# step_counter

### Sizing map, step_counter

Scale bar: 20 µm.
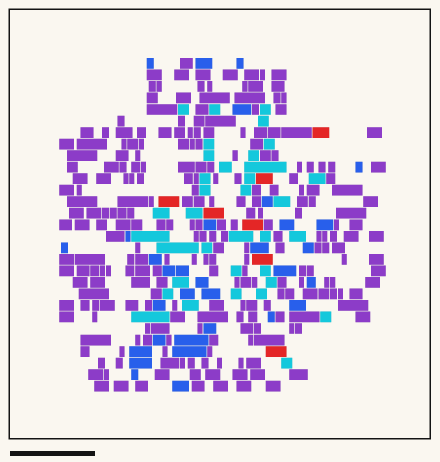

$ cat src/rtl/step_counter.sv
// Registered up/down counter with programmable step, parallel load and wrap/saturate mode.
// Carries a one-cycle wrap pulse, a sticky overflow flag and a combinational next-value preview.
module step_counter #(
    parameter int               WIDTH     = 16,
    parameter int               STEP_W    = 4,
    parameter bit               SATURATE  = 1'b0,
    parameter logic [WIDTH-1:0] RESET_VAL = '0
) (
    input  logic              i_clk,
    input  logic              i_rst,
    input  logic              i_en,
    input  logic              i_dir,
    input  logic [0:STEP_W-1] i_step,
    input  logic              i_load,
    input  logic [0:WIDTH-1]  i_load_val,
    input  logic              i_clr_flag,
    output logic [0:WIDTH-1]  o_count,
    output logic [0:WIDTH-1]  o_next,
    output logic              o_wrap,
    output logic              o_ovf,
    output logic              o_zero
);

    logic [STEP_W-1:0] step_v;
    logic [WIDTH-1:0]  load_val;
    logic [WIDTH-1:0]  step_ext;
    logic [WIDTH-1:0]  count_q;
    logic [WIDTH-1:0]  next_val;
    logic [WIDTH:0]    sum;
    logic [WIDTH:0]    diff;
    logic              step_evt;
    logic              wrap_q;
    logic              ovf_q;

    // Port bit i carries weight 2^i, so map index-for-index onto descending internal vectors.
    for (genvar i = 0; i < STEP_W; i++) begin : g_step_map
        assign step_v[i] = i_step[i];
    end

    for (genvar i = 0; i < WIDTH; i++) begin : g_val_map
        assign load_val[i] = i_load_val[i];
        assign o_count[i]  = count_q[i];
        assign o_next[i]   = next_val[i];
    end

    always_comb begin
        step_ext               = '0;
        step_ext[STEP_W-1:0]   = step_v;
        sum                    = {1'b0, count_q} + {1'b0, step_ext};
        diff                   = {1'b0, count_q} - {1'b0, step_ext};
        next_val               = count_q;
        step_evt               = 1'b0;
        if (i_load) begin
            next_val = load_val;
        end else if (i_en) begin
            if (i_dir) begin
                step_evt = sum[WIDTH];
                next_val = (SATURATE && sum[WIDTH]) ? '1 : sum[WIDTH-1:0];
            end else begin
                // Top bit of the widened difference is the borrow.
                step_evt = diff[WIDTH];
                next_val = (SATURATE && diff[WIDTH]) ? '0 : diff[WIDTH-1:0];
            end
        end
    end

    always_ff @(posedge i_clk) begin
        if (i_rst) begin
            count_q <= RESET_VAL;
            wrap_q  <= 1'b0;
            ovf_q   <= 1'b0;
        end else begin
            count_q <= next_val;
            wrap_q  <= step_evt;
            if (step_evt) begin
                ovf_q <= 1'b1;
            end else if (i_clr_flag) begin
                ovf_q <= 1'b0;
            end
        end
    end

    assign o_wrap = wrap_q;
    assign o_ovf  = ovf_q;
    assign o_zero = (count_q == '0);

endmodule
$ cat config.mk
export PLATFORM = sky130hd
export DESIGN_NAME = step_counter
export DESIGN_NICKNAME = d
export VERILOG_FILES = /design/src/rtl/step_counter.sv
export SDC_FILE = /design/constraint.sdc
export NUM_CORES = 1
export LEC_CHECK = 0
export ABC_AREA = 0
export CAP_MARGIN = 15
export CORE_AREA = 10 10 89 91
export DETAILED_ROUTE_END_ITERATION = 12
export DIE_AREA = 0 0 99 101
export GPL_TIMING_DRIVEN = 0
export SLEW_MARGIN = 10
export SYNTH_ARGS = -nofsm -noshare
export SYNTH_HDL_FRONTEND = slang
export SYNTH_SLANG_ARGS = --single-unit
$ cat constraint.sdc
create_clock -name i_clk -period 4.2 [get_ports i_clk]
set_input_delay 1.05 -clock i_clk [delete_from_list [all_inputs] [get_ports i_clk]]
set_output_delay 1.05 -clock i_clk [all_outputs]
set_load 0.01 [all_outputs]
# cache_ctrl_flat

**config.mk**
```make
export PLATFORM = sky130hd
export DESIGN_NAME = cache_ctrl_flat
export DESIGN_NICKNAME = d
export VERILOG_FILES = /design/src/rtl/cache_ctrl_if.sv /design/src/rtl/cache_ctrl.sv /design/src/flat_wrapper.sv
export SDC_FILE = /design/constraint.sdc
export NUM_CORES = 1
export LEC_CHECK = 0
export CAP_MARGIN = 0
export CORE_ASPECT_RATIO = 1.25
export CORE_MARGIN = 8
export CORE_UTILIZATION = 50
export CTS_CLUSTER_DIAMETER = 150
export DETAILED_ROUTE_END_ITERATION = 10
export GPL_ROUTABILITY_DRIVEN = 0
export GPL_TIMING_DRIVEN = 0
export PLACE_DENSITY_LB_ADDON = 0.15
export SLEW_MARGIN = 20
export SYNTH_ARGS = -nofsm -noshare
export SYNTH_HDL_FRONTEND = slang
export SYNTH_SLANG_ARGS = --single-unit
```
**constraint.sdc**
```tcl
create_clock -name clk -period 2.7 [get_ports clk]
set_input_delay 0.54 -clock clk [delete_from_list [all_inputs] [get_ports clk]]
set_output_delay 0.54 -clock clk [all_outputs]
set_load 0.005 [all_outputs]
```
**src/rtl/cache_ctrl_if.sv**
```systemverilog
// Bus bundle around cache_ctrl: CPU requester side, cache array side, backing memory side
// and the statistics outputs. The controller uses the slave modport, its surroundings the master.
interface cache_ctrl_if #(
    parameter int unsigned IDX_W  = 4,
    parameter int unsigned TAG_W  = 4,
    parameter int unsigned DATA_W = 8,
    parameter int unsigned CNT_W  = 16
);
    localparam int unsigned AW = IDX_W + TAG_W;

    logic              cpu_req;
    logic              cpu_we;
    logic [AW-1:0]     cpu_addr;
    logic [DATA_W-1:0] cpu_wdata;
    logic              cpu_ready;
    logic [DATA_W-1:0] cpu_rdata;
    logic              cpu_hit;
    logic              cpu_err;
    logic              busy;
    logic              flush;

    logic              cache_we;
    logic [AW-1:0]     cache_addr;
    logic [DATA_W-1:0] cache_wdata;
    logic [DATA_W-1:0] cache_rdata;
    logic              cache_hit;

    logic              mem_req;
    logic              mem_we;
    logic [AW-1:0]     mem_addr;
    logic [DATA_W-1:0] mem_wdata;
    logic [DATA_W-1:0] mem_rdata;
    logic              mem_ack;

    logic [CNT_W-1:0]  hit_count;
    logic [CNT_W-1:0]  miss_count;

    modport slave (
        input  cpu_req, cpu_we, cpu_addr, cpu_wdata, flush,
        output cpu_ready, cpu_rdata, cpu_hit, cpu_err, busy,
        output cache_we, cache_addr, cache_wdata,
        input  cache_rdata, cache_hit,
        output mem_req, mem_we, mem_addr, mem_wdata,
        input  mem_rdata, mem_ack,
        output hit_count, miss_count
    );

    modport master (
        output cpu_req, cpu_we, cpu_addr, cpu_wdata, flush,
        input  cpu_ready, cpu_rdata, cpu_hit, cpu_err, busy,
        input  cache_we, cache_addr, cache_wdata,
        output cache_rdata, cache_hit,
        input  mem_req, mem_we, mem_addr, mem_wdata,
        output mem_rdata, mem_ack,
        input  hit_count, miss_count
    );
endinterface

```
**src/rtl/cache_ctrl.sv**
```systemverilog
// Sequencing controller for a direct-mapped cache array: valid bits, write-through/write-update,
// read-miss fill, flush, memory timeout and saturating hit/miss statistics.
module cache_ctrl #(
    parameter int unsigned IDX_W       = 4,
    parameter int unsigned TAG_W       = 4,
    parameter int unsigned DATA_W      = 8,
    parameter int unsigned MEM_TIMEOUT = 255,
    parameter int unsigned CNT_W       = 16
) (
    input  logic        clk,
    input  logic        rst_n,
    cache_ctrl_if.slave bus
);
    localparam int unsigned AW    = IDX_W + TAG_W;
    localparam int unsigned LINES = 2 ** IDX_W;
    localparam logic [7:0]  WAIT_LAST = 8'(MEM_TIMEOUT - 1);
    localparam logic [CNT_W-1:0] CNT_MAX = {CNT_W{1'b1}};

    typedef enum logic [2:0] {
        StIdle,
        StLookup,
        StMemRd,
        StFill,
        StMemWr,
        StResp
    } state_e;

    state_e            state_q, state_d;
    logic [AW-1:0]     addr_q, addr_d;
    logic              we_q, we_d;
    logic [DATA_W-1:0] wdata_q, wdata_d;
    logic [DATA_W-1:0] fill_q, fill_d;
    logic [DATA_W-1:0] rdata_q, rdata_d;
    logic              hit_q, hit_d;
    logic              err_q, err_d;
    logic [LINES-1:0]  valid_q, valid_d;
    logic [7:0]        wait_q, wait_d;
    logic [CNT_W-1:0]  hit_cnt_q, hit_cnt_d;
    logic [CNT_W-1:0]  miss_cnt_q, miss_cnt_d;

    logic              cache_we;
    logic [DATA_W-1:0] cache_wdata;
    logic              mem_req;
    logic              mem_we;
    logic [IDX_W-1:0]  idx;
    logic              eff_hit;

    function automatic logic [CNT_W-1:0] sat_inc(input logic [CNT_W-1:0] v);
        return (v == CNT_MAX) ? v : v + {{(CNT_W-1){1'b0}}, 1'b1};
    endfunction

    assign idx = addr_q[IDX_W-1:0];
    // The array compares tags only; a line counts as present only while its valid bit is set.
    assign eff_hit = bus.cache_hit & valid_q[idx];

    always_comb begin
        state_d     = state_q;
        addr_d      = addr_q;
        we_d        = we_q;
        wdata_d     = wdata_q;
        fill_d      = fill_q;
        rdata_d     = rdata_q;
        hit_d       = hit_q;
        err_d       = err_q;
        valid_d     = valid_q;
        wait_d      = wait_q;
        hit_cnt_d   = hit_cnt_q;
        miss_cnt_d  = miss_cnt_q;
        cache_we    = 1'b0;
        cache_wdata = wdata_q;
        mem_req     = 1'b0;
        mem_we      = 1'b0;

        unique case (state_q)
            StIdle: begin
                if (bus.flush) begin
                    valid_d = '0;
                end else if (bus.cpu_req) begin
                    addr_d  = bus.cpu_addr;
                    we_d    = bus.cpu_we;
                    wdata_d = bus.cpu_wdata;
                    rdata_d = '0;
                    hit_d   = 1'b0;
                    err_d   = 1'b0;
                    state_d = StLookup;
                end
            end
            StLookup: begin
                hit_d = eff_hit;
                if (eff_hit) begin
                    hit_cnt_d = sat_inc(hit_cnt_q);
                end else begin
                    miss_cnt_d = sat_inc(miss_cnt_q);
                end
                if (we_q) begin
                    // Write-update: the line is written regardless of hit, then written through.
                    cache_we     = 1'b1;
                    valid_d[idx] = 1'b1;
                    wait_d       = '0;
                    state_d      = StMemWr;
                end else if (eff_hit) begin
                    rdata_d = bus.cache_rdata;
                    state_d = StResp;
                end else begin
                    wait_d  = '0;
                    state_d = StMemRd;
                end
            end
            StMemRd: begin
                mem_req = 1'b1;
                if (bus.mem_ack) begin
                    fill_d  = bus.mem_rdata;
                    state_d = StFill;
                end else if (wait_q == WAIT_LAST) begin
                    err_d   = 1'b1;
                    state_d = StResp;
                end else begin
                    wait_d = wait_q + 8'd1;
                end
            end
            StFill: begin
                cache_we     = 1'b1;
                cache_wdata  = fill_q;
                valid_d[idx] = 1'b1;
                rdata_d      = fill_q;
                state_d      = StResp;
            end
            StMemWr: begin
                mem_req = 1'b1;
                mem_we  = 1'b1;
                if (bus.mem_ack) begin
                    state_d = StResp;
                end else if (wait_q == WAIT_LAST) begin
                    err_d   = 1'b1;
                    state_d = StResp;
                end else begin
                    wait_d = wait_q + 8'd1;
                end
            end
            StResp: begin
                state_d = StIdle;
            end
            default: begin
                state_d = StIdle;
            end
        endcase
    end

    always_ff @(posedge clk or negedge rst_n) begin
        if (!rst_n) begin
            state_q <= StIdle;
        end else begin
            state_q <= state_d;
        end
    end

    always_ff @(posedge clk or negedge rst_n) begin
        if (!rst_n) begin
            addr_q     <= '0;
            we_q       <= 1'b0;
            wdata_q    <= '0;
            fill_q     <= '0;
            rdata_q    <= '0;
            hit_q      <= 1'b0;
            err_q      <= 1'b0;
            valid_q    <= '0;
            wait_q     <= '0;
            hit_cnt_q  <= '0;
            miss_cnt_q <= '0;
        end else begin
            addr_q     <= addr_d;
            we_q       <= we_d;
            wdata_q    <= wdata_d;
            fill_q     <= fill_d;
            rdata_q    <= rdata_d;
            hit_q      <= hit_d;
            err_q      <= err_d;
            valid_q    <= valid_d;
            wait_q     <= wait_d;
            hit_cnt_q  <= hit_cnt_d;
            miss_cnt_q <= miss_cnt_d;
        end
    end

    assign bus.cpu_ready   = (state_q == StResp);
    assign bus.cpu_rdata   = rdata_q;
    assign bus.cpu_hit     = hit_q;
    assign bus.cpu_err     = err_q;
    assign bus.busy        = (state_q != StIdle);
    assign bus.cache_we    = cache_we;
    assign bus.cache_addr  = addr_q;
    assign bus.cache_wdata = cache_wdata;
    assign bus.mem_req     = mem_req;
    assign bus.mem_we      = mem_we;
    assign bus.mem_addr    = addr_q;
    assign bus.mem_wdata   = wdata_q;
    assign bus.hit_count   = hit_cnt_q;
    assign bus.miss_count  = miss_cnt_q;
endmodule

```
**src/flat_wrapper.sv**
```systemverilog
// flat-port wrapper written by rule: the top's interface ports become plain ports
module cache_ctrl_flat 
#(
    parameter int unsigned IDX_W       = 4,
    parameter int unsigned TAG_W       = 4,
    parameter int unsigned DATA_W      = 8,
    parameter int unsigned MEM_TIMEOUT = 255,
    parameter int unsigned CNT_W       = 16
)
  (clk, rst_n, bus_cpu_req, bus_cpu_we, bus_cpu_addr, bus_cpu_wdata, bus_flush, bus_cpu_ready, bus_cpu_rdata, bus_cpu_hit, bus_cpu_err, bus_busy, bus_cache_we, bus_cache_addr, bus_cache_wdata, bus_cache_rdata, bus_cache_hit, bus_mem_req, bus_mem_we, bus_mem_addr, bus_mem_wdata, bus_mem_rdata, bus_mem_ack, bus_hit_count, bus_miss_count);
  cache_ctrl_if #(.IDX_W(IDX_W), .TAG_W(TAG_W), .DATA_W(DATA_W), .CNT_W(CNT_W)) bus_i ();
  input  logic clk;
  input  logic rst_n;
  input wire logic [$bits(bus_i.cpu_req)-1:0] bus_cpu_req;
  input wire logic [$bits(bus_i.cpu_we)-1:0] bus_cpu_we;
  input wire logic [$bits(bus_i.cpu_addr)-1:0] bus_cpu_addr;
  input wire logic [$bits(bus_i.cpu_wdata)-1:0] bus_cpu_wdata;
  input wire logic [$bits(bus_i.flush)-1:0] bus_flush;
  output wire logic [$bits(bus_i.cpu_ready)-1:0] bus_cpu_ready;
  output wire logic [$bits(bus_i.cpu_rdata)-1:0] bus_cpu_rdata;
  output wire logic [$bits(bus_i.cpu_hit)-1:0] bus_cpu_hit;
  output wire logic [$bits(bus_i.cpu_err)-1:0] bus_cpu_err;
  output wire logic [$bits(bus_i.busy)-1:0] bus_busy;
  output wire logic [$bits(bus_i.cache_we)-1:0] bus_cache_we;
  output wire logic [$bits(bus_i.cache_addr)-1:0] bus_cache_addr;
  output wire logic [$bits(bus_i.cache_wdata)-1:0] bus_cache_wdata;
  input wire logic [$bits(bus_i.cache_rdata)-1:0] bus_cache_rdata;
  input wire logic [$bits(bus_i.cache_hit)-1:0] bus_cache_hit;
  output wire logic [$bits(bus_i.mem_req)-1:0] bus_mem_req;
  output wire logic [$bits(bus_i.mem_we)-1:0] bus_mem_we;
  output wire logic [$bits(bus_i.mem_addr)-1:0] bus_mem_addr;
  output wire logic [$bits(bus_i.mem_wdata)-1:0] bus_mem_wdata;
  input wire logic [$bits(bus_i.mem_rdata)-1:0] bus_mem_rdata;
  input wire logic [$bits(bus_i.mem_ack)-1:0] bus_mem_ack;
  output wire logic [$bits(bus_i.hit_count)-1:0] bus_hit_count;
  output wire logic [$bits(bus_i.miss_count)-1:0] bus_miss_count;
  assign bus_i.cpu_req = bus_cpu_req;
  assign bus_i.cpu_we = bus_cpu_we;
  assign bus_i.cpu_addr = bus_cpu_addr;
  assign bus_i.cpu_wdata = bus_cpu_wdata;
  assign bus_i.flush = bus_flush;
  assign bus_cpu_ready = bus_i.cpu_ready;
  assign bus_cpu_rdata = bus_i.cpu_rdata;
  assign bus_cpu_hit = bus_i.cpu_hit;
  assign bus_cpu_err = bus_i.cpu_err;
  assign bus_busy = bus_i.busy;
  assign bus_cache_we = bus_i.cache_we;
  assign bus_cache_addr = bus_i.cache_addr;
  assign bus_cache_wdata = bus_i.cache_wdata;
  assign bus_i.cache_rdata = bus_cache_rdata;
  assign bus_i.cache_hit = bus_cache_hit;
  assign bus_mem_req = bus_i.mem_req;
  assign bus_mem_we = bus_i.mem_we;
  assign bus_mem_addr = bus_i.mem_addr;
  assign bus_mem_wdata = bus_i.mem_wdata;
  assign bus_i.mem_rdata = bus_mem_rdata;
  assign bus_i.mem_ack = bus_mem_ack;
  assign bus_hit_count = bus_i.hit_count;
  assign bus_miss_count = bus_i.miss_count;
  cache_ctrl #(.IDX_W(IDX_W), .TAG_W(TAG_W), .DATA_W(DATA_W), .MEM_TIMEOUT(MEM_TIMEOUT), .CNT_W(CNT_W)) u_core (.clk(clk), .rst_n(rst_n), .bus(bus_i));
endmodule
```
### Sequential cells grouped by signal name, cache_ctrl_flat

Scale bar: 20 µm. Other sequential cells in the stronger gray, the rest of the logic in the fainter gray.
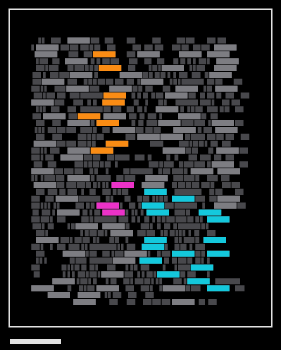
| signal | color | placed flops |
|---|---|---|
| `u_core.valid_q` | cyan | 16 |
| `u_core.state_q` | magenta | 3 |
| `u_core.bus.cpu_rdata` | orange | 8 |
not colored: 67
fraction of area in registers: 36.0%
power consumed by sequential cells: 0.00232 W

==> COMMIT_EDITMSG, cache_ctrl_flat <==
Log flow metrics for this revision

- Run status: complete, no violations
- Die X-Extent: between 100 and 150 µm
- According to the cell report, flip-flops and latches in the layout number about 94.
- MUX area fraction: between 6 and 7%
- In this run the vertical extent of the chip is ~120 µm.
- Wire length of the first global-routing pass: around 21 mm
- Setup slack on the critical path of the routed design comes to roughly 66 ps.
- Core Density at Floorplan: 51.8%
* Largest contributor to cell area by class: registers
- TritonCTS built the clock tree.
- Row generation in the floorplan step produced 39 rows.
* Number of DRC violations after detailed-routing iteration 0: 142
- Maximum clock path buffer count: 2
- Setup violations remaining at the end of the flow were counted as 0.
- Area leader share: 49.5%
- Hold_buf cts: 0
- Summing the areas of all compound-gate instances in the mapped netlist gives about a tenth of the synthesized area.
- Synthesized Nets: roughly 500
- Cell internal power was estimated by the tool at about 0.0044 W.
* Number of standard cells after synthesis: about 470
- ANT nets after route: 0
- Global Route met1 Usage: a little under a quarter
cache_ctrl_flat: flip-flops by register name, indices dropped and copies added (netlist names):
signal	count
u_core.bus.mem_wdata	8
u_core.state_q	3
u_core.valid_q	16
u_core.wait_q	8
u_core.bus.cpu_rdata	8
u_core.bus.cpu_hit	1
u_core.bus.hit_count	16
u_core.bus.cache_addr	8
u_core.fill_q	8
u_core.we_q	1
u_core.bus.cpu_err	1
u_core.bus.miss_count	16
cache_ctrl_flat: what timing repair did:
action / 4_1_cts / 5_1_grt
cloned: 1 / 0
setup endpoints to repair: 8 / 7
gates resized: 10 / 6
pin swaps: 1 / 1
buffers inserted: 4 / 4
cache_ctrl_flat: per-layer routing:
layer	wire [µm]	vias to the layer above
li1	-	1924
met1	4880	1932
met2	6270	117
met3	1030	17
met4	203	0
met5	0	-
cache_ctrl_flat: critical path: stages (launching register included):
cell and delay (ps):
sky130_fd_sc_hd__dfrtp_1 350, sky130_fd_sc_hd__buf_6 130, sky130_fd_sc_hd__inv_2 60, sky130_fd_sc_hd__nor3_4 260, sky130_fd_sc_hd__buf_6 170, sky130_fd_sc_hd__mux2_2 320, sky130_fd_sc_hd__clkdlybuf4s50_1 450
### Metal 2, step_counter

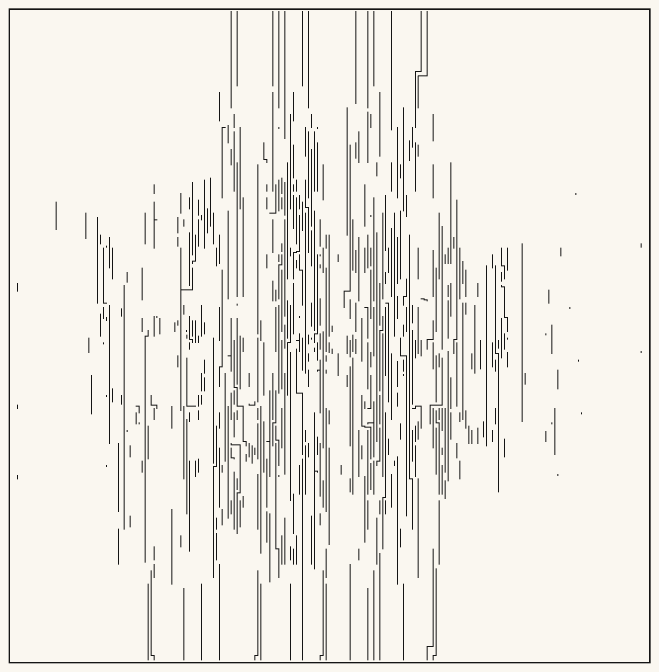
main direction: vertical
wire length on this layer: 3270 µm
global routing met2 resource utilization: 22.6%
final wirelength: 6.86 mm
vias after detailed routing: 2182

Notes on 'Sizing map' of step_counter above:
| size | color | cells | share |
|---|---|---|---|
| _3 and _4 cells | cyan | 35 | 11% |
| _6 and larger | red | 7 | 2.2% |
| _0 and _1 cells | purple | 251 | 77% |
| _2 cells | blue | 32 | 9.8% |
Worst Slack Setup Final: 59.7 ps
count of non-CTS buffers in the layout: 90
fin area: 0.00279 mm²

==> COMMIT_EDITMSG, step_counter <==
Log flow metrics for this revision

* Run status: complete, no violations
* Maximum number of pins on one net before global-route repair: 16
- The slowest stage of the critical path belongs to the cell sky130_fd_sc_hd__mux2_2.
- The report counts max-capacitance violations totalling 0.
* Row cnt: 29
- Global Route met1 Usage: between 10% and 20%
- Counting the warning lines in the Yosys log gives 0.
- Max IR drop VDD: around 0.12 mV
- # IOs: slightly above 60
- Sorting the synthesized cells by how often they occur yields 26 x sky130_fd_sc_hd__nand2_1, 22 x sky130_fd_sc_hd__nor2_1, 18 x sky130_fd_sc_hd__dfxtp_1.
- The share of synthesized area in the top cell type comes to 19.8%.
- Sequential cells were found to cover between 10% and 20% of the synthesized design area.
- Number of instances resized during post-cts repair: about 64
- Most frequent logic cell in the layout: sky130_fd_sc_hd__clkdlybuf4s50_1
* Clock skew: slightly below 10 ps
* Mean instance size in the synthesized netlist: 7.38 µm²
* Number of stages on the worst setup path: 10
* Signal buffers share of area: 28.1%
* Most numerous cell on the critical path: sky130_fd_sc_hd__dlygate4sd2_1
[step_counter: cells by family (layout without fill, tap and decap cells)]
| kind of cell | after synthesis | in the layout | synth area share (%) |
|---|---|---|---|
| adder cells (fa/ha/maj) | 10 | 10 | 7.69 |
| AND-OR/OR-AND | 67 | 67 | 25.7 |
| flip-flops | 18 | 18 | 19.8 |
| AND/OR/NAND/NOR | 117 | 117 | 35.2 |
| multiplexers | 4 | 4 | 2.34 |
| buffers and inverters | 26 | 104 | 6.94 |
| XOR/XNOR | 5 | 5 | 2.40 |
[step_counter: power by group]
group	leakage, nW	switching [W]	internal, W
Combinational	0.891	0.000157	0.000163
Clock	0.0288	0.0000701	0.0000837
Sequential	0.149	0.0000206	0.000184
Total	1.07	0.000248	0.000430
[step_counter: how the worst max path moves through the flow]
| stage | end | startpoint | slack (ps) |
|---|---|---|---|
| 6_report | o_next[10] | i_step[2] | 60 |
| 5_1_grt | o_next[12] | i_step[0] | -30 |
| 4_1_cts | o_next[9] | i_step[1] | 1 |
| 3_5_place_dp | o_next[10] | i_step[3] | -1040 |
| 3_3_place_gp | o_next[10] | i_step[3] | -1060 |
| 2_1_floorplan | o_next[14] | i_step[3] | 200 |

# sync_rst_gen

### Sizing map, sync_rst_gen

Scale bar: 20 µm.
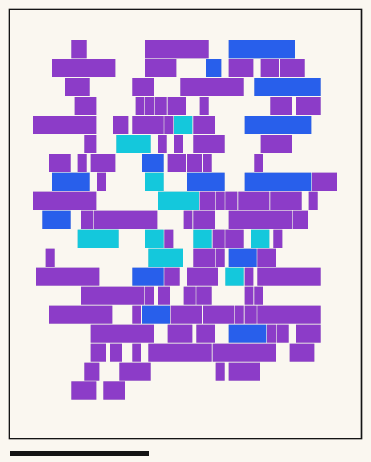

===== src/rtl/sync_rst_gen_pkg.sv =====
// Shared types and sizing helpers for the staggered reset generator.
package sync_rst_gen_pkg;

  typedef enum logic [1:0] {
    ASSERT,
    STRETCH,
    RELEASE,
    DONE
  } state_e;

  function automatic int unsigned cnt_width(input int unsigned a, input int unsigned b);
    int unsigned m;
    m = (a > b) ? a : b;
    return (m < 1) ? 1 : $clog2(m + 1);
  endfunction

endpackage


===== src/rtl/rst_sync_chain.sv =====
// Reset synchronizer: asserts asynchronously, deasserts after STAGES clock edges.
module rst_sync_chain #(
  parameter int unsigned STAGES = 2
) (
  input  logic clk,
  input  logic rst_n,
  output logic rst_sync
);

  if (STAGES < 2) begin : g_bad_stages
    $error("rst_sync_chain: STAGES must be at least 2");
  end

  logic [STAGES-1:0] sync_q;
  logic [STAGES-1:0] sync_d;

  always_comb begin
    sync_d = {sync_q[STAGES-2:0], 1'b1};
  end

  always_ff @(posedge clk or negedge rst_n) begin
    if (!rst_n) begin
      sync_q <= '0;
    end else begin
      sync_q <= sync_d;
    end
  end

  assign rst_sync = sync_q[STAGES-1];

endmodule


===== src/rtl/sync_rst_gen.sv =====
// Root reset generator: filters a software reset request, stretches the reset
// and releases NUM_OUTS synchronous active-high resets in a staggered order.
module sync_rst_gen
  import sync_rst_gen_pkg::*;
#(
  parameter int unsigned SYNC_STAGES    = 2,
  parameter int unsigned STRETCH_CYCLES = 16,
  parameter int unsigned NUM_OUTS       = 3,
  parameter int unsigned STAGGER_CYCLES = 4,
  parameter int unsigned FILTER_CYCLES  = 2
) (
  input  logic                clk,
  input  logic                rst_n,
  input  logic                sw_rst_req,
  output logic [NUM_OUTS-1:0] rst_out,
  output logic                rst_done,
  output logic                busy
);

  if (SYNC_STAGES < 2) begin : g_bad_sync
    $error("sync_rst_gen: SYNC_STAGES must be at least 2");
  end
  if (STRETCH_CYCLES < 1) begin : g_bad_stretch
    $error("sync_rst_gen: STRETCH_CYCLES must be at least 1");
  end
  if (NUM_OUTS < 1) begin : g_bad_outs
    $error("sync_rst_gen: NUM_OUTS must be at least 1");
  end
  if (STAGGER_CYCLES < 1) begin : g_bad_stagger
    $error("sync_rst_gen: STAGGER_CYCLES must be at least 1");
  end
  if (FILTER_CYCLES < 1) begin : g_bad_filter
    $error("sync_rst_gen: FILTER_CYCLES must be at least 1");
  end

  localparam int unsigned CW = cnt_width(STRETCH_CYCLES, STAGGER_CYCLES);
  localparam int unsigned IW = $clog2(NUM_OUTS + 1);
  localparam int unsigned FW = $clog2(FILTER_CYCLES + 1);

  localparam logic [CW-1:0] STRETCH_LAST = CW'(STRETCH_CYCLES - 1);
  localparam logic [CW-1:0] STAGGER_LAST = CW'(STAGGER_CYCLES - 1);
  localparam logic [IW-1:0] IDX_END      = IW'(NUM_OUTS);
  localparam logic [FW-1:0] FILT_MAX     = FW'(FILTER_CYCLES);

  logic                rst_sync;
  logic                qual;

  state_e              state_q,    state_d;
  logic [CW-1:0]       cnt_q,      cnt_d;
  logic [IW-1:0]       idx_q,      idx_d;
  logic [FW-1:0]       flt_q,      flt_d;
  logic                req_hold_q, req_hold_d;
  logic [NUM_OUTS-1:0] rst_out_q,  rst_out_d;
  logic                rst_done_q, rst_done_d;
  logic                busy_q,     busy_d;

  rst_sync_chain #(
    .STAGES (SYNC_STAGES)
  ) u_sync (
    .clk      (clk),
    .rst_n    (rst_n),
    .rst_sync (rst_sync)
  );

  always_comb begin
    flt_d = '0;
    if (sw_rst_req) begin
      flt_d = (flt_q == FILT_MAX) ? flt_q : flt_q + FW'(1);
    end
  end

  assign qual = (flt_q == FILT_MAX);

  always_comb begin
    state_d    = state_q;
    cnt_d      = cnt_q;
    idx_d      = idx_q;
    rst_out_d  = rst_out_q;
    rst_done_d = rst_done_q;
    // Stretch is held at 0 through the edge where the request is seen to drop,
    // mirroring how rst_sync rising is first observed one edge later.
    req_hold_d = qual && (state_q != ASSERT);

    if (qual && (state_q != ASSERT)) begin
      state_d    = STRETCH;
      cnt_d      = '0;
      idx_d      = '0;
      rst_out_d  = '1;
      rst_done_d = 1'b0;
    end else begin
      case (state_q)
        ASSERT: begin
          if (rst_sync) begin
            state_d = STRETCH;
            cnt_d   = '0;
          end
        end
        STRETCH: begin
          if (req_hold_q) begin
            cnt_d = '0;
          end else if (cnt_q == STRETCH_LAST) begin
            state_d      = RELEASE;
            rst_out_d[0] = 1'b0;
            idx_d        = IW'(1);
            cnt_d        = '0;
          end else begin
            cnt_d = cnt_q + CW'(1);
          end
        end
        RELEASE: begin
          if (idx_q == IDX_END) begin
            state_d    = DONE;
            rst_done_d = 1'b1;
          end else if (cnt_q == STAGGER_LAST) begin
            for (int unsigned i = 0; i < NUM_OUTS; i++) begin
              if (IW'(i) == idx_q) begin
                rst_out_d[i] = 1'b0;
              end
            end
            idx_d = idx_q + IW'(1);
            cnt_d = '0;
          end else begin
            cnt_d = cnt_q + CW'(1);
          end
        end
        DONE: begin
          rst_done_d = 1'b1;
        end
        default: begin
          state_d = ASSERT;
        end
      endcase
    end

    busy_d = |rst_out_d;
  end

  always_ff @(posedge clk or negedge rst_n) begin
    if (!rst_n) begin
      state_q    <= ASSERT;
      cnt_q      <= '0;
      idx_q      <= '0;
      flt_q      <= '0;
      req_hold_q <= 1'b0;
      rst_out_q  <= '1;
      rst_done_q <= 1'b0;
      busy_q     <= 1'b1;
    end else begin
      state_q    <= state_d;
      cnt_q      <= cnt_d;
      idx_q      <= idx_d;
      flt_q      <= flt_d;
      req_hold_q <= req_hold_d;
      rst_out_q  <= rst_out_d;
      rst_done_q <= rst_done_d;
      busy_q     <= busy_d;
    end
  end

  assign rst_out  = rst_out_q;
  assign rst_done = rst_done_q;
  assign busy     = busy_q;

endmodule


===== config.mk =====
export PLATFORM = sky130hd
export DESIGN_NAME = sync_rst_gen
export DESIGN_NICKNAME = d
export VERILOG_FILES = /design/src/rtl/sync_rst_gen_pkg.sv /design/src/rtl/rst_sync_chain.sv /design/src/rtl/sync_rst_gen.sv
export SDC_FILE = /design/constraint.sdc
export NUM_CORES = 1
export LEC_CHECK = 0
export CORE_ASPECT_RATIO = 1.25
export CORE_MARGIN = 3
export CORE_UTILIZATION = 45
export CTS_CLUSTER_SIZE = 28
export DETAILED_ROUTE_END_ITERATION = 12
export GPL_TIMING_DRIVEN = 0
export PLACE_DENSITY = 0.61
export RECOVER_POWER = 25
export SLEW_MARGIN = 10
export SYNTH_ARGS = -nofsm -noshare
export SYNTH_HDL_FRONTEND = slang
export SYNTH_SLANG_ARGS = --single-unit

===== constraint.sdc =====
create_clock -name clk -period 2.2 [get_ports clk]
set_clock_uncertainty 0.2 [all_clocks]
set_input_delay 0.33 -clock clk [delete_from_list [all_inputs] [get_ports clk]]
set_output_delay 0.33 -clock clk [all_outputs]
set_load 0.03 [all_outputs]

# mmu_table_walk

===== config.mk =====
export PLATFORM = sky130hd
export DESIGN_NAME = mmu_table_walk
export DESIGN_NICKNAME = d
export VERILOG_FILES = /design/src/rtl/mmu_table_walk.sv
export SDC_FILE = /design/constraint.sdc
export NUM_CORES = 1
export LEC_CHECK = 0
export CORE_ASPECT_RATIO = 1.5
export CORE_MARGIN = 8
export CORE_UTILIZATION = 44
export CTS_BUF_LIST = sky130_fd_sc_hd__clkbuf_8 sky130_fd_sc_hd__clkbuf_16
export DETAILED_ROUTE_END_ITERATION = 8
export GPL_TIMING_DRIVEN = 0
export PLACE_DENSITY = 0.8
export SLEW_MARGIN = 20
export SYNTH_ARGS = -nofsm -noshare
export SYNTH_HDL_FRONTEND = slang
export SYNTH_SLANG_ARGS = --single-unit

===== constraint.sdc =====
create_clock -name clk -period 2.25 [get_ports clk]
set_input_delay 0.3375 -clock clk [delete_from_list [all_inputs] [get_ports clk]]
set_output_delay 0.3375 -clock clk [all_outputs]
set_load 0.05 [all_outputs]

===== src/rtl/mmu_table_walk.sv =====
// ============================================================================
// Module   : mmu_table_walk
// Purpose  : ARM9-style two-level translation table walker (L1 then optional L2)
// Revision : 1.0
// ============================================================================
`default_nettype none

module mmu_table_walk (
    input  logic        clk,
    input  logic        rst_n,
    input  logic        start,
    input  logic [31:0] mva,
    input  logic [17:0] ttb,
    output logic        mem_req,
    output logic [31:0] mem_addr,
    input  logic        mem_ack,
    input  logic [31:0] mem_rdata,
    output logic        busy,
    output logic        done,
    output logic        fault,
    output logic [31:0] paddr,
    output logic [3:0]  fault_status
);

    localparam logic [3:0] FS_SECTION = 4'b0101;
    localparam logic [3:0] FS_PAGE    = 4'b0111;

    typedef enum logic [1:0] {
        IDLE = 2'd0,
        L1   = 2'd1,
        L2   = 2'd2,
        RESP = 2'd3
    } state_t;

    state_t      state_q;
    logic [19:0] mva_q;
    logic        coarse_q;
    logic        mem_req_q;
    logic [31:0] mem_addr_q;
    logic        busy_q;
    logic        done_q;
    logic        fault_q;
    logic [31:0] paddr_q;
    logic [3:0]  fault_status_q;

    // Permission, domain and cache fields of the descriptor play no part here.
    logic w_unused_desc;
    assign w_unused_desc = &{1'b0, mem_rdata[9:2]};

    always_ff @(posedge clk) begin
        if (!rst_n) begin
            state_q        <= IDLE;
            mva_q          <= 20'd0;
            coarse_q       <= 1'b0;
            mem_req_q      <= 1'b0;
            mem_addr_q     <= 32'd0;
            busy_q         <= 1'b0;
            done_q         <= 1'b0;
            fault_q        <= 1'b0;
            paddr_q        <= 32'd0;
            fault_status_q <= 4'd0;
        end else begin
            case (state_q)
                IDLE: begin
                    if (start) begin
                        mva_q      <= mva[19:0];
                        mem_addr_q <= {ttb, mva[31:20], 2'b00};
                        mem_req_q  <= 1'b1;
                        busy_q     <= 1'b1;
                        state_q    <= L1;
                    end
                end
                L1: begin
                    if (mem_ack) begin
                        case (mem_rdata[1:0])
                            2'b00: begin
                                mem_req_q      <= 1'b0;
                                busy_q         <= 1'b0;
                                fault_q        <= 1'b1;
                                fault_status_q <= FS_SECTION;
                                state_q        <= RESP;
                            end
                            2'b10: begin
                                mem_req_q <= 1'b0;
                                busy_q    <= 1'b0;
                                done_q    <= 1'b1;
                                paddr_q   <= {mem_rdata[31:20], mva_q[19:0]};
                                state_q   <= RESP;
                            end
                            2'b01: begin
                                mem_addr_q <= {mem_rdata[31:10], mva_q[19:12], 2'b00};
                                coarse_q   <= 1'b1;
                                state_q    <= L2;
                            end
                            default: begin
                                mem_addr_q <= {mem_rdata[31:12], mva_q[19:10], 2'b00};
                                coarse_q   <= 1'b0;
                                state_q    <= L2;
                            end
                        endcase
                    end
                end
                L2: begin
                    if (mem_ack) begin
                        mem_req_q <= 1'b0;
                        busy_q    <= 1'b0;
                        state_q   <= RESP;
                        case (mem_rdata[1:0])
                            2'b01: begin
                                done_q  <= 1'b1;
                                paddr_q <= {mem_rdata[31:16], mva_q[15:0]};
                            end
                            2'b10: begin
                                done_q  <= 1'b1;
                                paddr_q <= {mem_rdata[31:12], mva_q[11:0]};
                            end
                            2'b11: begin
                                // Tiny pages exist only in fine tables.
                                if (coarse_q) begin
                                    fault_q        <= 1'b1;
                                    fault_status_q <= FS_PAGE;
                                end else begin
                                    done_q  <= 1'b1;
                                    paddr_q <= {mem_rdata[31:10], mva_q[9:0]};
                                end
                            end
                            default: begin
                                fault_q        <= 1'b1;
                                fault_status_q <= FS_PAGE;
                            end
                        endcase
                    end
                end
                RESP: begin
                    done_q  <= 1'b0;
                    fault_q <= 1'b0;
                    state_q <= IDLE;
                end
                default: state_q <= IDLE;
            endcase
        end
    end

    assign mem_req      = mem_req_q;
    assign mem_addr     = mem_addr_q;
    assign busy         = busy_q;
    assign done         = done_q;
    assign fault        = fault_q;
    assign paddr        = paddr_q;
    assign fault_status = fault_status_q;

endmodule

`default_nettype wire


### Clock distribution, sync_rst_gen

Scale bar: 20 µm.
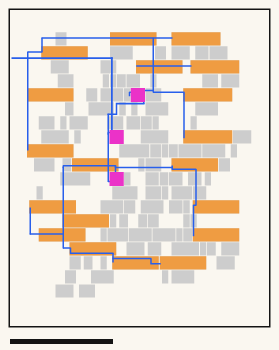
[flip-flops] orange | count: 19
[clock drivers] magenta | count: 3
[clock wires] blue | length: 246 µm
routed clock nets: 4
Clk Latency, worst-skew pair: 290 ps
Clk pwr share: 11.7%
clock network power consumption: 0.000173 W

### Sequential cells grouped by signal name, sync_rst_gen

Scale bar: 20 µm. Other sequential cells in the stronger gray, the rest of the logic in the fainter gray.
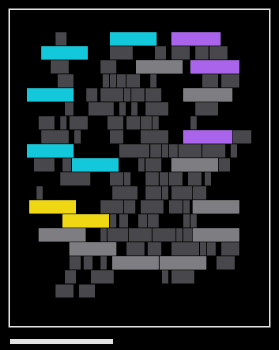
| signal | color | placed flops |
|---|---|---|
| `u_sync.sync_q` | yellow | 2 |
| `rst_out` | purple | 3 |
| `cnt_q` | cyan | 5 |
fraction of area in registers: 37.3%
Layout Utilization: 57.0%
power consumed by sequential cells: 0.000512 W
register area: 480 µm²

Notes on 'Sizing map' of sync_rst_gen above:
| size | color | cells | share |
|---|---|---|---|
| _0 and _1 cells | purple | 95 | 81% |
| _2 cells | blue | 13 | 11% |
| _3 and _4 cells | cyan | 10 | 8.5% |
fin area: 0.00129 mm²
count of non-CTS buffers in the layout: 10

==> COMMIT_EDITMSG, sync_rst_gen <==
Log flow metrics for this revision

- Run status: complete, no violations
- The pin closest to its max-slew limit shows a slew of roughly 840 ps.
- In the final report, the number of pins over their slew limit comes to 0.
* Cell type with the largest total area after synthesis: sky130_fd_sc_hd__dfrtp_1
* Worst path cell trace: ha_2, or4b_4, nor3_4, mux2_2, a211oi_1
- Across all hold checks on the routed design, the worst slack comes to between 150 and 200 ps.
* Capturing instance or port of the critical path: idx_q[0]
- Per the OpenROAD power report, leakage power amounts to 0.569 nW.
- Per the GRT log, the top usage layer is met2.
- Number of flip-flops and latches: 19
* Leftover overflow at the end of global routing: 0
- Sort of element at the start of the critical path: flop
- Height of the chip: slightly above 60 µm
* Inverter count: 13
- Proportion of layout cells with a drive suffix above 1: around 19%
- Xor/xnor share of the synthesized area: less than 1%
* Synthesized Nets: approximately 120
- Global-route usage over all layers: 14.6%
- Area fraction of clock buffers and clock inverters: 2.04%
* Signal buffers share of area: 7.19%
- CTS saw 19 sinks.
- Max Fanout on Critical Path: 4
* HPWL reported at the end of detailed placement: around 1.5 mm
- Net Sw Frac: around 43%
* Setup total negative slack: 0 ps
sync_rst_gen: cells in the mapped netlist, types with 2 or more instances:
master and count:
sky130_fd_sc_hd__dfrtp_1 15, sky130_fd_sc_hd__ha_1 13, sky130_fd_sc_hd__inv_1 12, sky130_fd_sc_hd__nand2_1 7, sky130_fd_sc_hd__o21ai_0 5, sky130_fd_sc_hd__dfstp_2 4, sky130_fd_sc_hd__nor2_1 4, sky130_fd_sc_hd__a21oi_1 3
sky130_fd_sc_hd__a221o_1 3, sky130_fd_sc_hd__a22o_1 3, sky130_fd_sc_hd__a211oi_1 2, sky130_fd_sc_hd__and2_1 2, sky130_fd_sc_hd__mux2_2 2, sky130_fd_sc_hd__nand2b_1 2, sky130_fd_sc_hd__nand4_1 2
sync_rst_gen: power by group through the flow:
stage / Combinational [W] / Sequential, W / Clock (W)
floorplan: 0.000504 / 0.000550 / 0
global placement: 0.000719 / 0.000514 / 0
detailed placement: 0.000731 / 0.000521 / 0
global route: 0.000893 / 0.000523 / 0.000198
CTS: 0.000767 / 0.000514 / 0.000185
finish: 0.000799 / 0.000512 / 0.000173
### Clock wiring as the flow saved it, mmu_table_walk

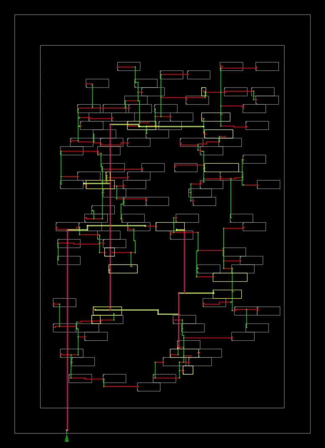
Num Clock Sinks: 90
Clk Latency, worst-skew pair: 340 ps
clock skew: 9.12 ps
clock network power consumption: 0.00160 W

==> COMMIT_EDITMSG, mmu_table_walk <==
Log flow metrics for this revision

- Flops out of synthesis: around 90
- Area overhead of the layout relative to synthesis: 46.7%
- Standby leakage power: 2.26 nW
- Height of the chip: ~140 µm
- Net Sw Frac: between 40 and 50%
- Yosys reports that the leading cell type by area covers between 40% and 50% of the netlist area.
* Type of element capturing the critical path: flop
- Leftover overflow at the end of global routing: 0
* Area taken by multi-input logic gates: 0.00210 mm²
- In the routed layout, each cell is associated on average with a via count of 5.39.
- Buffers added to address setup during post-CTS repair amount to 0.
- After synthesis, flip-flops and latches occupy about 43% of the total area.
* Run status: complete, no violations
- According to the floorplan log, the row count is about 43.
- Number of antenna violations at the first check in global routing: 0
- The wire-length estimate of the detail-placed layout is about 11 mm.
* Maximum number of pins on one net before global-route repair: 16
* Worst path cell trace: clkdlybuf4s50_1, inv_1, ha_1, and2b_4, nand3b_2, clkbuf_1, o21ai_0, a21oi_1
mmu_table_walk: path summary, 6_finish.rpt:
| check | endpoint | slack [ps] | depth (start not counted) |
|---|---|---|---|
| worst max-delay path | paddr[27] | 140 | 8 |
| worst min-delay path | mem_addr[9] | 450 | 2 |
| worst max register to register | paddr[31] | 200 | 8 |
| worst min register to register | mem_addr[9] | 450 | 2 |
mmu_table_walk: cells by family after synthesis:
logic type / after synthesis / share of synthesized area, %
AND-OR/OR-AND: 146 / 23.1
adder cells (fa/ha/maj): 12 / 3.61
buffers and inverters: 51 / 6.56
flip-flops: 90 / 43.4
multiplexers: 37 / 8.91
other: 1 / 0.0902
AND/OR/NAND/NOR: 132 / 14.4
mmu_table_walk: metrics by stage:
stage / setup WS [ps] / hold WS (ps) / util, % / TNS, ps / instances
2_1_floorplan: 461 / 437 / - / 0 / 471
3_3_place_gp: -250 / 445 / 62.7 / -9280 / 729
3_5_place_dp: -329 / 448 / 62.7 / -12290 / 729
4_1_cts: 11.8 / 455 / 66.1 / 0 / 745
5_1_grt: 16.8 / 478 / 66.3 / 0 / 745
6_report: 142 / 452 / 66.3 / 0 / 745

# uart_rx_fifo

### Clock distribution, uart_rx_fifo

Scale bar: 20 µm.
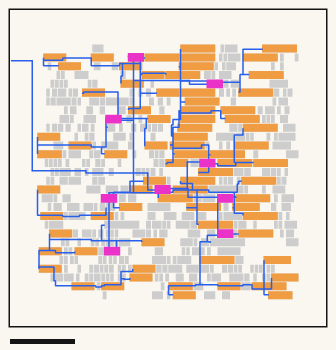

**config.mk**
```make
export PLATFORM = sky130hd
export DESIGN_NAME = uart_rx_fifo
export DESIGN_NICKNAME = d
export VERILOG_FILES = /design/src/rtl/uart_pkg.sv /design/src/rtl/sync_fifo.sv /design/src/rtl/uart_rx_fifo.sv
export SDC_FILE = /design/constraint.sdc
export NUM_CORES = 1
export LEC_CHECK = 0
export ABC_AREA = 1
export CORE_MARGIN = 8
export CORE_UTILIZATION = 50
export CTS_BUF_LIST = sky130_fd_sc_hd__clkbuf_2 sky130_fd_sc_hd__clkbuf_4 sky130_fd_sc_hd__clkbuf_8
export CTS_CLUSTER_DIAMETER = 150
export CTS_CLUSTER_SIZE = 40
export DETAILED_ROUTE_END_ITERATION = 8
export PLACE_DENSITY_LB_ADDON = 0.05
export RECOVER_POWER = 50
export SYNTH_ARGS = -nofsm -noshare
export SYNTH_HDL_FRONTEND = slang
export SYNTH_SLANG_ARGS = --single-unit
```
**constraint.sdc**
```tcl
create_clock -name clk -period 1.9 [get_ports clk]
set_clock_uncertainty 0.15 [all_clocks]
set_input_delay 0.38 -clock clk [delete_from_list [all_inputs] [get_ports clk]]
set_output_delay 0.38 -clock clk [all_outputs]
set_load 0.02 [all_outputs]
```
**src/rtl/uart_pkg.sv**
```systemverilog
// Shared definitions for the UART receive path: FSM state encoding, bit-timing helpers
// and parity-sense constants. The parity logic is built only when UART_RX_PARITY_EN is defined.
package uart_pkg;

  typedef enum logic [2:0] {
    ST_IDLE   = 3'd0,
    ST_START  = 3'd1,
    ST_DATA   = 3'd2,
    ST_PARITY = 3'd3,
    ST_STOP   = 3'd4
  } rx_state_e;

  localparam logic PARITY_SENSE_EVEN = 1'b0;
  localparam logic PARITY_SENSE_ODD  = 1'b1;

  function automatic int clks_per_bit(input int clock_rate, input int baud_rate);
    return clock_rate / baud_rate;
  endfunction

  function automatic int half_bit(input int clock_rate, input int baud_rate);
    return clks_per_bit(clock_rate, baud_rate) / 2;
  endfunction

endpackage

```
**src/rtl/sync_fifo.sv**
```systemverilog
// Generic single-clock FIFO with push/pop and full/empty flags. Pointers carry one extra
// wrap bit so that full and empty can be told apart without a separate counter.
module sync_fifo #(
  parameter int WIDTH = 8,
  parameter int DEPTH = 4
) (
  input  logic             clk,
  input  logic             rst,
  input  logic             push,
  input  logic [WIDTH-1:0] wdata,
  input  logic             pop,
  output logic [WIDTH-1:0] rdata,
  output logic             full,
  output logic             empty
);

  localparam int AW = $clog2(DEPTH);

  logic [WIDTH-1:0] mem_q [DEPTH];
  logic [AW:0]      wr_ptr_q, wr_ptr_d;
  logic [AW:0]      rd_ptr_q, rd_ptr_d;
  logic             push_ok, pop_ok;

  assign empty = (wr_ptr_q == rd_ptr_q);
  assign full  = (wr_ptr_q[AW] != rd_ptr_q[AW]) &&
                 (wr_ptr_q[AW-1:0] == rd_ptr_q[AW-1:0]);

  // A push into a full FIFO still succeeds when the head is popped in the same cycle.
  assign push_ok = push & (~full | pop);
  assign pop_ok  = pop & ~empty;
  assign rdata   = mem_q[rd_ptr_q[AW-1:0]];

  always_comb begin
    wr_ptr_d = wr_ptr_q;
    rd_ptr_d = rd_ptr_q;
    if (push_ok) wr_ptr_d = wr_ptr_q + 1'b1;
    if (pop_ok)  rd_ptr_d = rd_ptr_q + 1'b1;
  end

  always_ff @(posedge clk) begin
    if (rst) begin
      wr_ptr_q <= '0;
      rd_ptr_q <= '0;
    end else begin
      wr_ptr_q <= wr_ptr_d;
      rd_ptr_q <= rd_ptr_d;
    end
  end

  always_ff @(posedge clk) begin
    if (push_ok) mem_q[wr_ptr_q[AW-1:0]] <= wdata;
  end

endmodule

```
**src/rtl/uart_rx_fifo.sv**
```systemverilog
// Oversampling UART receiver feeding a sync_fifo with a valid/ready output side.
// Define UART_RX_PARITY_EN to expect a parity bit between data and stop bits.
module uart_rx_fifo
  import uart_pkg::*;
#(
  parameter int CLOCK_RATE = 100000000,
  parameter int BAUD_RATE  = 115200,
  parameter int DATA_BITS  = 8,
  parameter int STOP_BITS  = 1,
  parameter int FIFO_DEPTH = 4,
  parameter int PARITY_ODD = 0
) (
  input  logic                 clk,
  input  logic                 rst,
  input  logic                 rx,
  output logic [DATA_BITS-1:0] data,
  output logic                 frame_err,
  output logic                 parity_err,
  output logic                 valid,
  input  logic                 ready,
  output logic                 overflow,
  output logic                 busy
);

  localparam int CPB   = clks_per_bit(CLOCK_RATE, BAUD_RATE);
  localparam int HALF  = half_bit(CLOCK_RATE, BAUD_RATE);
  localparam int CNT_W = $clog2(CPB);
`ifdef UART_RX_PARITY_EN
  localparam int   ENTRY_W = DATA_BITS + 2;
  localparam logic SENSE   = (PARITY_ODD != 0) ? PARITY_SENSE_ODD : PARITY_SENSE_EVEN;
`else
  localparam int   ENTRY_W = DATA_BITS + 1;
`endif

  logic                 sync1_q, sync2_q, prev_q, rx_s;
  rx_state_e            state_q, state_d;
  logic [CNT_W-1:0]     cnt_q, cnt_d;
  logic [3:0]           bit_q, bit_d;
  logic [DATA_BITS-1:0] shift_q, shift_d;
  logic                 ferr_q, ferr_d;
  logic                 overflow_q, overflow_d;
  logic                 push, pop;
  logic [ENTRY_W-1:0]   wdata, rdata;
  logic                 fifo_full, fifo_empty;
`ifdef UART_RX_PARITY_EN
  logic                 perr_q, perr_d;
`endif

  assign rx_s = sync2_q;

  always_comb begin
    state_d  = state_q;
    cnt_d    = cnt_q + CNT_W'(1);
    bit_d    = bit_q;
    shift_d  = shift_q;
    ferr_d   = ferr_q;
    push     = 1'b0;
`ifdef UART_RX_PARITY_EN
    perr_d   = perr_q;
`endif
    case (state_q)
      ST_IDLE: begin
        cnt_d = '0;
        // Needs a high-to-low transition, so a held break never retriggers.
        if (prev_q && !rx_s) begin
          state_d = ST_START;
          bit_d   = '0;
          ferr_d  = 1'b0;
`ifdef UART_RX_PARITY_EN
          perr_d  = 1'b0;
`endif
        end
      end
      ST_START: begin
        if (cnt_q == CNT_W'(HALF - 1)) begin
          cnt_d   = '0;
          state_d = rx_s ? ST_IDLE : ST_DATA;
        end
      end
      ST_DATA: begin
        if (cnt_q == CNT_W'(CPB - 1)) begin
          cnt_d   = '0;
          shift_d = {rx_s, shift_q[DATA_BITS-1:1]};
          if (bit_q == 4'(DATA_BITS - 1)) begin
            bit_d = '0;
`ifdef UART_RX_PARITY_EN
            state_d = ST_PARITY;
`else
            state_d = ST_STOP;
`endif
          end else begin
            bit_d = bit_q + 4'd1;
          end
        end
      end
`ifdef UART_RX_PARITY_EN
      ST_PARITY: begin
        if (cnt_q == CNT_W'(CPB - 1)) begin
          cnt_d   = '0;
          perr_d  = ((^shift_q) ^ rx_s) != SENSE;
          state_d = ST_STOP;
        end
      end
`endif
      ST_STOP: begin
        if (cnt_q == CNT_W'(CPB - 1)) begin
          cnt_d = '0;
          if (!rx_s) ferr_d = 1'b1;
          if (bit_q == 4'(STOP_BITS - 1)) begin
            push    = 1'b1;
            state_d = ST_IDLE;
          end else begin
            bit_d = bit_q + 4'd1;
          end
        end
      end
      default: state_d = ST_IDLE;
    endcase
  end

`ifdef UART_RX_PARITY_EN
  assign wdata = {perr_q, ferr_d, shift_q};
`else
  assign wdata = {ferr_d, shift_q};
`endif

  assign pop        = valid & ready;
  assign overflow_d = push & fifo_full & ~pop;

  always_ff @(posedge clk) begin
    if (rst) begin
      sync1_q    <= 1'b1;
      sync2_q    <= 1'b1;
      prev_q     <= 1'b1;
      state_q    <= ST_IDLE;
      cnt_q      <= '0;
      bit_q      <= '0;
      shift_q    <= '0;
      ferr_q     <= 1'b0;
      overflow_q <= 1'b0;
`ifdef UART_RX_PARITY_EN
      perr_q     <= 1'b0;
`endif
    end else begin
      sync1_q    <= rx;
      sync2_q    <= sync1_q;
      prev_q     <= sync2_q;
      state_q    <= state_d;
      cnt_q      <= cnt_d;
      bit_q      <= bit_d;
      shift_q    <= shift_d;
      ferr_q     <= ferr_d;
      overflow_q <= overflow_d;
`ifdef UART_RX_PARITY_EN
      perr_q     <= perr_d;
`endif
    end
  end

  sync_fifo #(
    .WIDTH (ENTRY_W),
    .DEPTH (FIFO_DEPTH)
  ) u_fifo (
    .clk   (clk),
    .rst   (rst),
    .push  (push),
    .wdata (wdata),
    .pop   (pop),
    .rdata (rdata),
    .full  (fifo_full),
    .empty (fifo_empty)
  );

  // Outputs read as zero while the FIFO is empty, so reset leaves every output at 0.
  assign valid     = ~fifo_empty;
  assign data      = valid ? rdata[DATA_BITS-1:0] : '0;
  assign frame_err = valid & rdata[DATA_BITS];
`ifdef UART_RX_PARITY_EN
  assign parity_err = valid & rdata[DATA_BITS+1];
`else
  assign parity_err = 1'b0;
`endif
  assign overflow  = overflow_q;
  assign busy      = (state_q != ST_IDLE);

endmodule

```
# sipo_rx

==> config.mk <==
export PLATFORM = sky130hd
export DESIGN_NAME = sipo_rx
export DESIGN_NICKNAME = d
export VERILOG_FILES = /design/src/rtl/sipo_rx.sv
export SDC_FILE = /design/constraint.sdc
export NUM_CORES = 1
export LEC_CHECK = 0
export CORE_AREA = 3 3 40 42
export CTS_BUF_LIST = sky130_fd_sc_hd__clkbuf_16
export DETAILED_ROUTE_END_ITERATION = 16
export DIE_AREA = 0 0 43 45
export GPL_TIMING_DRIVEN = 0
export SETUP_SLACK_MARGIN = 0.3
export SLEW_MARGIN = 10
export SYNTH_ARGS = -nofsm -noshare
export SYNTH_HDL_FRONTEND = slang
export SYNTH_SLANG_ARGS = --single-unit
==> constraint.sdc <==
create_clock -name clk -period 3.9 [get_ports clk]
set_input_delay 0.78 -clock clk [delete_from_list [all_inputs] [get_ports clk]]
set_output_delay 0.78 -clock clk [all_outputs]
set_load 0.005 [all_outputs]
==> src/rtl/sipo_rx.sv <==
// Serial-in parallel-out receiver with a valid/ready output and a sticky overrun flag.
// Define SIPO_MSB_FIRST_EN for MSB-first assembly; LSB-first otherwise.
module sipo_rx #(
  parameter int unsigned WIDTH = 4
) (
  input  logic             clk,
  input  logic             rst,
  input  logic             sel,
  input  logic             inbit,
  input  logic             data_ready,
  input  logic             ovr_clr,
  output logic [WIDTH-1:0] data_out,
  output logic             data_valid,
  output logic             busy,
  output logic             overrun
);

  localparam int unsigned CW = $clog2(WIDTH) + 1;
  localparam logic [CW-1:0] LAST = CW'(WIDTH - 1);

  logic [CW-1:0]    cnt_q, cnt_d;
  logic [WIDTH-1:0] sh_q, sh_d;
  logic [WIDTH-1:0] dout_q, dout_d;
  logic             valid_q, valid_d;
  logic             ovr_q, ovr_d;
  logic             busy_q, busy_d;
  logic [WIDTH-1:0] shifted;
  logic             done;
  logic             ovr_set;

`ifdef SIPO_MSB_FIRST_EN
  assign shifted = {sh_q[WIDTH-2:0], inbit};
`else
  assign shifted = {inbit, sh_q[WIDTH-1:1]};
`endif

  always_comb begin
    cnt_d   = cnt_q;
    sh_d    = sh_q;
    dout_d  = dout_q;
    valid_d = valid_q && !data_ready;
    ovr_set = 1'b0;
    done    = 1'b0;

    if (sel) begin
      sh_d = shifted;
      if (cnt_q == LAST) begin
        cnt_d = '0;
        done  = 1'b1;
      end else begin
        cnt_d = cnt_q + 1'b1;
      end
    end else begin
      cnt_d = '0;
    end

    // A transfer on the completion edge frees the output slot for the new word.
    if (done) begin
      if (!valid_q || data_ready) begin
        dout_d  = shifted;
        valid_d = 1'b1;
      end else begin
        ovr_set = 1'b1;
      end
    end

    if (ovr_set)      ovr_d = 1'b1;
    else if (ovr_clr) ovr_d = 1'b0;
    else              ovr_d = ovr_q;

    busy_d = (cnt_d != '0);
  end

  always_ff @(posedge clk or negedge rst) begin
    if (!rst) begin
      cnt_q   <= '0;
      sh_q    <= '0;
      dout_q  <= '0;
      valid_q <= 1'b0;
      ovr_q   <= 1'b0;
      busy_q  <= 1'b0;
    end else begin
      cnt_q   <= cnt_d;
      sh_q    <= sh_d;
      dout_q  <= dout_d;
      valid_q <= valid_d;
      ovr_q   <= ovr_d;
      busy_q  <= busy_d;
    end
  end

  assign data_out   = dout_q;
  assign data_valid = valid_q;
  assign busy       = busy_q;
  assign overrun    = ovr_q;

endmodule

# date_setter

==> config.mk <==
export PLATFORM = sky130hd
export DESIGN_NAME = date_setter
export DESIGN_NICKNAME = d
export VERILOG_FILES = /design/src/rtl/date_setter.sv
export SDC_FILE = /design/constraint.sdc
export NUM_CORES = 1
export LEC_CHECK = 0
export ABC_AREA = 1
export ABC_CLOCK_PERIOD_IN_PS = 5990
export CAP_MARGIN = 20
export CELL_PAD_IN_SITES_DETAIL_PLACEMENT = 1
export CELL_PAD_IN_SITES_GLOBAL_PLACEMENT = 1
export CORE_MARGIN = 2
export CORE_UTILIZATION = 40
export CTS_CLUSTER_DIAMETER = 60
export DETAILED_ROUTE_END_ITERATION = 10
export PLACE_DENSITY_LB_ADDON = 0.3
export RECOVER_POWER = 50
export SLEW_MARGIN = 20
export SYNTH_ARGS = -nofsm -noshare
export SYNTH_HDL_FRONTEND = slang
export SYNTH_SLANG_ARGS = --single-unit
==> constraint.sdc <==
create_clock -name clk -period 5.99 [get_ports clk]
set_input_delay 0.8985 -clock clk [delete_from_list [all_inputs] [get_ports clk]]
set_output_delay 0.8985 -clock clk [all_outputs]
set_load 0.05 [all_outputs]
==> src/rtl/date_setter.sv <==
// rtl/date_setter.sv - date editor driving the date counter's adjust interface.
// Optional DATE_SET_TIMEOUT_EN adds an inactivity auto-commit after TIMEOUT_S seconds.
module date_setter #(
  parameter int YEAR_MAX  = 9999,
  parameter int TIMEOUT_S = 30
) (
  input  logic        clk,
  input  logic        rst,
  input  logic        tick_1hz,
  input  logic        btn_mode,
  input  logic        btn_up,
  input  logic        btn_down,
  input  logic [5:0]  cur_day,
  input  logic [3:0]  cur_month,
  input  logic [13:0] cur_year,
  output logic        adjust_mode,
  output logic [5:0]  adj_day,
  output logic [3:0]  adj_month,
  output logic [13:0] adj_year,
  output logic [1:0]  field_sel,
  output logic        blink
);

  localparam logic [2:0] S_IDLE   = 3'd0;
  localparam logic [2:0] S_DAY    = 3'd1;
  localparam logic [2:0] S_MONTH  = 3'd2;
  localparam logic [2:0] S_YEAR   = 3'd3;
  localparam logic [2:0] S_COMMIT = 3'd4;

  localparam logic [13:0] YMAX = 14'(YEAR_MAX);

  logic [2:0]  state_q, state_d;
  logic [5:0]  adj_day_q, adj_day_d;
  logic [3:0]  adj_month_q, adj_month_d;
  logic [13:0] adj_year_q, adj_year_d;
  logic [1:0]  field_sel_q, field_sel_d;
  logic        adjust_mode_q, adjust_mode_d;
  logic        blink_q, blink_d;

`ifdef DATE_SET_TIMEOUT_EN
  localparam int TW = $clog2(TIMEOUT_S + 1);
  logic [TW-1:0] to_cnt_q, to_cnt_d;
`endif

  function automatic logic is_leap(input logic [13:0] y);
    return (((y % 14'd4) == 14'd0) && ((y % 14'd100) != 14'd0)) || ((y % 14'd400) == 14'd0);
  endfunction

  function automatic logic [5:0] max_day(input logic [3:0] m, input logic [13:0] y);
    case (m)
      4'd2:                     return is_leap(y) ? 6'd29 : 6'd28;
      4'd4, 4'd6, 4'd9, 4'd11:  return 6'd30;
      default:                  return 6'd31;
    endcase
  endfunction

  logic        step_en, step_up;
  logic [5:0]  md_cur, md_mon, md_year;
  logic [5:0]  day_next;
  logic [3:0]  mon_next;
  logic [13:0] year_next;

  // Candidate next values for each field; out-of-range captures wrap out on the first step.
  always_comb begin
    step_en = btn_up ^ btn_down;
    step_up = btn_up;
    md_cur  = max_day(adj_month_q, adj_year_q);
    if (step_up) begin
      day_next  = (adj_day_q >= md_cur) ? 6'd1 : adj_day_q + 6'd1;
      mon_next  = (adj_month_q >= 4'd12) ? 4'd1 : adj_month_q + 4'd1;
      year_next = (adj_year_q >= YMAX) ? 14'd0 : adj_year_q + 14'd1;
    end else begin
      day_next  = (adj_day_q <= 6'd1 || adj_day_q > md_cur) ? md_cur : adj_day_q - 6'd1;
      mon_next  = (adj_month_q <= 4'd1 || adj_month_q > 4'd12) ? 4'd12 : adj_month_q - 4'd1;
      year_next = (adj_year_q == 14'd0 || adj_year_q > YMAX) ? YMAX : adj_year_q - 14'd1;
    end
    md_mon  = max_day(mon_next, adj_year_q);
    md_year = max_day(adj_month_q, year_next);
  end

  always_comb begin
    state_d     = state_q;
    adj_day_d   = adj_day_q;
    adj_month_d = adj_month_q;
    adj_year_d  = adj_year_q;
    blink_d     = blink_q;
`ifdef DATE_SET_TIMEOUT_EN
    to_cnt_d    = '0;
`endif
    case (state_q)
      S_IDLE: begin
        if (btn_mode) begin
          adj_day_d   = cur_day;
          adj_month_d = cur_month;
          adj_year_d  = cur_year;
          state_d     = S_DAY;
          blink_d     = 1'b0;
        end
      end
      S_DAY, S_MONTH, S_YEAR: begin
        if (tick_1hz) blink_d = ~blink_q;
        if (btn_mode) begin
          state_d = state_q + 3'd1;
        end else if (step_en) begin
          case (state_q)
            S_DAY: adj_day_d = day_next;
            S_MONTH: begin
              adj_month_d = mon_next;
              if (adj_day_q > md_mon) adj_day_d = md_mon;
            end
            default: begin
              adj_year_d = year_next;
              if (adj_day_q > md_year) adj_day_d = md_year;
            end
          endcase
        end
`ifdef DATE_SET_TIMEOUT_EN
        // Any button restarts the inactivity count and wins over a same-cycle expiry.
        if (btn_mode || btn_up || btn_down) begin
          to_cnt_d = '0;
        end else if (tick_1hz) begin
          if (to_cnt_q == TW'(TIMEOUT_S - 1)) begin
            state_d  = S_COMMIT;
            to_cnt_d = '0;
          end else begin
            to_cnt_d = to_cnt_q + TW'(1);
          end
        end else begin
          to_cnt_d = to_cnt_q;
        end
`endif
      end
      S_COMMIT: begin
        state_d = S_IDLE;
        blink_d = 1'b0;
      end
      default: state_d = S_IDLE;
    endcase

    adjust_mode_d = (state_d != S_IDLE);
    case (state_d)
      S_DAY:   field_sel_d = 2'd1;
      S_MONTH: field_sel_d = 2'd2;
      S_YEAR:  field_sel_d = 2'd3;
      default: field_sel_d = 2'd0;
    endcase
  end

  always_ff @(posedge clk) begin
    if (rst) begin
      state_q       <= S_IDLE;
      adj_day_q     <= 6'd1;
      adj_month_q   <= 4'd1;
      adj_year_q    <= 14'd2024;
      field_sel_q   <= 2'd0;
      adjust_mode_q <= 1'b0;
      blink_q       <= 1'b0;
    end else begin
      state_q       <= state_d;
      adj_day_q     <= adj_day_d;
      adj_month_q   <= adj_month_d;
      adj_year_q    <= adj_year_d;
      field_sel_q   <= field_sel_d;
      adjust_mode_q <= adjust_mode_d;
      blink_q       <= blink_d;
    end
  end

`ifdef DATE_SET_TIMEOUT_EN
  always_ff @(posedge clk) begin
    if (rst) to_cnt_q <= '0;
    else     to_cnt_q <= to_cnt_d;
  end
`endif

  assign adjust_mode = adjust_mode_q;
  assign adj_day     = adj_day_q;
  assign adj_month   = adj_month_q;
  assign adj_year    = adj_year_q;
  assign field_sel   = field_sel_q;
  assign blink       = blink_q;

endmodule


## Gallery

Sequential cells grouped by signal name.
shot_01.png
Scale bar: 20 µm. Other sequential cells in the stronger gray, the rest of the logic in the fainter gray.
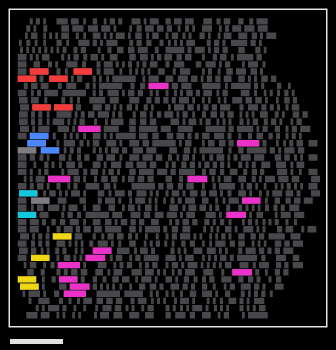
shot_02.png
Scale bar: 10 µm. Other sequential cells in the stronger gray, the rest of the logic in the fainter gray.
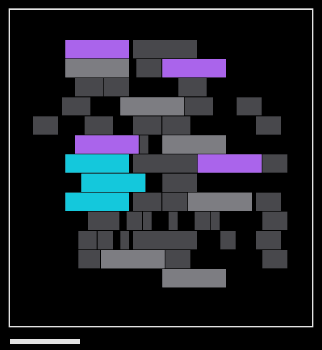
shot_03.png
Scale bar: 20 µm. Other sequential cells in the stronger gray, the rest of the logic in the fainter gray.
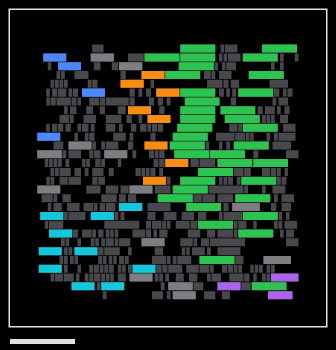
- shot_02.png = sipo_rx
- shot_01.png = date_setter
- shot_03.png = uart_rx_fifo
Of these, largest die: shot_01.png
Of these, most cells: shot_01.png

Key to shot_02.png:
| signal | color | placed flops |
|---|---|---|
| `data_out` | purple | 4 |
| `cnt_q` | cyan | 3 |

### Clock wiring as the flow saved it, uart_rx_fifo

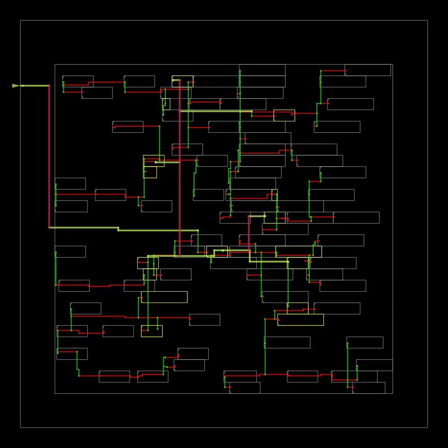
Clk Latency, worst-skew pair: 340 ps

### Close-up of the layout, uart_rx_fifo

Window x 58 to 88, y 9 to 39 µm. Cells in gray, sequential cells in the stronger gray; small squares are vias.
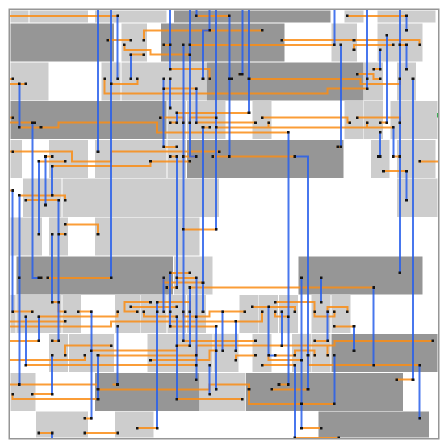
| layer | color |
|---|---|
| metal 3 | green |
| metal 2 | blue |
| metal 1 | orange |
cells with their middle in the window: 59
sequential cells in the window: 11
most frequent: nor2_1 (12), nand2_1 (7), buf_4 (7)
netlist names of flops here include: `u_fifo.mem_q` (6), `u_fifo.rd_ptr_q` (3)

Notes on 'Clock distribution' of uart_rx_fifo above:
[flip-flops] orange | count: 74
[clock wires] blue | length: 875 µm
[clock drivers] magenta | count: 9
routed clock nets: 10

==> COMMIT_EDITMSG, uart_rx_fifo <==
Log flow metrics for this revision

* Finish-stage setup viols: 10
- Violated checks: negative setup slack
* Final wirelength: about 6.7 mm
- Across every metal layer, demand over resource in global routing totals between 10% and 20%.
- Run status: finished, violations left
* Die X-Extent: 97.6 µm
- Buffers and inverters on the worst path: 4
- Sorting the synthesized cells by how often they occur yields 68 x sky130_fd_sc_hd__nor2_1, 62 x sky130_fd_sc_hd__nand2_1, 38 x sky130_fd_sc_hd__dfxtp_1.
- Unrepaired setup endpoints after global routing: true
* Average routed wire per standard cell: between 10 and 15 µm
* Maximum number of pins on one net before global-route repair: 18
* Number of flip-flops and latches: between 70 and 80
* Post-layout instance count excluding filler cells: 500
- The CTS log lists the clock sinks for this run as approximately 74.
- Number of buffers added on ports: 15
- Cell type with the largest total area after synthesis: sky130_fd_sc_hd__edfxtp_1
* Worst Slack Setup Final: -129 ps
- Row cnt: 29
- Tcrit/Tclk final: 107%
* WHS: between 200 and 300 ps
- The data required time reported for the critical path is 1370 ps.
- Pre-CTS worst setup slack: -344 ps
* Clk root buf: sky130_fd_sc_hd__clkbuf_8
- Counting along the longest clock path gives a buffer depth of 2.
* Type of element capturing the critical path: output pin
- RR Startpoint: bit_q[0]
==> uart_rx_fifo: cell families after synthesis <==
group | share of synthesized area [%]
DFF | 55.3
buffers and inverters | 6.09
adders and majority gates | 3.38
and+or+nand+nor | 24.6
other | 0.113
xor gates and xnor gates | 2.63
AOI/OAI and AO/OA | 7.85
==> uart_rx_fifo: what timing repair did <==
| action | 4_1_cts | 5_1_grt |
|---|---|---|
| endpoints found under the hold margin | 0 | 0 |
| pin swaps | 3 | 7 |
| resized | 58 | 39 |
| setup buffers | 2 | 1 |
| setup endpoints to repair | 37 | 46 |
| gates cloned | 1 | 2 |
==> uart_rx_fifo: per-layer routing <==
layer / part of all wire (%) / wire, µm / track usage [%]
met1: 46 / 3080 / 17.4
met2: 48 / 3200 / 23.3
met3: 3.7 / 246 / 4.13
met4: 2.0 / 130 / 6.53
met5: 0 / 0 / 0
==> uart_rx_fifo: worst paths after layout <==
kind | endpoint | cells past startpoint
hold reg to reg | rx_s | 1
hold / removal | rx_s | 1
setup / recovery | data[6] | 7
setup reg to reg | u_fifo.mem_q[3][0] | 9
### Clock wiring as the flow saved it, date_setter

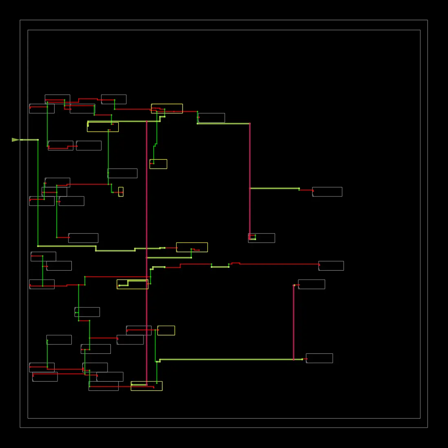
number of flip-flops and latches: 31
clock skew: 12.2 ps
Clk Latency, worst-skew pair: 300 ps
number of buffers created by CTS: 5

==> COMMIT_EDITMSG, date_setter <==
Log flow metrics for this revision

- Critical Path Max Stage Delay: 440 ps
- Worst Slack Setup Final: -684 ps
* Pin slew with the least headroom to its limit: 1100 ps
- In this run, synthesis inferred 0 flip-flops with an integrated enable.
- The tightest min-delay check is of the flop to flop type.
- Per STA, the startpoint of the critical path is adj_year[8].
* Compound-gate portion of the synthesized area: 17.6%
- Flops out of synthesis: 31
* Clock period minus final worst setup slack: ~6700 ps
* Most used standard cell by instance count after synthesis: sky130_fd_sc_hd__nand2_1
- The flow ran to the end, but the final reports show violations.
- The synthesized netlist devotes under 10% of its cell area to adder and majority cells.
- The final reports fail on negative setup slack.
- Measured against the total synthesized area, the mux share comes to 0%.
- For reference, the placement row count at floorplan is 42.
- Detailed placement finished with a half-perimeter wire length of between 15 and 20 mm.
- Antenna diode instance count: 0
- Measured along the y axis, the die boundary spans 120 µm.
- Most instantiated flip-flop cell in the synthesis netlist: sky130_fd_sc_hd__dfxtp_1
- The final timing report counts setup violations totalling 6.
- Num Clock Sinks: 31
-- date_setter: what timing repair did --
action,in CTS,in global routing
resized,29,190
buffers inserted,4,31
pin swaps,10,65
setup endpoints to repair,6,6
endpoints found under the hold margin,0,0
-- date_setter: area by class of cell --
class	count	area, µm²
Inverter	136	523
Tap cell	176	220
Sequential cell	31	647
Timing Repair Buffer	151	1310
Clock buffer	8	156
Fill cell	1761	5450
Multi-Input combinational cell	743	4890
-- date_setter: metal layers --
metal / routed length [µm] / vias up / share of wire [%] / global-route usage (%)
met5: 0 / - / 0 / 0
met1: 10900 / 3753 / 38 / 34.1
met2: 13700 / 474 / 48 / 51.1
met3: 2050 / 183 / 7.1 / 3.23
li1: - / 3348 / - / -
met4: 2000 / 0 / 7.0 / 9.19
### Clock distribution, sipo_rx

Scale bar: 10 µm.
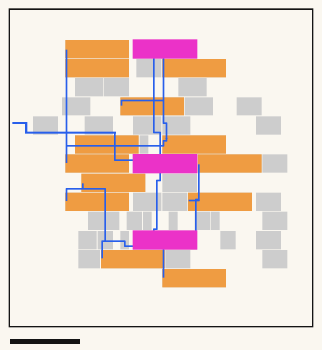
[clock drivers] magenta | count: 3
[flip-flops] orange | count: 13
[clock wires] blue | length: 159 µm
routed clock nets: 4
Clk Latency, worst-skew pair: 240 ps
clock skew: 0.806 ps

==> COMMIT_EDITMSG, sipo_rx <==
Log flow metrics for this revision

- Clock period minus final worst setup slack: roughly 2000 ps
- From synthesis to final layout, the design area changed by 43.7%.
- Counting both buffers and inverters, the worst setup path holds a total of 1.
* Flop2flop setup slack: 2550 ps
- The routed design uses between 50 and 60 µm of met3 wire.
- Most frequent logic cell in the layout: sky130_fd_sc_hd__dfrtp_1
- Compound-gate portion of the synthesized area: 1.26%
- For this run, the share of the core covered by cells in the final layout is 55.7%.
* Flops out of synthesis: 13
- In this run the worst path has a maximum fanout of 7.
- Number of cells in the yosys synthesis report: 33
- The global routing report lists combined usage of all routing layers as just over 10%.
- In the synthesized netlist the dominant register cell turns out to be sky130_fd_sc_hd__dfrtp_1.
- Overall chip area: between 0.0015 and 0.002 mm²
- The number of global-route vias before repair is ~330.
* Number of distinct standard cells referenced by the synthesized netlist: 13
- Area of the core: 0.00128 mm²
- Once the clock tree was built, the setup fixing pass inserted 0 buffers.
* Maximum number of pins on one net before global-route repair: 14
- The flow ran to the end, and the final reports show no timing, DRC or antenna violations.
- Pin slew with the least headroom to its limit: 554 ps
- Setup repair after global routing left no endpoint under its margin.
-- sipo_rx: worst register-to-register path, delay by kind of cell, from the launching register on --
kind / cells / cell delay [ps]
adders and majority gates: 1 / 210
DFF: 1 / 350
muxes: 1 / 350
and+or+nand+nor: 2 / 320
-- sipo_rx: layout make-up --
cell class / instances / share of cell area (%)
sequential: 13 / 45.5
multi-input combinational: 19 / 23.6
tap: 15 / 2.62
inverter: 1 / 0.524
clock inverter: 1 / 0.524
timing repair buffer: 12 / 16.8
clock buffer: 3 / 10.5
-- sipo_rx: final timing paths --
path | end | cells after the start
worst max register to register | data_out[1] | 4
worst max-delay path | data_out[1] | 4
max in group asynchronous | data_out[0] | 1
worst min register to register | sh_q[1] | 1
min in group asynchronous | data_out[1] | 1
worst min-delay path | sh_q[1] | 1

# ram_mar_unit

### Clock distribution, ram_mar_unit

Scale bar: 50 µm.
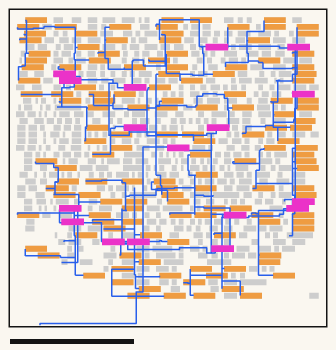

## config.mk

```make
export PLATFORM = sky130hd
export DESIGN_NAME = ram_mar_unit
export DESIGN_NICKNAME = d
export VERILOG_FILES = /design/src/rtl/ram_mar_unit_pkg.sv /design/src/rtl/ram_mar_unit_prog_loader.sv /design/src/rtl/ram_mar_unit.sv
export SDC_FILE = /design/constraint.sdc
export NUM_CORES = 1
export LEC_CHECK = 0
export ABC_AREA = 0
export ABC_CLOCK_PERIOD_IN_PS = 6700
export CAP_MARGIN = 15
export CELL_PAD_IN_SITES_DETAIL_PLACEMENT = 1
export CELL_PAD_IN_SITES_GLOBAL_PLACEMENT = 1
export CORE_MARGIN = 2
export CORE_UTILIZATION = 54
export CTS_CLUSTER_DIAMETER = 120
export CTS_CLUSTER_SIZE = 20
export DETAILED_ROUTE_END_ITERATION = 8
export PLACE_DENSITY = 0.95
export SYNTH_ARGS = -nofsm -noshare
export SYNTH_HDL_FRONTEND = slang
export SYNTH_HIERARCHICAL = 1
export SYNTH_SLANG_ARGS = --single-unit
export TNS_END_PERCENT = 50
```

## constraint.sdc

```tcl
create_clock -name clk -period 6.7 [get_ports clk]
set_clock_uncertainty 0.15 [all_clocks]
set_input_delay 0.67 -clock clk [delete_from_list [all_inputs] [get_ports clk]]
set_output_delay 0.67 -clock clk [all_outputs]
set_load 0.1 [all_outputs]
```

## src/rtl/ram_mar_unit_pkg.sv

```systemverilog
// Shared CPU definitions: default widths, loader state encoding and the
// bit positions of the memory control signals within the control word.
package ram_mar_unit_pkg;

  localparam int ADDR_W_DEF = 4;
  localparam int DATA_W_DEF = 8;
  localparam int DEPTH_DEF  = 1 << ADDR_W_DEF;

  typedef enum logic [1:0] {
    LDR_IDLE = 2'd0,
    LDR_LOAD = 2'd1,
    LDR_DONE = 2'd2
  } ldr_state_e;

  // Bit positions of the memory-related signals within the control word.
  localparam int CTL_LM = 0;
  localparam int CTL_CE = 1;
  localparam int CTL_WE = 2;
  localparam int CTL_W  = 3;

endpackage : ram_mar_unit_pkg

```

## src/rtl/ram_mar_unit_prog_loader.sv

```systemverilog
// Byte-wide program loader: owns the RAM write port while a program is
// streamed in through a valid/ready handshake.
module ram_mar_unit_prog_loader
  import ram_mar_unit_pkg::*;
#(
  parameter int ADDR_W = ADDR_W_DEF,
  parameter int DATA_W = DATA_W_DEF,
  parameter int DEPTH  = DEPTH_DEF
) (
  input  logic              clk,
  input  logic              rst_n,
  input  logic              prog_mode,
  input  logic              prog_valid,
  input  logic [DATA_W-1:0] prog_data,
  input  logic              prog_last,
  output logic              prog_ready,
  output logic              prog_done,
  output logic              ldr_idle,
  output logic              wr_en,
  output logic [ADDR_W-1:0] wr_addr,
  output logic [DATA_W-1:0] wr_data
);

  localparam logic [ADDR_W-1:0] LAST_ADDR = ADDR_W'(DEPTH - 1);

  ldr_state_e        state, state_nxt;
  logic [ADDR_W-1:0] ptr, ptr_nxt;

  // NOTE: sequential state uses non-blocking assignments only; the
  // combinational block below computes next values with blocking ones.
  always_ff @(posedge clk or negedge rst_n) begin
    if (!rst_n) begin
      state <= LDR_IDLE;
      ptr   <= '0;
    end else begin
      state <= state_nxt;
      ptr   <= ptr_nxt;
    end
  end

  // NOTE: every output of this block gets a default first so no latch is
  // inferred on paths that do not assign it.
  always_comb begin
    state_nxt  = state;
    ptr_nxt    = ptr;
    wr_en      = 1'b0;
    prog_ready = 1'b0;
    prog_done  = 1'b0;
    unique case (state)
      LDR_IDLE: begin
        if (prog_mode) begin
          state_nxt = LDR_LOAD;
          ptr_nxt   = '0;
        end
      end
      LDR_LOAD: begin
        prog_ready = 1'b1;
        if (prog_valid) begin
          wr_en   = 1'b1;
          ptr_nxt = ptr + ADDR_W'(1);
        end
        // An abort still commits a byte handed over in the same cycle.
        if (!prog_mode) begin
          state_nxt = LDR_IDLE;
        end else if (prog_valid && (ptr == LAST_ADDR || prog_last)) begin
          state_nxt = LDR_DONE;
        end
      end
      LDR_DONE: begin
        prog_done = 1'b1;
        if (!prog_mode) state_nxt = LDR_IDLE;
      end
      default: state_nxt = LDR_IDLE;
    endcase
  end

  assign ldr_idle = (state == LDR_IDLE);
  assign wr_addr  = ptr;
  assign wr_data  = prog_data;

endmodule : ram_mar_unit_prog_loader

```

## src/rtl/ram_mar_unit.sv

```systemverilog
// Memory address register plus flop-based RAM on the shared CPU bus, with a
// program loader that takes over the RAM while the CPU is held off.
module ram_mar_unit
  import ram_mar_unit_pkg::*;
#(
  parameter int ADDR_W = ADDR_W_DEF,
  parameter int DATA_W = DATA_W_DEF,
  parameter int DEPTH  = DEPTH_DEF
) (
  input  logic              clk,
  input  logic              rst_n,
  input  logic [DATA_W-1:0] bus_in,
  output logic [DATA_W-1:0] bus_out,
  output logic              bus_oe,
  input  logic              lm,
  input  logic              ce,
  input  logic              we,
  input  logic              prog_mode,
  input  logic              prog_valid,
  input  logic [DATA_W-1:0] prog_data,
  input  logic              prog_last,
  output logic              prog_ready,
  output logic              prog_done,
  output logic [ADDR_W-1:0] mar
);

  logic [DATA_W-1:0] mem [DEPTH];
  logic [CTL_W-1:0]  ctl;
  logic              ldr_idle;
  logic              ldr_wr_en;
  logic [ADDR_W-1:0] ldr_wr_addr;
  logic [DATA_W-1:0] ldr_wr_data;
  logic              cpu_lm;
  logic              cpu_ce;
  logic              cpu_we;

  always_comb begin
    ctl         = '0;
    ctl[CTL_LM] = lm;
    ctl[CTL_CE] = ce;
    ctl[CTL_WE] = we;
  end

  // CPU controls only act while the loader is idle; a read wins over a write.
  assign cpu_lm = ldr_idle & ctl[CTL_LM];
  assign cpu_ce = ldr_idle & ctl[CTL_CE];
  assign cpu_we = ldr_idle & ctl[CTL_WE] & ~ctl[CTL_CE];

  ram_mar_unit_prog_loader #(
    .ADDR_W (ADDR_W),
    .DATA_W (DATA_W),
    .DEPTH  (DEPTH)
  ) u_prog_loader (
    .clk        (clk),
    .rst_n      (rst_n),
    .prog_mode  (prog_mode),
    .prog_valid (prog_valid),
    .prog_data  (prog_data),
    .prog_last  (prog_last),
    .prog_ready (prog_ready),
    .prog_done  (prog_done),
    .ldr_idle   (ldr_idle),
    .wr_en      (ldr_wr_en),
    .wr_addr    (ldr_wr_addr),
    .wr_data    (ldr_wr_data)
  );

  // NOTE: the RAM is built from flops and is cleared by reset, so every word
  // sits in the async-reset branch; a macro RAM could not be reset this way.
  always_ff @(posedge clk or negedge rst_n) begin
    if (!rst_n) begin
      mar <= '0;
      for (int i = 0; i < DEPTH; i++) mem[i] <= '0;
    end else begin
      if (ldr_wr_en) begin
        mem[ldr_wr_addr] <= ldr_wr_data;
      end else if (cpu_we) begin
        mem[mar] <= bus_in;
      end
      if (cpu_lm) mar <= bus_in[ADDR_W-1:0];
    end
  end

  assign bus_oe  = cpu_ce;
  assign bus_out = cpu_ce ? mem[mar] : '0;

endmodule : ram_mar_unit

```

# arbitro_jogadores

===== config.mk =====
export PLATFORM = sky130hd
export DESIGN_NAME = arbitro_jogadores
export DESIGN_NICKNAME = d
export VERILOG_FILES = /design/src/rtl/arbitro_jogadores.sv
export SDC_FILE = /design/constraint.sdc
export NUM_CORES = 1
export LEC_CHECK = 0
export CAP_MARGIN = 5
export CORE_MARGIN = 2
export CORE_UTILIZATION = 43
export DETAILED_ROUTE_END_ITERATION = 8
export GPL_TIMING_DRIVEN = 0
export PLACE_DENSITY = 0.77
export SLEW_MARGIN = 20
export SYNTH_ARGS = -nofsm -noshare
export SYNTH_HDL_FRONTEND = slang
export SYNTH_SLANG_ARGS = --single-unit

===== constraint.sdc =====
create_clock -name clk -period 1.5 [get_ports clk]
set_input_delay 0.15 -clock clk [delete_from_list [all_inputs] [get_ports clk]]
set_output_delay 0.15 -clock clk [all_outputs]
set_load 0.01 [all_outputs]

===== src/rtl/arbitro_jogadores.sv =====
// Two-player turn arbiter in front of a shared track checker.
// Optional turn timeout is compiled in when ARBITRO_TIMEOUT_EN is defined.
module arbitro_jogadores #(
  parameter int MAX_FALHAS = 3,
  parameter int TEMPO_MAX  = 1000
) (
  input  logic       clk,
  input  logic       reset,
  input  logic       req_j0,
  input  logic       req_j1,
  input  logic [3:0] numero_j0,
  input  logic [3:0] numero_j1,
  input  logic       insere_j0,
  input  logic       insere_j1,
  input  logic       chk_erro,
  input  logic       chk_sucesso,
  output logic       chk_reset,
  output logic [3:0] chk_numero,
  output logic       chk_insere,
  output logic [1:0] vez,
  output logic [1:0] falhas_j0,
  output logic [1:0] falhas_j1,
  output logic [1:0] bloqueado,
  output logic [1:0] vencedor,
  output logic       fim_jogo
);

  typedef enum logic [1:0] {OCIOSO, LIMPA, TURNO, FIM_JOGO} t_estado;

  localparam logic [1:0] L_MAX = 2'(MAX_FALHAS);

  t_estado    r_estado, w_estado_next;
  logic [1:0] r_vez, w_vez_next;
  logic       r_ultimo, w_ultimo_next;
  logic [1:0] r_falhas [2];
  logic [1:0] w_falhas_next [2];
  logic [1:0] r_bloq, w_bloq_next;
  logic [1:0] r_venc, w_venc_next;
  logic       r_fim, w_fim_next;
  logic       r_chk_reset, w_chk_reset_next;
  logic       r_chk_insere, w_chk_insere_next;
  logic [3:0] r_chk_numero, w_chk_numero_next;

  logic [1:0] w_req;
  logic [1:0] w_eleg;
  logic [1:0] w_grant;
  logic [1:0] w_falha_inc [2];
  logic [1:0] w_bloq_falha;
  logic       w_g;
  logic       w_ins_g;
  logic [3:0] w_num_g;
  logic       w_timeout;

  assign w_req   = {req_j1, req_j0};
  assign w_g     = r_vez[1];
  assign w_ins_g = r_vez[1] ? insere_j1 : insere_j0;
  assign w_num_g = r_vez[1] ? numero_j1 : numero_j0;

  genvar gi;
  generate
    for (gi = 0; gi < 2; gi++) begin : g_jogador
      assign w_eleg[gi]      = w_req[gi] & ~r_bloq[gi];
      assign w_falha_inc[gi] = (r_falhas[gi] == L_MAX) ? r_falhas[gi] : r_falhas[gi] + 2'd1;
      assign w_bloq_falha[gi] = r_bloq[gi] |
                                ((w_g == 1'(gi)) && (w_falha_inc[gi] == L_MAX));
    end
  endgenerate

  // On a tie the player who did not hold the previous turn goes first.
  assign w_grant = (&w_eleg) ? (r_ultimo ? 2'b01 : 2'b10) : w_eleg;

`ifdef ARBITRO_TIMEOUT_EN
  localparam int TW = (TEMPO_MAX > 2) ? $clog2(TEMPO_MAX) : 1;

  logic [TW-1:0] r_timer, w_timer_next;

  always_comb begin
    w_timer_next = '0;
    if (r_estado == TURNO) begin
      w_timer_next = w_ins_g ? '0 : r_timer + 1'b1;
    end
  end

  assign w_timeout = (r_estado == TURNO) && !w_ins_g && (r_timer == TW'(TEMPO_MAX - 1));

  always_ff @(posedge clk or negedge reset) begin
    if (!reset) begin
      r_timer <= '0;
    end else begin
      r_timer <= w_timer_next;
    end
  end
`else
  // Constant false: turns end only on the checker flags.
  assign w_timeout = (TEMPO_MAX < 0);
`endif

  always_comb begin
    w_estado_next     = r_estado;
    w_vez_next        = r_vez;
    w_ultimo_next     = r_ultimo;
    w_falhas_next[0]  = r_falhas[0];
    w_falhas_next[1]  = r_falhas[1];
    w_bloq_next       = r_bloq;
    w_venc_next       = r_venc;
    w_fim_next        = r_fim;
    w_chk_reset_next  = 1'b0;
    w_chk_insere_next = 1'b0;
    w_chk_numero_next = r_chk_numero;
    case (r_estado)
      OCIOSO: begin
        if (&r_bloq) begin
          w_estado_next = FIM_JOGO;
          w_fim_next    = 1'b1;
        end else if (|w_eleg) begin
          w_vez_next       = w_grant;
          w_ultimo_next    = w_grant[1];
          w_chk_reset_next = 1'b1;
          w_estado_next    = LIMPA;
        end
      end
      LIMPA: begin
        w_estado_next = TURNO;
      end
      TURNO: begin
        // Error beats success, and a strobe in an ending cycle is dropped.
        if (chk_erro || w_timeout) begin
          w_falhas_next[w_g] = w_falha_inc[w_g];
          w_bloq_next        = w_bloq_falha;
          w_vez_next         = 2'b00;
          if (&w_bloq_falha) begin
            w_estado_next = FIM_JOGO;
            w_fim_next    = 1'b1;
          end else begin
            w_estado_next = OCIOSO;
          end
        end else if (chk_sucesso) begin
          w_venc_next   = r_vez;
          w_fim_next    = 1'b1;
          w_vez_next    = 2'b00;
          w_estado_next = FIM_JOGO;
        end else if (w_ins_g) begin
          w_chk_insere_next = 1'b1;
          w_chk_numero_next = w_num_g;
        end
      end
      FIM_JOGO: begin
        w_estado_next = FIM_JOGO;
      end
      default: begin
        w_estado_next = OCIOSO;
      end
    endcase
  end

  always_ff @(posedge clk or negedge reset) begin
    if (!reset) begin
      r_estado     <= OCIOSO;
      r_vez        <= 2'b00;
      r_ultimo     <= 1'b1;
      r_falhas[0]  <= 2'd0;
      r_falhas[1]  <= 2'd0;
      r_bloq       <= 2'b00;
      r_venc       <= 2'b00;
      r_fim        <= 1'b0;
      r_chk_reset  <= 1'b0;
      r_chk_insere <= 1'b0;
      r_chk_numero <= 4'd0;
    end else begin
      r_estado     <= w_estado_next;
      r_vez        <= w_vez_next;
      r_ultimo     <= w_ultimo_next;
      r_falhas[0]  <= w_falhas_next[0];
      r_falhas[1]  <= w_falhas_next[1];
      r_bloq       <= w_bloq_next;
      r_venc       <= w_venc_next;
      r_fim        <= w_fim_next;
      r_chk_reset  <= w_chk_reset_next;
      r_chk_insere <= w_chk_insere_next;
      r_chk_numero <= w_chk_numero_next;
    end
  end

  assign chk_reset  = r_chk_reset;
  assign chk_insere = r_chk_insere;
  assign chk_numero = r_chk_numero;
  assign vez        = r_vez;
  assign falhas_j0  = r_falhas[0];
  assign falhas_j1  = r_falhas[1];
  assign bloqueado  = r_bloq;
  assign vencedor   = r_venc;
  assign fim_jogo   = r_fim;

endmodule


# counter_stim_agent

--- config.mk ---
export PLATFORM = sky130hd
export DESIGN_NAME = counter_stim_agent
export DESIGN_NICKNAME = d
export VERILOG_FILES = /design/src/rtl/counter_agent_pkg.sv /design/src/rtl/counter_agent_lfsr.sv /design/src/rtl/counter_stim_agent.sv
export SDC_FILE = /design/constraint.sdc
export NUM_CORES = 1
export LEC_CHECK = 0
export ABC_AREA = 1
export CORE_MARGIN = 1
export CORE_UTILIZATION = 53
export DETAILED_ROUTE_END_ITERATION = 6
export PLACE_DENSITY_LB_ADDON = 0.3
export SLEW_MARGIN = 25
export SYNTH_ARGS = -nofsm -noshare
export SYNTH_HDL_FRONTEND = slang
export SYNTH_SLANG_ARGS = --single-unit
--- constraint.sdc ---
create_clock -name clk -period 1.8 [get_ports clk]
set_input_delay 0.27 -clock clk [delete_from_list [all_inputs] [get_ports clk]]
set_output_delay 0.27 -clock clk [all_outputs]
set_load 0.02 [all_outputs]
--- src/rtl/counter_agent_pkg.sv ---
// Shared types and constants for the counter stimulus agent (counter_stim_agent).
package counter_agent_pkg;

    typedef enum logic [1:0] {
        MODE_LFSR = 2'b00,
        MODE_UP   = 2'b01,
        MODE_DOWN = 2'b10,
        MODE_ALT  = 2'b11
    } mode_e;

    typedef enum logic [1:0] {
        S_IDLE,
        S_DUT_RST,
        S_RUN,
        S_DRAIN
    } state_e;

    localparam int DUT_RST_CYCLES = 2;
    localparam int ALT_PERIOD     = 16;
    localparam int LFSR_W         = 16;

    // x^16+x^14+x^13+x^11+1 in right-shifting form: bits 0,2,3,5 feed bit 15.
    localparam logic [LFSR_W-1:0] LFSR_TAPS = 16'h002D;

    // A per-channel seed of zero would lock the LFSR, so fall back to the base seed.
    function automatic logic [LFSR_W-1:0] lfsr_seed(input logic [LFSR_W-1:0] base, input int idx);
        logic [LFSR_W-1:0] s;
        s = base ^ LFSR_W'(idx);
        return (s == '0) ? base : s;
    endfunction

endpackage

--- src/rtl/counter_agent_lfsr.sv ---
// One 16-bit Fibonacci LFSR with synchronous seed load and step enable.
module counter_agent_lfsr
    import counter_agent_pkg::*;
(
    input  logic              clk,
    input  logic              rst,
    input  logic              load,
    input  logic              step,
    input  logic [LFSR_W-1:0] seed,
    output logic [LFSR_W-1:0] value
);

    logic feedback;

    assign feedback = ^(value & LFSR_TAPS);

    always_ff @(posedge clk or posedge rst) begin
        if (rst) begin
            value <= '0;
        end else if (load) begin
            value <= seed;
        end else if (step) begin
            value <= {feedback, value[LFSR_W-1:1]};
        end
    end

endmodule

--- src/rtl/counter_stim_agent.sv ---
// Stimulus agent driving NCH up/down counters; reference models and error
// outputs exist only when COUNTER_AGENT_CHECK_EN is defined.
module counter_stim_agent
    import counter_agent_pkg::*;
#(
    parameter int          N          = 8,
    parameter int          NCH        = 2,
    parameter int          NUM_CYCLES = 200,
    parameter logic [15:0] SEED       = 16'hACE1,
    localparam int         CHW        = (NCH > 1) ? $clog2(NCH) : 1
) (
    input  logic             clk,
    input  logic             rst,
    input  logic             start,
    input  logic [1:0]       mode,
    output logic [NCH-1:0]   dut_rst_n,
    output logic [NCH-1:0]   en,
    output logic [NCH-1:0]   up_dn,
    input  logic [NCH*N-1:0] count,
    output logic             busy,
    output logic             done,
    output logic             err_valid,
    output logic [CHW-1:0]   err_ch,
    output logic [15:0]      err_cnt,
    output state_e           state_dbg
);

    // Handshake: start is accepted only while busy is low (IDLE); a start seen
    // while busy is dropped. done pulses once when the run completes.

    localparam int PCW = $clog2(NUM_CYCLES + 1);

    state_e             state;
    mode_e              mode_q;
    logic [PCW-1:0]     phase_cnt;
    logic [LFSR_W-1:0]  lfsr_val [NCH];
    logic [NCH-1:0]     next_en;
    logic [NCH-1:0]     next_up;
    logic [31:0]        next_idx;
    logic               alt_up;
    logic               rst_last;
    logic               run_last;
    logic               lfsr_load;
    logic               lfsr_step;

    assign state_dbg = state;
    assign rst_last  = (state == S_DUT_RST) && (phase_cnt == PCW'(DUT_RST_CYCLES - 1));
    assign run_last  = (state == S_RUN) && (phase_cnt == PCW'(NUM_CYCLES - 1));
    assign lfsr_load = (state == S_IDLE) && start;
    assign lfsr_step = rst_last || ((state == S_RUN) && !run_last);

    for (genvar i = 0; i < NCH; i++) begin : g_lfsr
        counter_agent_lfsr u_lfsr (
            .clk   (clk),
            .rst   (rst),
            .load  (lfsr_load),
            .step  (lfsr_step),
            .seed  (lfsr_seed(SEED, i)),
            .value (lfsr_val[i])
        );
    end

    // Stimulus for the RUN cycle that begins at the coming edge.
    always_comb begin
        next_idx = (state == S_RUN) ? (32'(phase_cnt) + 32'd1) : 32'd0;
        alt_up   = (next_idx % (2 * ALT_PERIOD)) < ALT_PERIOD;
        next_en  = '0;
        next_up  = '0;
        for (int i = 0; i < NCH; i++) begin
            case (mode_q)
                MODE_LFSR: begin next_en[i] = lfsr_val[i][0]; next_up[i] = lfsr_val[i][1]; end
                MODE_UP:   begin next_en[i] = 1'b1; next_up[i] = 1'b1; end
                MODE_DOWN: begin next_en[i] = 1'b1; next_up[i] = 1'b0; end
                default:   begin next_en[i] = 1'b1; next_up[i] = alt_up; end
            endcase
        end
    end

    always_ff @(posedge clk or posedge rst) begin
        if (rst) begin
            state     <= S_IDLE;
            mode_q    <= MODE_LFSR;
            phase_cnt <= '0;
            dut_rst_n <= '0;
            en        <= '0;
            up_dn     <= '0;
            busy      <= 1'b0;
            done      <= 1'b0;
        end else begin
            done <= 1'b0;
            case (state)
                S_IDLE: begin
                    if (start) begin
                        mode_q    <= mode_e'(mode);
                        phase_cnt <= '0;
                        busy      <= 1'b1;
                        state     <= S_DUT_RST;
                    end
                end
                S_DUT_RST: begin
                    if (rst_last) begin
                        state     <= S_RUN;
                        phase_cnt <= '0;
                        dut_rst_n <= '1;
                        en        <= next_en;
                        up_dn     <= next_up;
                    end else begin
                        phase_cnt <= phase_cnt + PCW'(1);
                    end
                end
                S_RUN: begin
                    if (run_last) begin
                        state <= S_DRAIN;
                        en    <= '0;
                        up_dn <= '0;
                    end else begin
                        phase_cnt <= phase_cnt + PCW'(1);
                        en        <= next_en;
                        up_dn     <= next_up;
                    end
                end
                default: begin
                    state     <= S_IDLE;
                    dut_rst_n <= '0;
                    busy      <= 1'b0;
                    done      <= 1'b1;
                end
            endcase
        end
    end

`ifdef COUNTER_AGENT_CHECK_EN
    logic [N-1:0]   model [NCH];
    logic [NCH-1:0] mism;
    logic [15:0]    mism_cnt;
    logic [CHW-1:0] first_ch;
    logic           compare_now;
    logic [16:0]    err_sum;

    // The counter reflects the previous edge's stimulus, so compare one cycle late.
    always_comb begin
        compare_now = ((state == S_RUN) && (phase_cnt != '0)) || (state == S_DRAIN);
        mism        = '0;
        mism_cnt    = '0;
        first_ch    = '0;
        for (int i = NCH - 1; i >= 0; i--) begin
            mism[i]  = compare_now && (count[i*N +: N] != model[i]);
            mism_cnt = mism_cnt + 16'(mism[i]);
            if (mism[i]) first_ch = CHW'(i);
        end
        err_sum = {1'b0, err_cnt} + {1'b0, mism_cnt};
    end

    always_ff @(posedge clk or posedge rst) begin
        if (rst) begin
            for (int i = 0; i < NCH; i++) model[i] <= '0;
            err_valid <= 1'b0;
            err_ch    <= '0;
            err_cnt   <= '0;
        end else if (lfsr_load) begin
            for (int i = 0; i < NCH; i++) model[i] <= '0;
            err_valid <= 1'b0;
            err_ch    <= '0;
            err_cnt   <= '0;
        end else begin
            for (int i = 0; i < NCH; i++) begin
                if (en[i]) model[i] <= up_dn[i] ? (model[i] + N'(1)) : (model[i] - N'(1));
            end
            if (|mism) begin
                err_valid <= 1'b1;
                if (!err_valid) err_ch <= first_ch;
                err_cnt <= err_sum[16] ? 16'hFFFF : err_sum[15:0];
            end
        end
    end
`else
    logic unused_count;

    assign unused_count = ^count;
    assign err_valid    = 1'b0;
    assign err_ch       = '0;
    assign err_cnt      = '0;
`endif

endmodule

### Clock distribution, arbitro_jogadores

Scale bar: 20 µm.
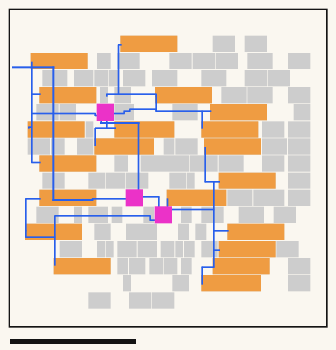
[clock wires] blue | length: 220 µm
[clock drivers] magenta | count: 3
[flip-flops] orange | count: 20
routed clock nets: 4
Clk pwr share: 12.6%
clock skew: 3.74 ps
Clk Latency, worst-skew pair: 290 ps

==> COMMIT_EDITMSG, arbitro_jogadores <==
Log flow metrics for this revision

- RR Startpoint: vez[1]
- Synthesized Nets: about 90
- The filler cells instantiated in the layout total roughly 160.
- Most used standard cell by instance count after synthesis: sky130_fd_sc_hd__dfrtp_1
- The end-of-flow timing check tallies setup violations at 0.
- Highest Signal Layer: met4
- Number of global-route vias before repair: between 700 and 800
- Dividing total power by cell area gives a power density of 1520 mW/mm².
- Run status: complete, no violations
- Simple-gate share of the synthesized area: between 10 and 15%
- Number of buffers created by CTS: 3
- In the routed design, unresolved DRC markers number 0.
- Counting endpoints that fail hold in the final report gives 0.
- The highest clock rate this design can be run at is roughly 700 MHz.
- Global routing finished with a remaining overflow of 0.
* Clock period minus final worst setup slack: roughly 1500 ps
- Clk root buf: sky130_fd_sc_hd__clkbuf_4
- The overall die size recorded for this design is between 0.002 and 0.003 mm².
- The min-delay analysis places its worst path in the category input pin to asynchronous set/reset pin.
- Number of cells in the yosys synthesis report: ~74
- Pin slew with the least headroom to its limit: about 840 ps
* Antenna diode instance count: 0
- Post-synth tally of flip-flops with integrated enable: 0
==> arbitro_jogadores: metal layers <==
layer | global-route usage, % | vias to the layer above
li1 | - | 350
met1 | 24.0 | 366
met2 | 26.8 | 27
met3 | 4.17 | 2
met4 | 6.94 | 0
met5 | 0 | -
==> arbitro_jogadores: flip-flops by register name, indices dropped and copies added, names as in the netlist <==
signal and count:
chk_numero 4, vez 2, r_ultimo 1, r_estado 2
falhas_j1 2, chk_insere 1, falhas_j0 2, bloqueado 2
chk_reset 1, fim_jogo 1, vencedor 2
==> arbitro_jogadores: power breakdown <==
part           total (W)  internal, W  switching, W
registers       0.000899     0.000726      0.000173
logic           0.000867     0.000529      0.000337
clock network   0.000254     0.000103      0.000150
total            0.00202      0.00136      0.000660
==> arbitro_jogadores: timing repair <==
action	in CTS	in global routing
setup endpoints to repair	5	6
hold buffers	0	0
pin swaps	1	0
resized	3	2
setup buffers	1	1
==> arbitro_jogadores: critical path, cell delays in order, from the launching register on <==
cell and delay (ps):
sky130_fd_sc_hd__dfrtp_2 470, sky130_fd_sc_hd__mux2i_2 190, sky130_fd_sc_hd__nor4_4 200, sky130_fd_sc_hd__buf_4 170, sky130_fd_sc_hd__mux2_2 330
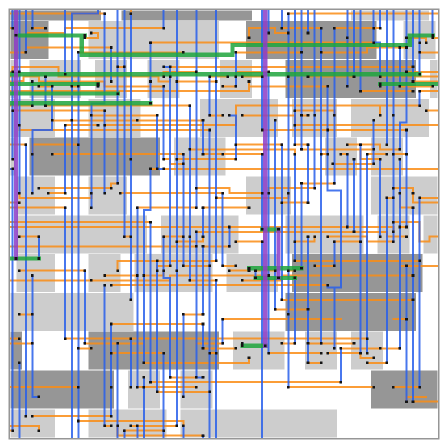
*Close-up of the layout, ram_mar_unit*
Window x 81 to 111, y 17 to 47 µm. Cells in gray, sequential cells in the stronger gray; small squares are vias.
| layer | color |
|---|---|
| metal 4 | purple |
| metal 2 | blue |
| metal 1 | orange |
| metal 3 | green |
sequential cells in the window: 8
cells with their middle in the window: 43
netlist names of flops here include: `mem` (8)
most frequent: o22ai_1 (11), dfrtp_1 (8), mux2_4 (7)

About 'Clock distribution' of ram_mar_unit:
[clock drivers] magenta | count: 17
[flip-flops] orange | count: 138
[clock wires] blue | length: 2010 µm
flops lie: spread over the die
routed clock nets: 18
Clk Latency, worst-skew pair: 440 ps
Clk pwr share: 40.4%
clock network power consumption: 0.00104 W

==> COMMIT_EDITMSG, ram_mar_unit <==
Log flow metrics for this revision

- Most frequent logic cell in the layout: sky130_fd_sc_hd__o22ai_1
* Comb. pwr: around 0.00057 W
- The synthesized design spends more area on one cell type than any other, namely sky130_fd_sc_hd__dfrtp_1.
* Number of buffers added on ports: 38
- HPWL reported at the end of detailed placement: ~17 mm
- After synthesis, the most frequently instantiated cells are 144 x sky130_fd_sc_hd__o22ai_1, 138 x sky130_fd_sc_hd__dfrtp_1, 88 x sky130_fd_sc_hd__mux2_4.
* Number of stages on the worst setup path: 6
- The share of total power dissipated in combinational logic is a little over a fifth.
- The detail route stage leaves a number of antenna-violating nets equal to 0.
- Largest cells by area after synthesis: sky130_fd_sc_hd__dfrtp_1 42%, sky130_fd_sc_hd__mux2_4 16%, sky130_fd_sc_hd__o22ai_1 11%, sky130_fd_sc_hd__mux2_2 6.5%, sky130_fd_sc_hd__mux2_1 4.3%
* Fraction of synthesis flops using an asynchronous set or reset pin: 100%
- Wire length of the first global-routing pass: about 45 mm
* Run status: complete, no violations
- Setup total negative slack on the finished layout was measured at 0 ps.
* Critical R2R Capture: mem[46]
-- ram_mar_unit: sequential cells by signal, indices dropped and copies added, names as in the netlist --
register,cells
u_prog_loader/state,2
mem,128
u_prog_loader/wr_addr,4
mar,4
-- ram_mar_unit: through the flow --
stage               setup WS [ps]  hold WS [ps]  util, %  cell area (µm²)  std cells
floorplan                    1770           224        -             8290        692
global placement             2450           319     56.2             8480        846
detailed placement           2330           329     56.2             8480        846
CTS                          1930          52.2     60.4             9110        878
global route                 1740          60.1     60.6             9140        879
finish                       1840          25.9     60.6             9140        879
-- ram_mar_unit: cell families after synthesis --
family          Yosys count  synth area share [%]
flops                   138                  41.7
mux                     191                  30.7
buf+inv                  78                  5.48
simple gates             99                  7.05
compound gates          185                  15.0
fa+ha+maj                 1                 0.151
-- ram_mar_unit: metal layers --
metal  global-route usage, %  vias up
li1                        -     2622
met4                    18.3        0
met1                    47.9     3351
met5                       0        -
met3                    10.5      107
met2                    56.2      502
-- ram_mar_unit: cell type report --
class                      instances  area share [%]
clock buffer                      20            4.78
clock inverter                    12            2.16
inverter                           4           0.164
multi-input combinational        476            47.9
sequential                       138            37.8
tap                              188            2.57
timing repair buffer              41            4.64
### Clock wiring as the flow saved it, counter_stim_agent

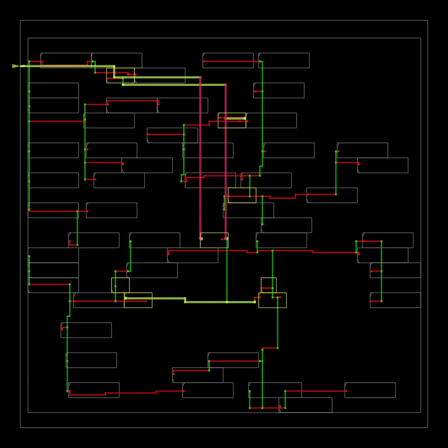
Clk Latency, worst-skew pair: 310 ps
clock network power consumption: 0.000707 W
final-layout clock buffer total: 6
clock skew: 13.5 ps
number of buffers created by CTS: 5

==> COMMIT_EDITMSG, counter_stim_agent <==
Log flow metrics for this revision

* Final wirelength: roughly 4.9 mm
- Slowest cell on the critical path: sky130_fd_sc_hd__clkdlybuf4s50_1
* Global-route usage over all layers: around a fifth
- Finish-stage setup viols: 0
* Pre-CTS worst setup slack: between 150 and 200 ps
- Per the synthesis report, the simple-gate share of the synthesized area is between 20% and 30%.
- The post-placement cell area is ~0.0029 mm².
* Run status: complete, no violations
* Antenna diode instance count: 0
- Synthesis produced a netlist whose cell count is 340.
- Buffers added to address setup during post-CTS repair amount to 0.
- Comb gates: between 200 and 250
- Data required, critical path: 1530 ps
* Vias after detailed routing: about 2100
- Sort of element at the start of the critical path: flop
- The Yosys step of the flow raised 0 warnings.
* Height of the chip: around 74 µm
- The critical path is of the flop to output pin type.
- WHS: 308 ps
- Sequential cells placed in the final layout were counted as roughly 51.
- Number of max-cap violations: 0
* Row cnt: 25
- Ranked by flip-flop count, first place goes to g_lfsr.u_lfsr.value.
-- counter_stim_agent: metal layers --
metal	vias up	global-route usage (%)	wire length (µm)	part of all wire, %
met1	981	30.1	2400	49
met5	-	0	0	0
li1	1074	-	-	-
met4	0	7.48	67	1.4
met3	7	4.94	197	4.0
met2	50	31.8	2230	46
-- counter_stim_agent: power by group --
group          total (W)  switching (W)  internal (W)
logic            0.00249        0.00154      0.000953
registers        0.00191       0.000297       0.00161
clock network   0.000707       0.000392      0.000314
total            0.00511        0.00223       0.00288
-- counter_stim_agent: cell usage after synthesis (5+ instances only) --
master / number
sky130_fd_sc_hd__inv_1: 37
sky130_fd_sc_hd__ha_1: 7
sky130_fd_sc_hd__o21ai_0: 18
sky130_fd_sc_hd__nand3_1: 49
sky130_fd_sc_hd__o21ai_1: 13
sky130_fd_sc_hd__nand2_1: 91
sky130_fd_sc_hd__nor2_1: 12
sky130_fd_sc_hd__a21oi_1: 5
sky130_fd_sc_hd__buf_4: 21
sky130_fd_sc_hd__dfrtp_1: 51
-- counter_stim_agent: timing repair --
item                                   CTS  global route
gates resized                            0             3
endpoints found under the hold margin    0             0
setup endpoints to repair                0             6

==> gallery <==
Sequential cells grouped by signal name.
Plate I
Scale bar: 20 µm. Other sequential cells in the stronger gray, the rest of the logic in the fainter gray.
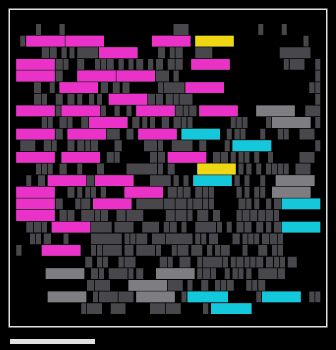
Plate II
Scale bar: 50 µm. Other sequential cells in the stronger gray, the rest of the logic in the fainter gray.
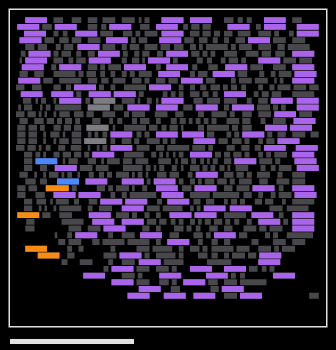
Plate III
Scale bar: 20 µm. Other sequential cells in the stronger gray, the rest of the logic in the fainter gray.
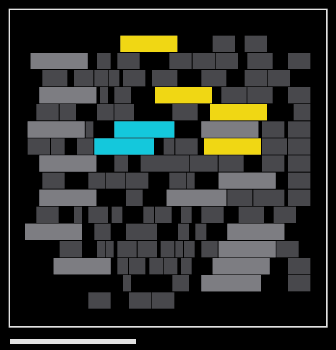
Plate III is arbitro_jogadores.
Plate II is ram_mar_unit.
Plate I is counter_stim_agent.
Of these, fewest cells: Plate III


# sc_job_ctrl

File: config.mk
export PLATFORM = sky130hd
export DESIGN_NAME = sc_job_ctrl
export DESIGN_NICKNAME = d
export VERILOG_FILES = /design/src/rtl/sc_job_ctrl.sv
export SDC_FILE = /design/constraint.sdc
export NUM_CORES = 1
export LEC_CHECK = 0
export ABC_AREA = 1
export CAP_MARGIN = 5
export CORE_ASPECT_RATIO = 1.25
export CORE_MARGIN = 4
export CORE_UTILIZATION = 30
export CTS_CLUSTER_SIZE = 8
export DETAILED_ROUTE_END_ITERATION = 10
export SLEW_MARGIN = 20
export SYNTH_ARGS = -nofsm -noshare
export SYNTH_HDL_FRONTEND = slang
export SYNTH_SLANG_ARGS = --single-unit
File: constraint.sdc
create_clock -name clk -period 4.79 [get_ports clk]
set_input_delay 1.1975 -clock clk [delete_from_list [all_inputs] [get_ports clk]]
set_output_delay 1.1975 -clock clk [all_outputs]
set_load 0.005 [all_outputs]
File: src/rtl/sc_job_ctrl.sv
// sc_job_ctrl: per-job sequencer for a stochastic-computing app instance.
// Latches operands, restarts the app, stops on done or a cycle cap, and reports Bz plus cycles used.
module sc_job_ctrl #(
    parameter  int W        = 4,
    parameter  int N        = 4,
    parameter  int NC       = 1,
    parameter  int CORR     = 0,
    localparam int TW       = (CORR != 0) ? W + NC : W * N + NC,
    parameter  int LEN_W    = TW,
    parameter  int USE_DONE = 1
) (
    input  logic                    clk,
    input  logic                    rst_n,
    input  logic                    in_valid,
    output logic                    in_ready,
    input  logic [N-1:0][W-1:0]     in_Bxs,
    output logic                    app_rst_n,
    output logic [N-1:0][W-1:0]     app_Bxs,
    input  logic [TW-1:0]           app_Bz,
    input  logic                    app_done,
    output logic                    out_valid,
    input  logic                    out_ready,
    output logic [TW-1:0]           out_Bz,
    output logic [LEN_W:0]          out_cycles,
    output logic                    out_early
);
    typedef enum logic [1:0] {IDLE, CLR, RUN, HOLD} state_t;
    localparam logic [LEN_W:0] CAP = {1'b1, {LEN_W{1'b0}}};

    state_t               state_q, state_d;
    logic [LEN_W:0]       cyc_q, cyc_d, cycles_q, cycles_d;
    logic [N-1:0][W-1:0]  bxs_q, bxs_d;
    logic [TW-1:0]        bz_q, bz_d;
    logic                 early_q, early_d, valid_q, valid_d, app_rst_q;
    logic                 hit_done, stop;

    // A done flag seen at cyc 0 is left over from the previous job and is ignored.
    assign hit_done   = (USE_DONE != 0) && app_done && (cyc_q != '0);
    assign stop       = hit_done || (cyc_q == CAP);
    assign in_ready   = (state_q == IDLE);
    assign app_rst_n  = app_rst_q;
    assign app_Bxs    = bxs_q;
    assign out_valid  = valid_q;
    assign out_Bz     = bz_q;
    assign out_cycles = cycles_q;
    assign out_early  = early_q;

    always_comb begin
        state_d  = state_q;
        cyc_d    = cyc_q;
        bxs_d    = bxs_q;
        bz_d     = bz_q;
        cycles_d = cycles_q;
        early_d  = early_q;
        valid_d  = valid_q;
        unique case (state_q)
            IDLE: if (in_valid) begin
                bxs_d   = in_Bxs;
                state_d = CLR;
            end
            CLR: begin
                cyc_d   = '0;
                state_d = RUN;
            end
            RUN: if (stop) begin
                bz_d     = app_Bz;
                cycles_d = cyc_q;
                early_d  = hit_done;
                valid_d  = 1'b1;
                state_d  = HOLD;
            end else begin
                cyc_d = cyc_q + 1'b1;
            end
            HOLD: if (out_ready) begin
                valid_d = 1'b0;
                state_d = IDLE;
            end
        endcase
    end

    always_ff @(posedge clk or negedge rst_n) begin
        if (!rst_n) begin
            state_q   <= IDLE;
            cyc_q     <= '0;
            bxs_q     <= '0;
            bz_q      <= '0;
            cycles_q  <= '0;
            early_q   <= 1'b0;
            valid_q   <= 1'b0;
            app_rst_q <= 1'b0;
        end else begin
            state_q   <= state_d;
            cyc_q     <= cyc_d;
            bxs_q     <= bxs_d;
            bz_q      <= bz_d;
            cycles_q  <= cycles_d;
            early_q   <= early_d;
            valid_q   <= valid_d;
            app_rst_q <= (state_d == RUN);
        end
    end
endmodule

==> COMMIT_EDITMSG <==
Log flow metrics for this revision

- Signal buffers share of area: a little under a fifth
- By area, registers come first.
* DR pass1 iterations: 4
* Multi-input combinational area share: a little under a third
- The power report puts the leakage power at 2.21 nW.
* Area taken by multi-input logic gates: around 0.0015 mm²
- The internal portion of the total power is ~0.0018 W.
* Buffers inserted during post-CTS setup optimization: 0
- Register area: around 0.0019 mm²
- The worst setup path is captured at an output pin.
- Setup total negative slack: 0 ps
* Run status: complete, no violations
- Along the critical path, the tally of buffer and inverter instances is 1.
- Summed over all nets, the switching power comes to roughly 0.00085 W.
- Height of the chip: between 100 and 150 µm
- Per STA, the endpoint of the critical path is in_ready.
* Most used standard cell by instance count after synthesis: sky130_fd_sc_hd__nand2_1
## cell families after synthesis
kind of cell | Yosys count | synth area share [%]
AOI/OAI and AO/OA | 17 | 4.01
xor gates and xnor gates | 13 | 3.15
adders and majority gates | 2 | 0.691
buffers and inverters | 41 | 6.67
DFF | 74 | 51.2
muxes | 16 | 4.98
and+or+nand+nor | 229 | 29.3
## metal layers
metal  up-vias  global-route usage, %  wire length [µm]
met4         0                   5.03               108
met2        60                   20.0              4070
met3         7                   4.13               467
met1      1320                   14.4              3410
li1       1417                      -                 -
met5         -                      0                 0
## per-stage QoR
stage | util [%] | total power, W | hold slack, ps
6_report | 41.9 | 0.00261 | 469
5_1_grt | 41.9 | 0.00279 | 488
4_1_cts | 41.9 | 0.00266 | 472
3_5_place_dp | 39.1 | 0.00193 | 459
3_3_place_gp | 39.1 | 0.00191 | 456
2_1_floorplan | - | 0.00151 | 464
## state kept, by name, indices dropped and copies added (netlist names)
signal      flops
app_Bxs        16
app_rst_n       1
cyc_q          18
out_Bz         17
out_cycles     18
out_early       1
out_valid       1
state_q         2
### Close-up of the layout, sc_job_ctrl

Window x 65 to 95, y 18 to 48 µm. Cells in gray, sequential cells in the stronger gray; small squares are vias.
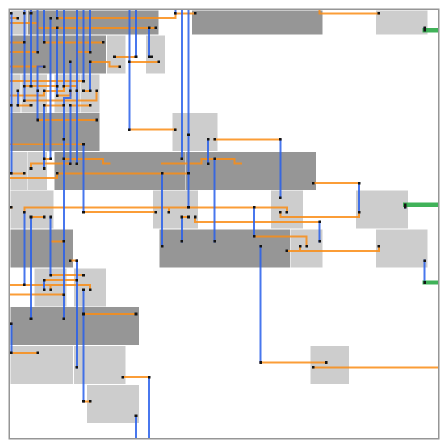
| layer | color |
|---|---|
| metal 2 | blue |
| metal 1 | orange |
| metal 3 | green |
most frequent: dfrtp_1 (8), clkdlybuf4s50_1 (5)
netlist names of flops here include: `cyc_q` (4), `out_cycles` (4)
cells with their middle in the window: 29
sequential cells in the window: 8

### Sizing map, sc_job_ctrl

Scale bar: 20 µm.
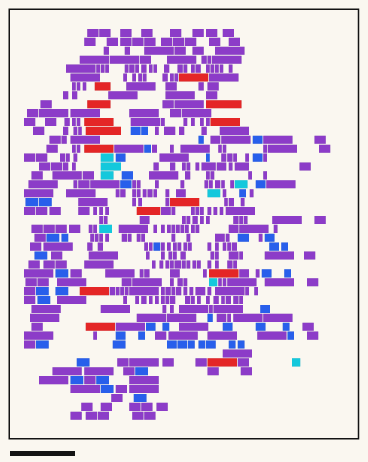
| size | color | cells | share |
|---|---|---|---|
| _0 and _1 cells | purple | 409 | 85% |
| _6 and larger | red | 14 | 2.9% |
| _3 and _4 cells | cyan | 8 | 1.7% |
| _2 cells | blue | 53 | 11% |
area overhead of the layout relative to synthesis: 35.7%
count of non-CTS buffers in the layout: 92
Worst Slack Setup Final: 2110 ps
fin area: 0.00491 mm²



==> layout pictures side by side <==
Close-up of the layout.
picture 1
Window x 62 to 92, y 16 to 46 µm. Cells in gray, sequential cells in the stronger gray; small squares are vias.
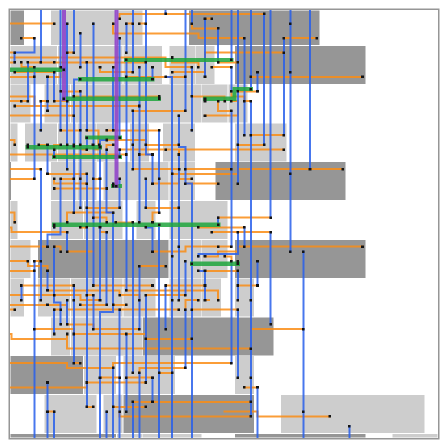
picture 2
Window x 20 to 50, y 0 to 30 µm. Cells in gray, sequential cells in the stronger gray; small squares are vias.
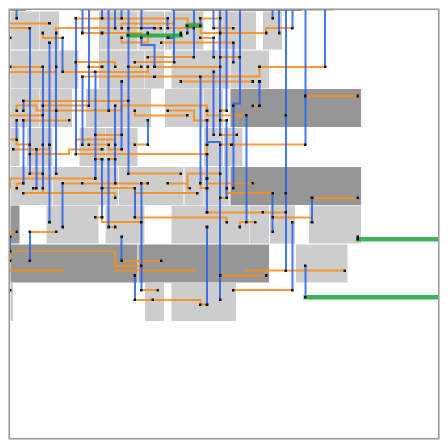
picture 3
Window x 59 to 89, y 10 to 40 µm. Cells in gray, sequential cells in the stronger gray; small squares are vias.
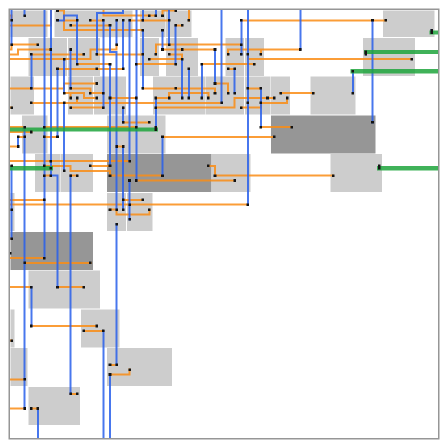
picture 4
Window x 57 to 87, y 19 to 49 µm. Cells in gray, sequential cells in the stronger gray; small squares are vias.
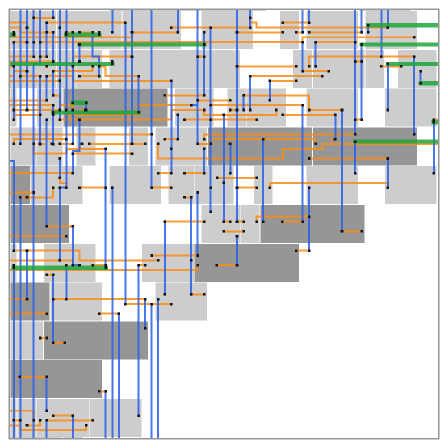
picture 5
Window x 20 to 50, y 0 to 30 µm. Cells in gray, sequential cells in the stronger gray; small squares are vias.
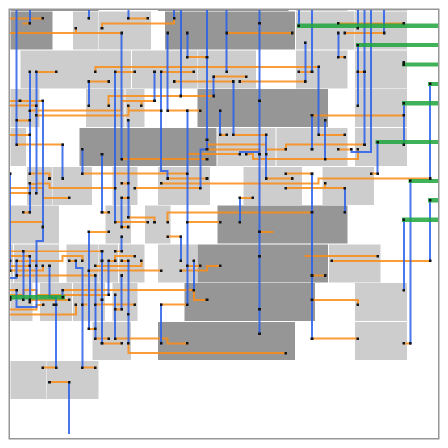
picture 6
Window x 75 to 105, y 15 to 45 µm. Cells in gray, sequential cells in the stronger gray; small squares are vias.
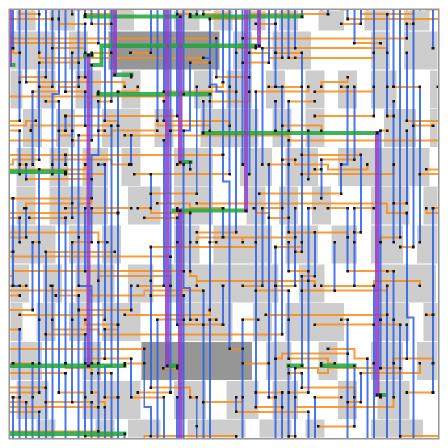
Picture 2 comes from sync_rst_gen.
Picture 4 comes from mmu_table_walk.
Picture 1 comes from cache_ctrl_flat.
Picture 6 comes from date_setter.
Picture 3 comes from step_counter.
Picture 5 comes from arbitro_jogadores.

Key to picture 1:
| layer | color |
|---|---|
| metal 4 | purple |
| metal 1 | orange |
| metal 3 | green |
| metal 2 | blue |
most frequent: nor2_1 (11), dfrtp_1 (8), a21oi_1 (7)
netlist names of flops here include: `u_core.valid_q` (8)
cells with their middle in the window: 51
sequential cells in the window: 8


==> notes/layouts.md <==
Pictures saved along the way, in no particular order.

Clock wiring as the flow saved it.
image #1
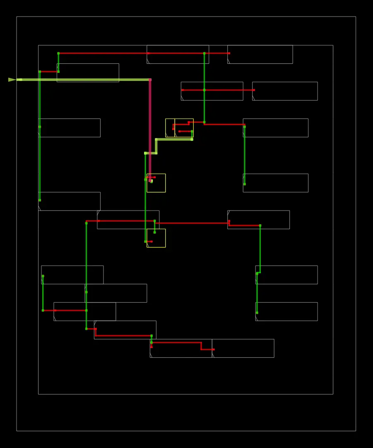
image #2
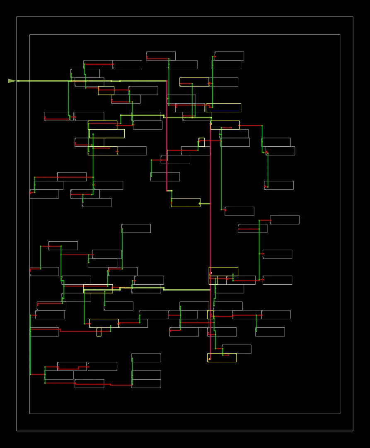
image #3
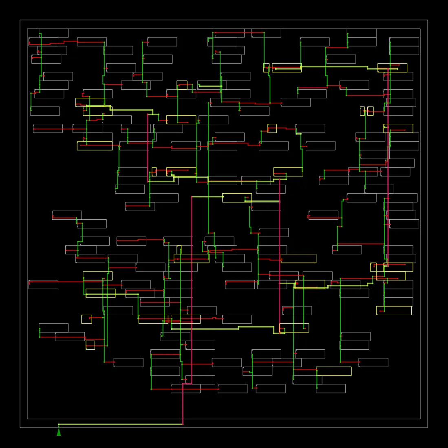
image #4
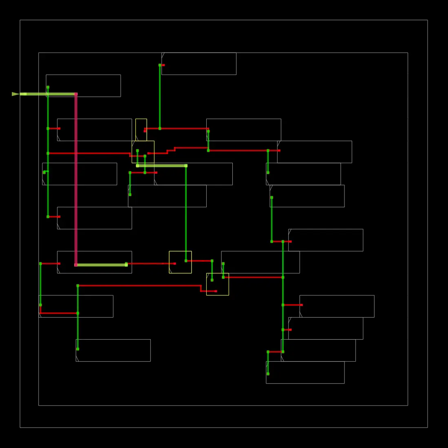
image #5
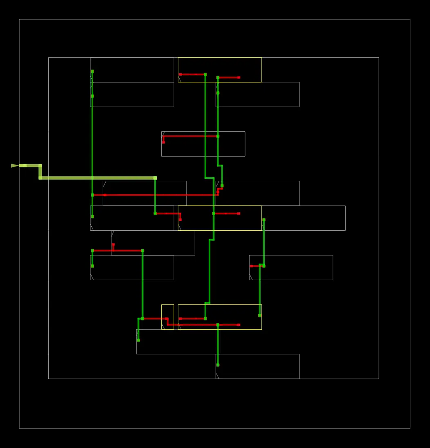
image #6
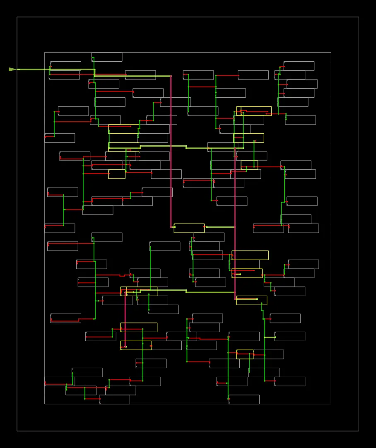
sipo_rx is image #5.
ram_mar_unit is image #3.
cache_ctrl_flat is image #6.
arbitro_jogadores is image #4.
sc_job_ctrl is image #2.
sync_rst_gen is image #1.
- most clock buffers: image #3

No activity file was given, so power comes from the tool's default toggle rates.
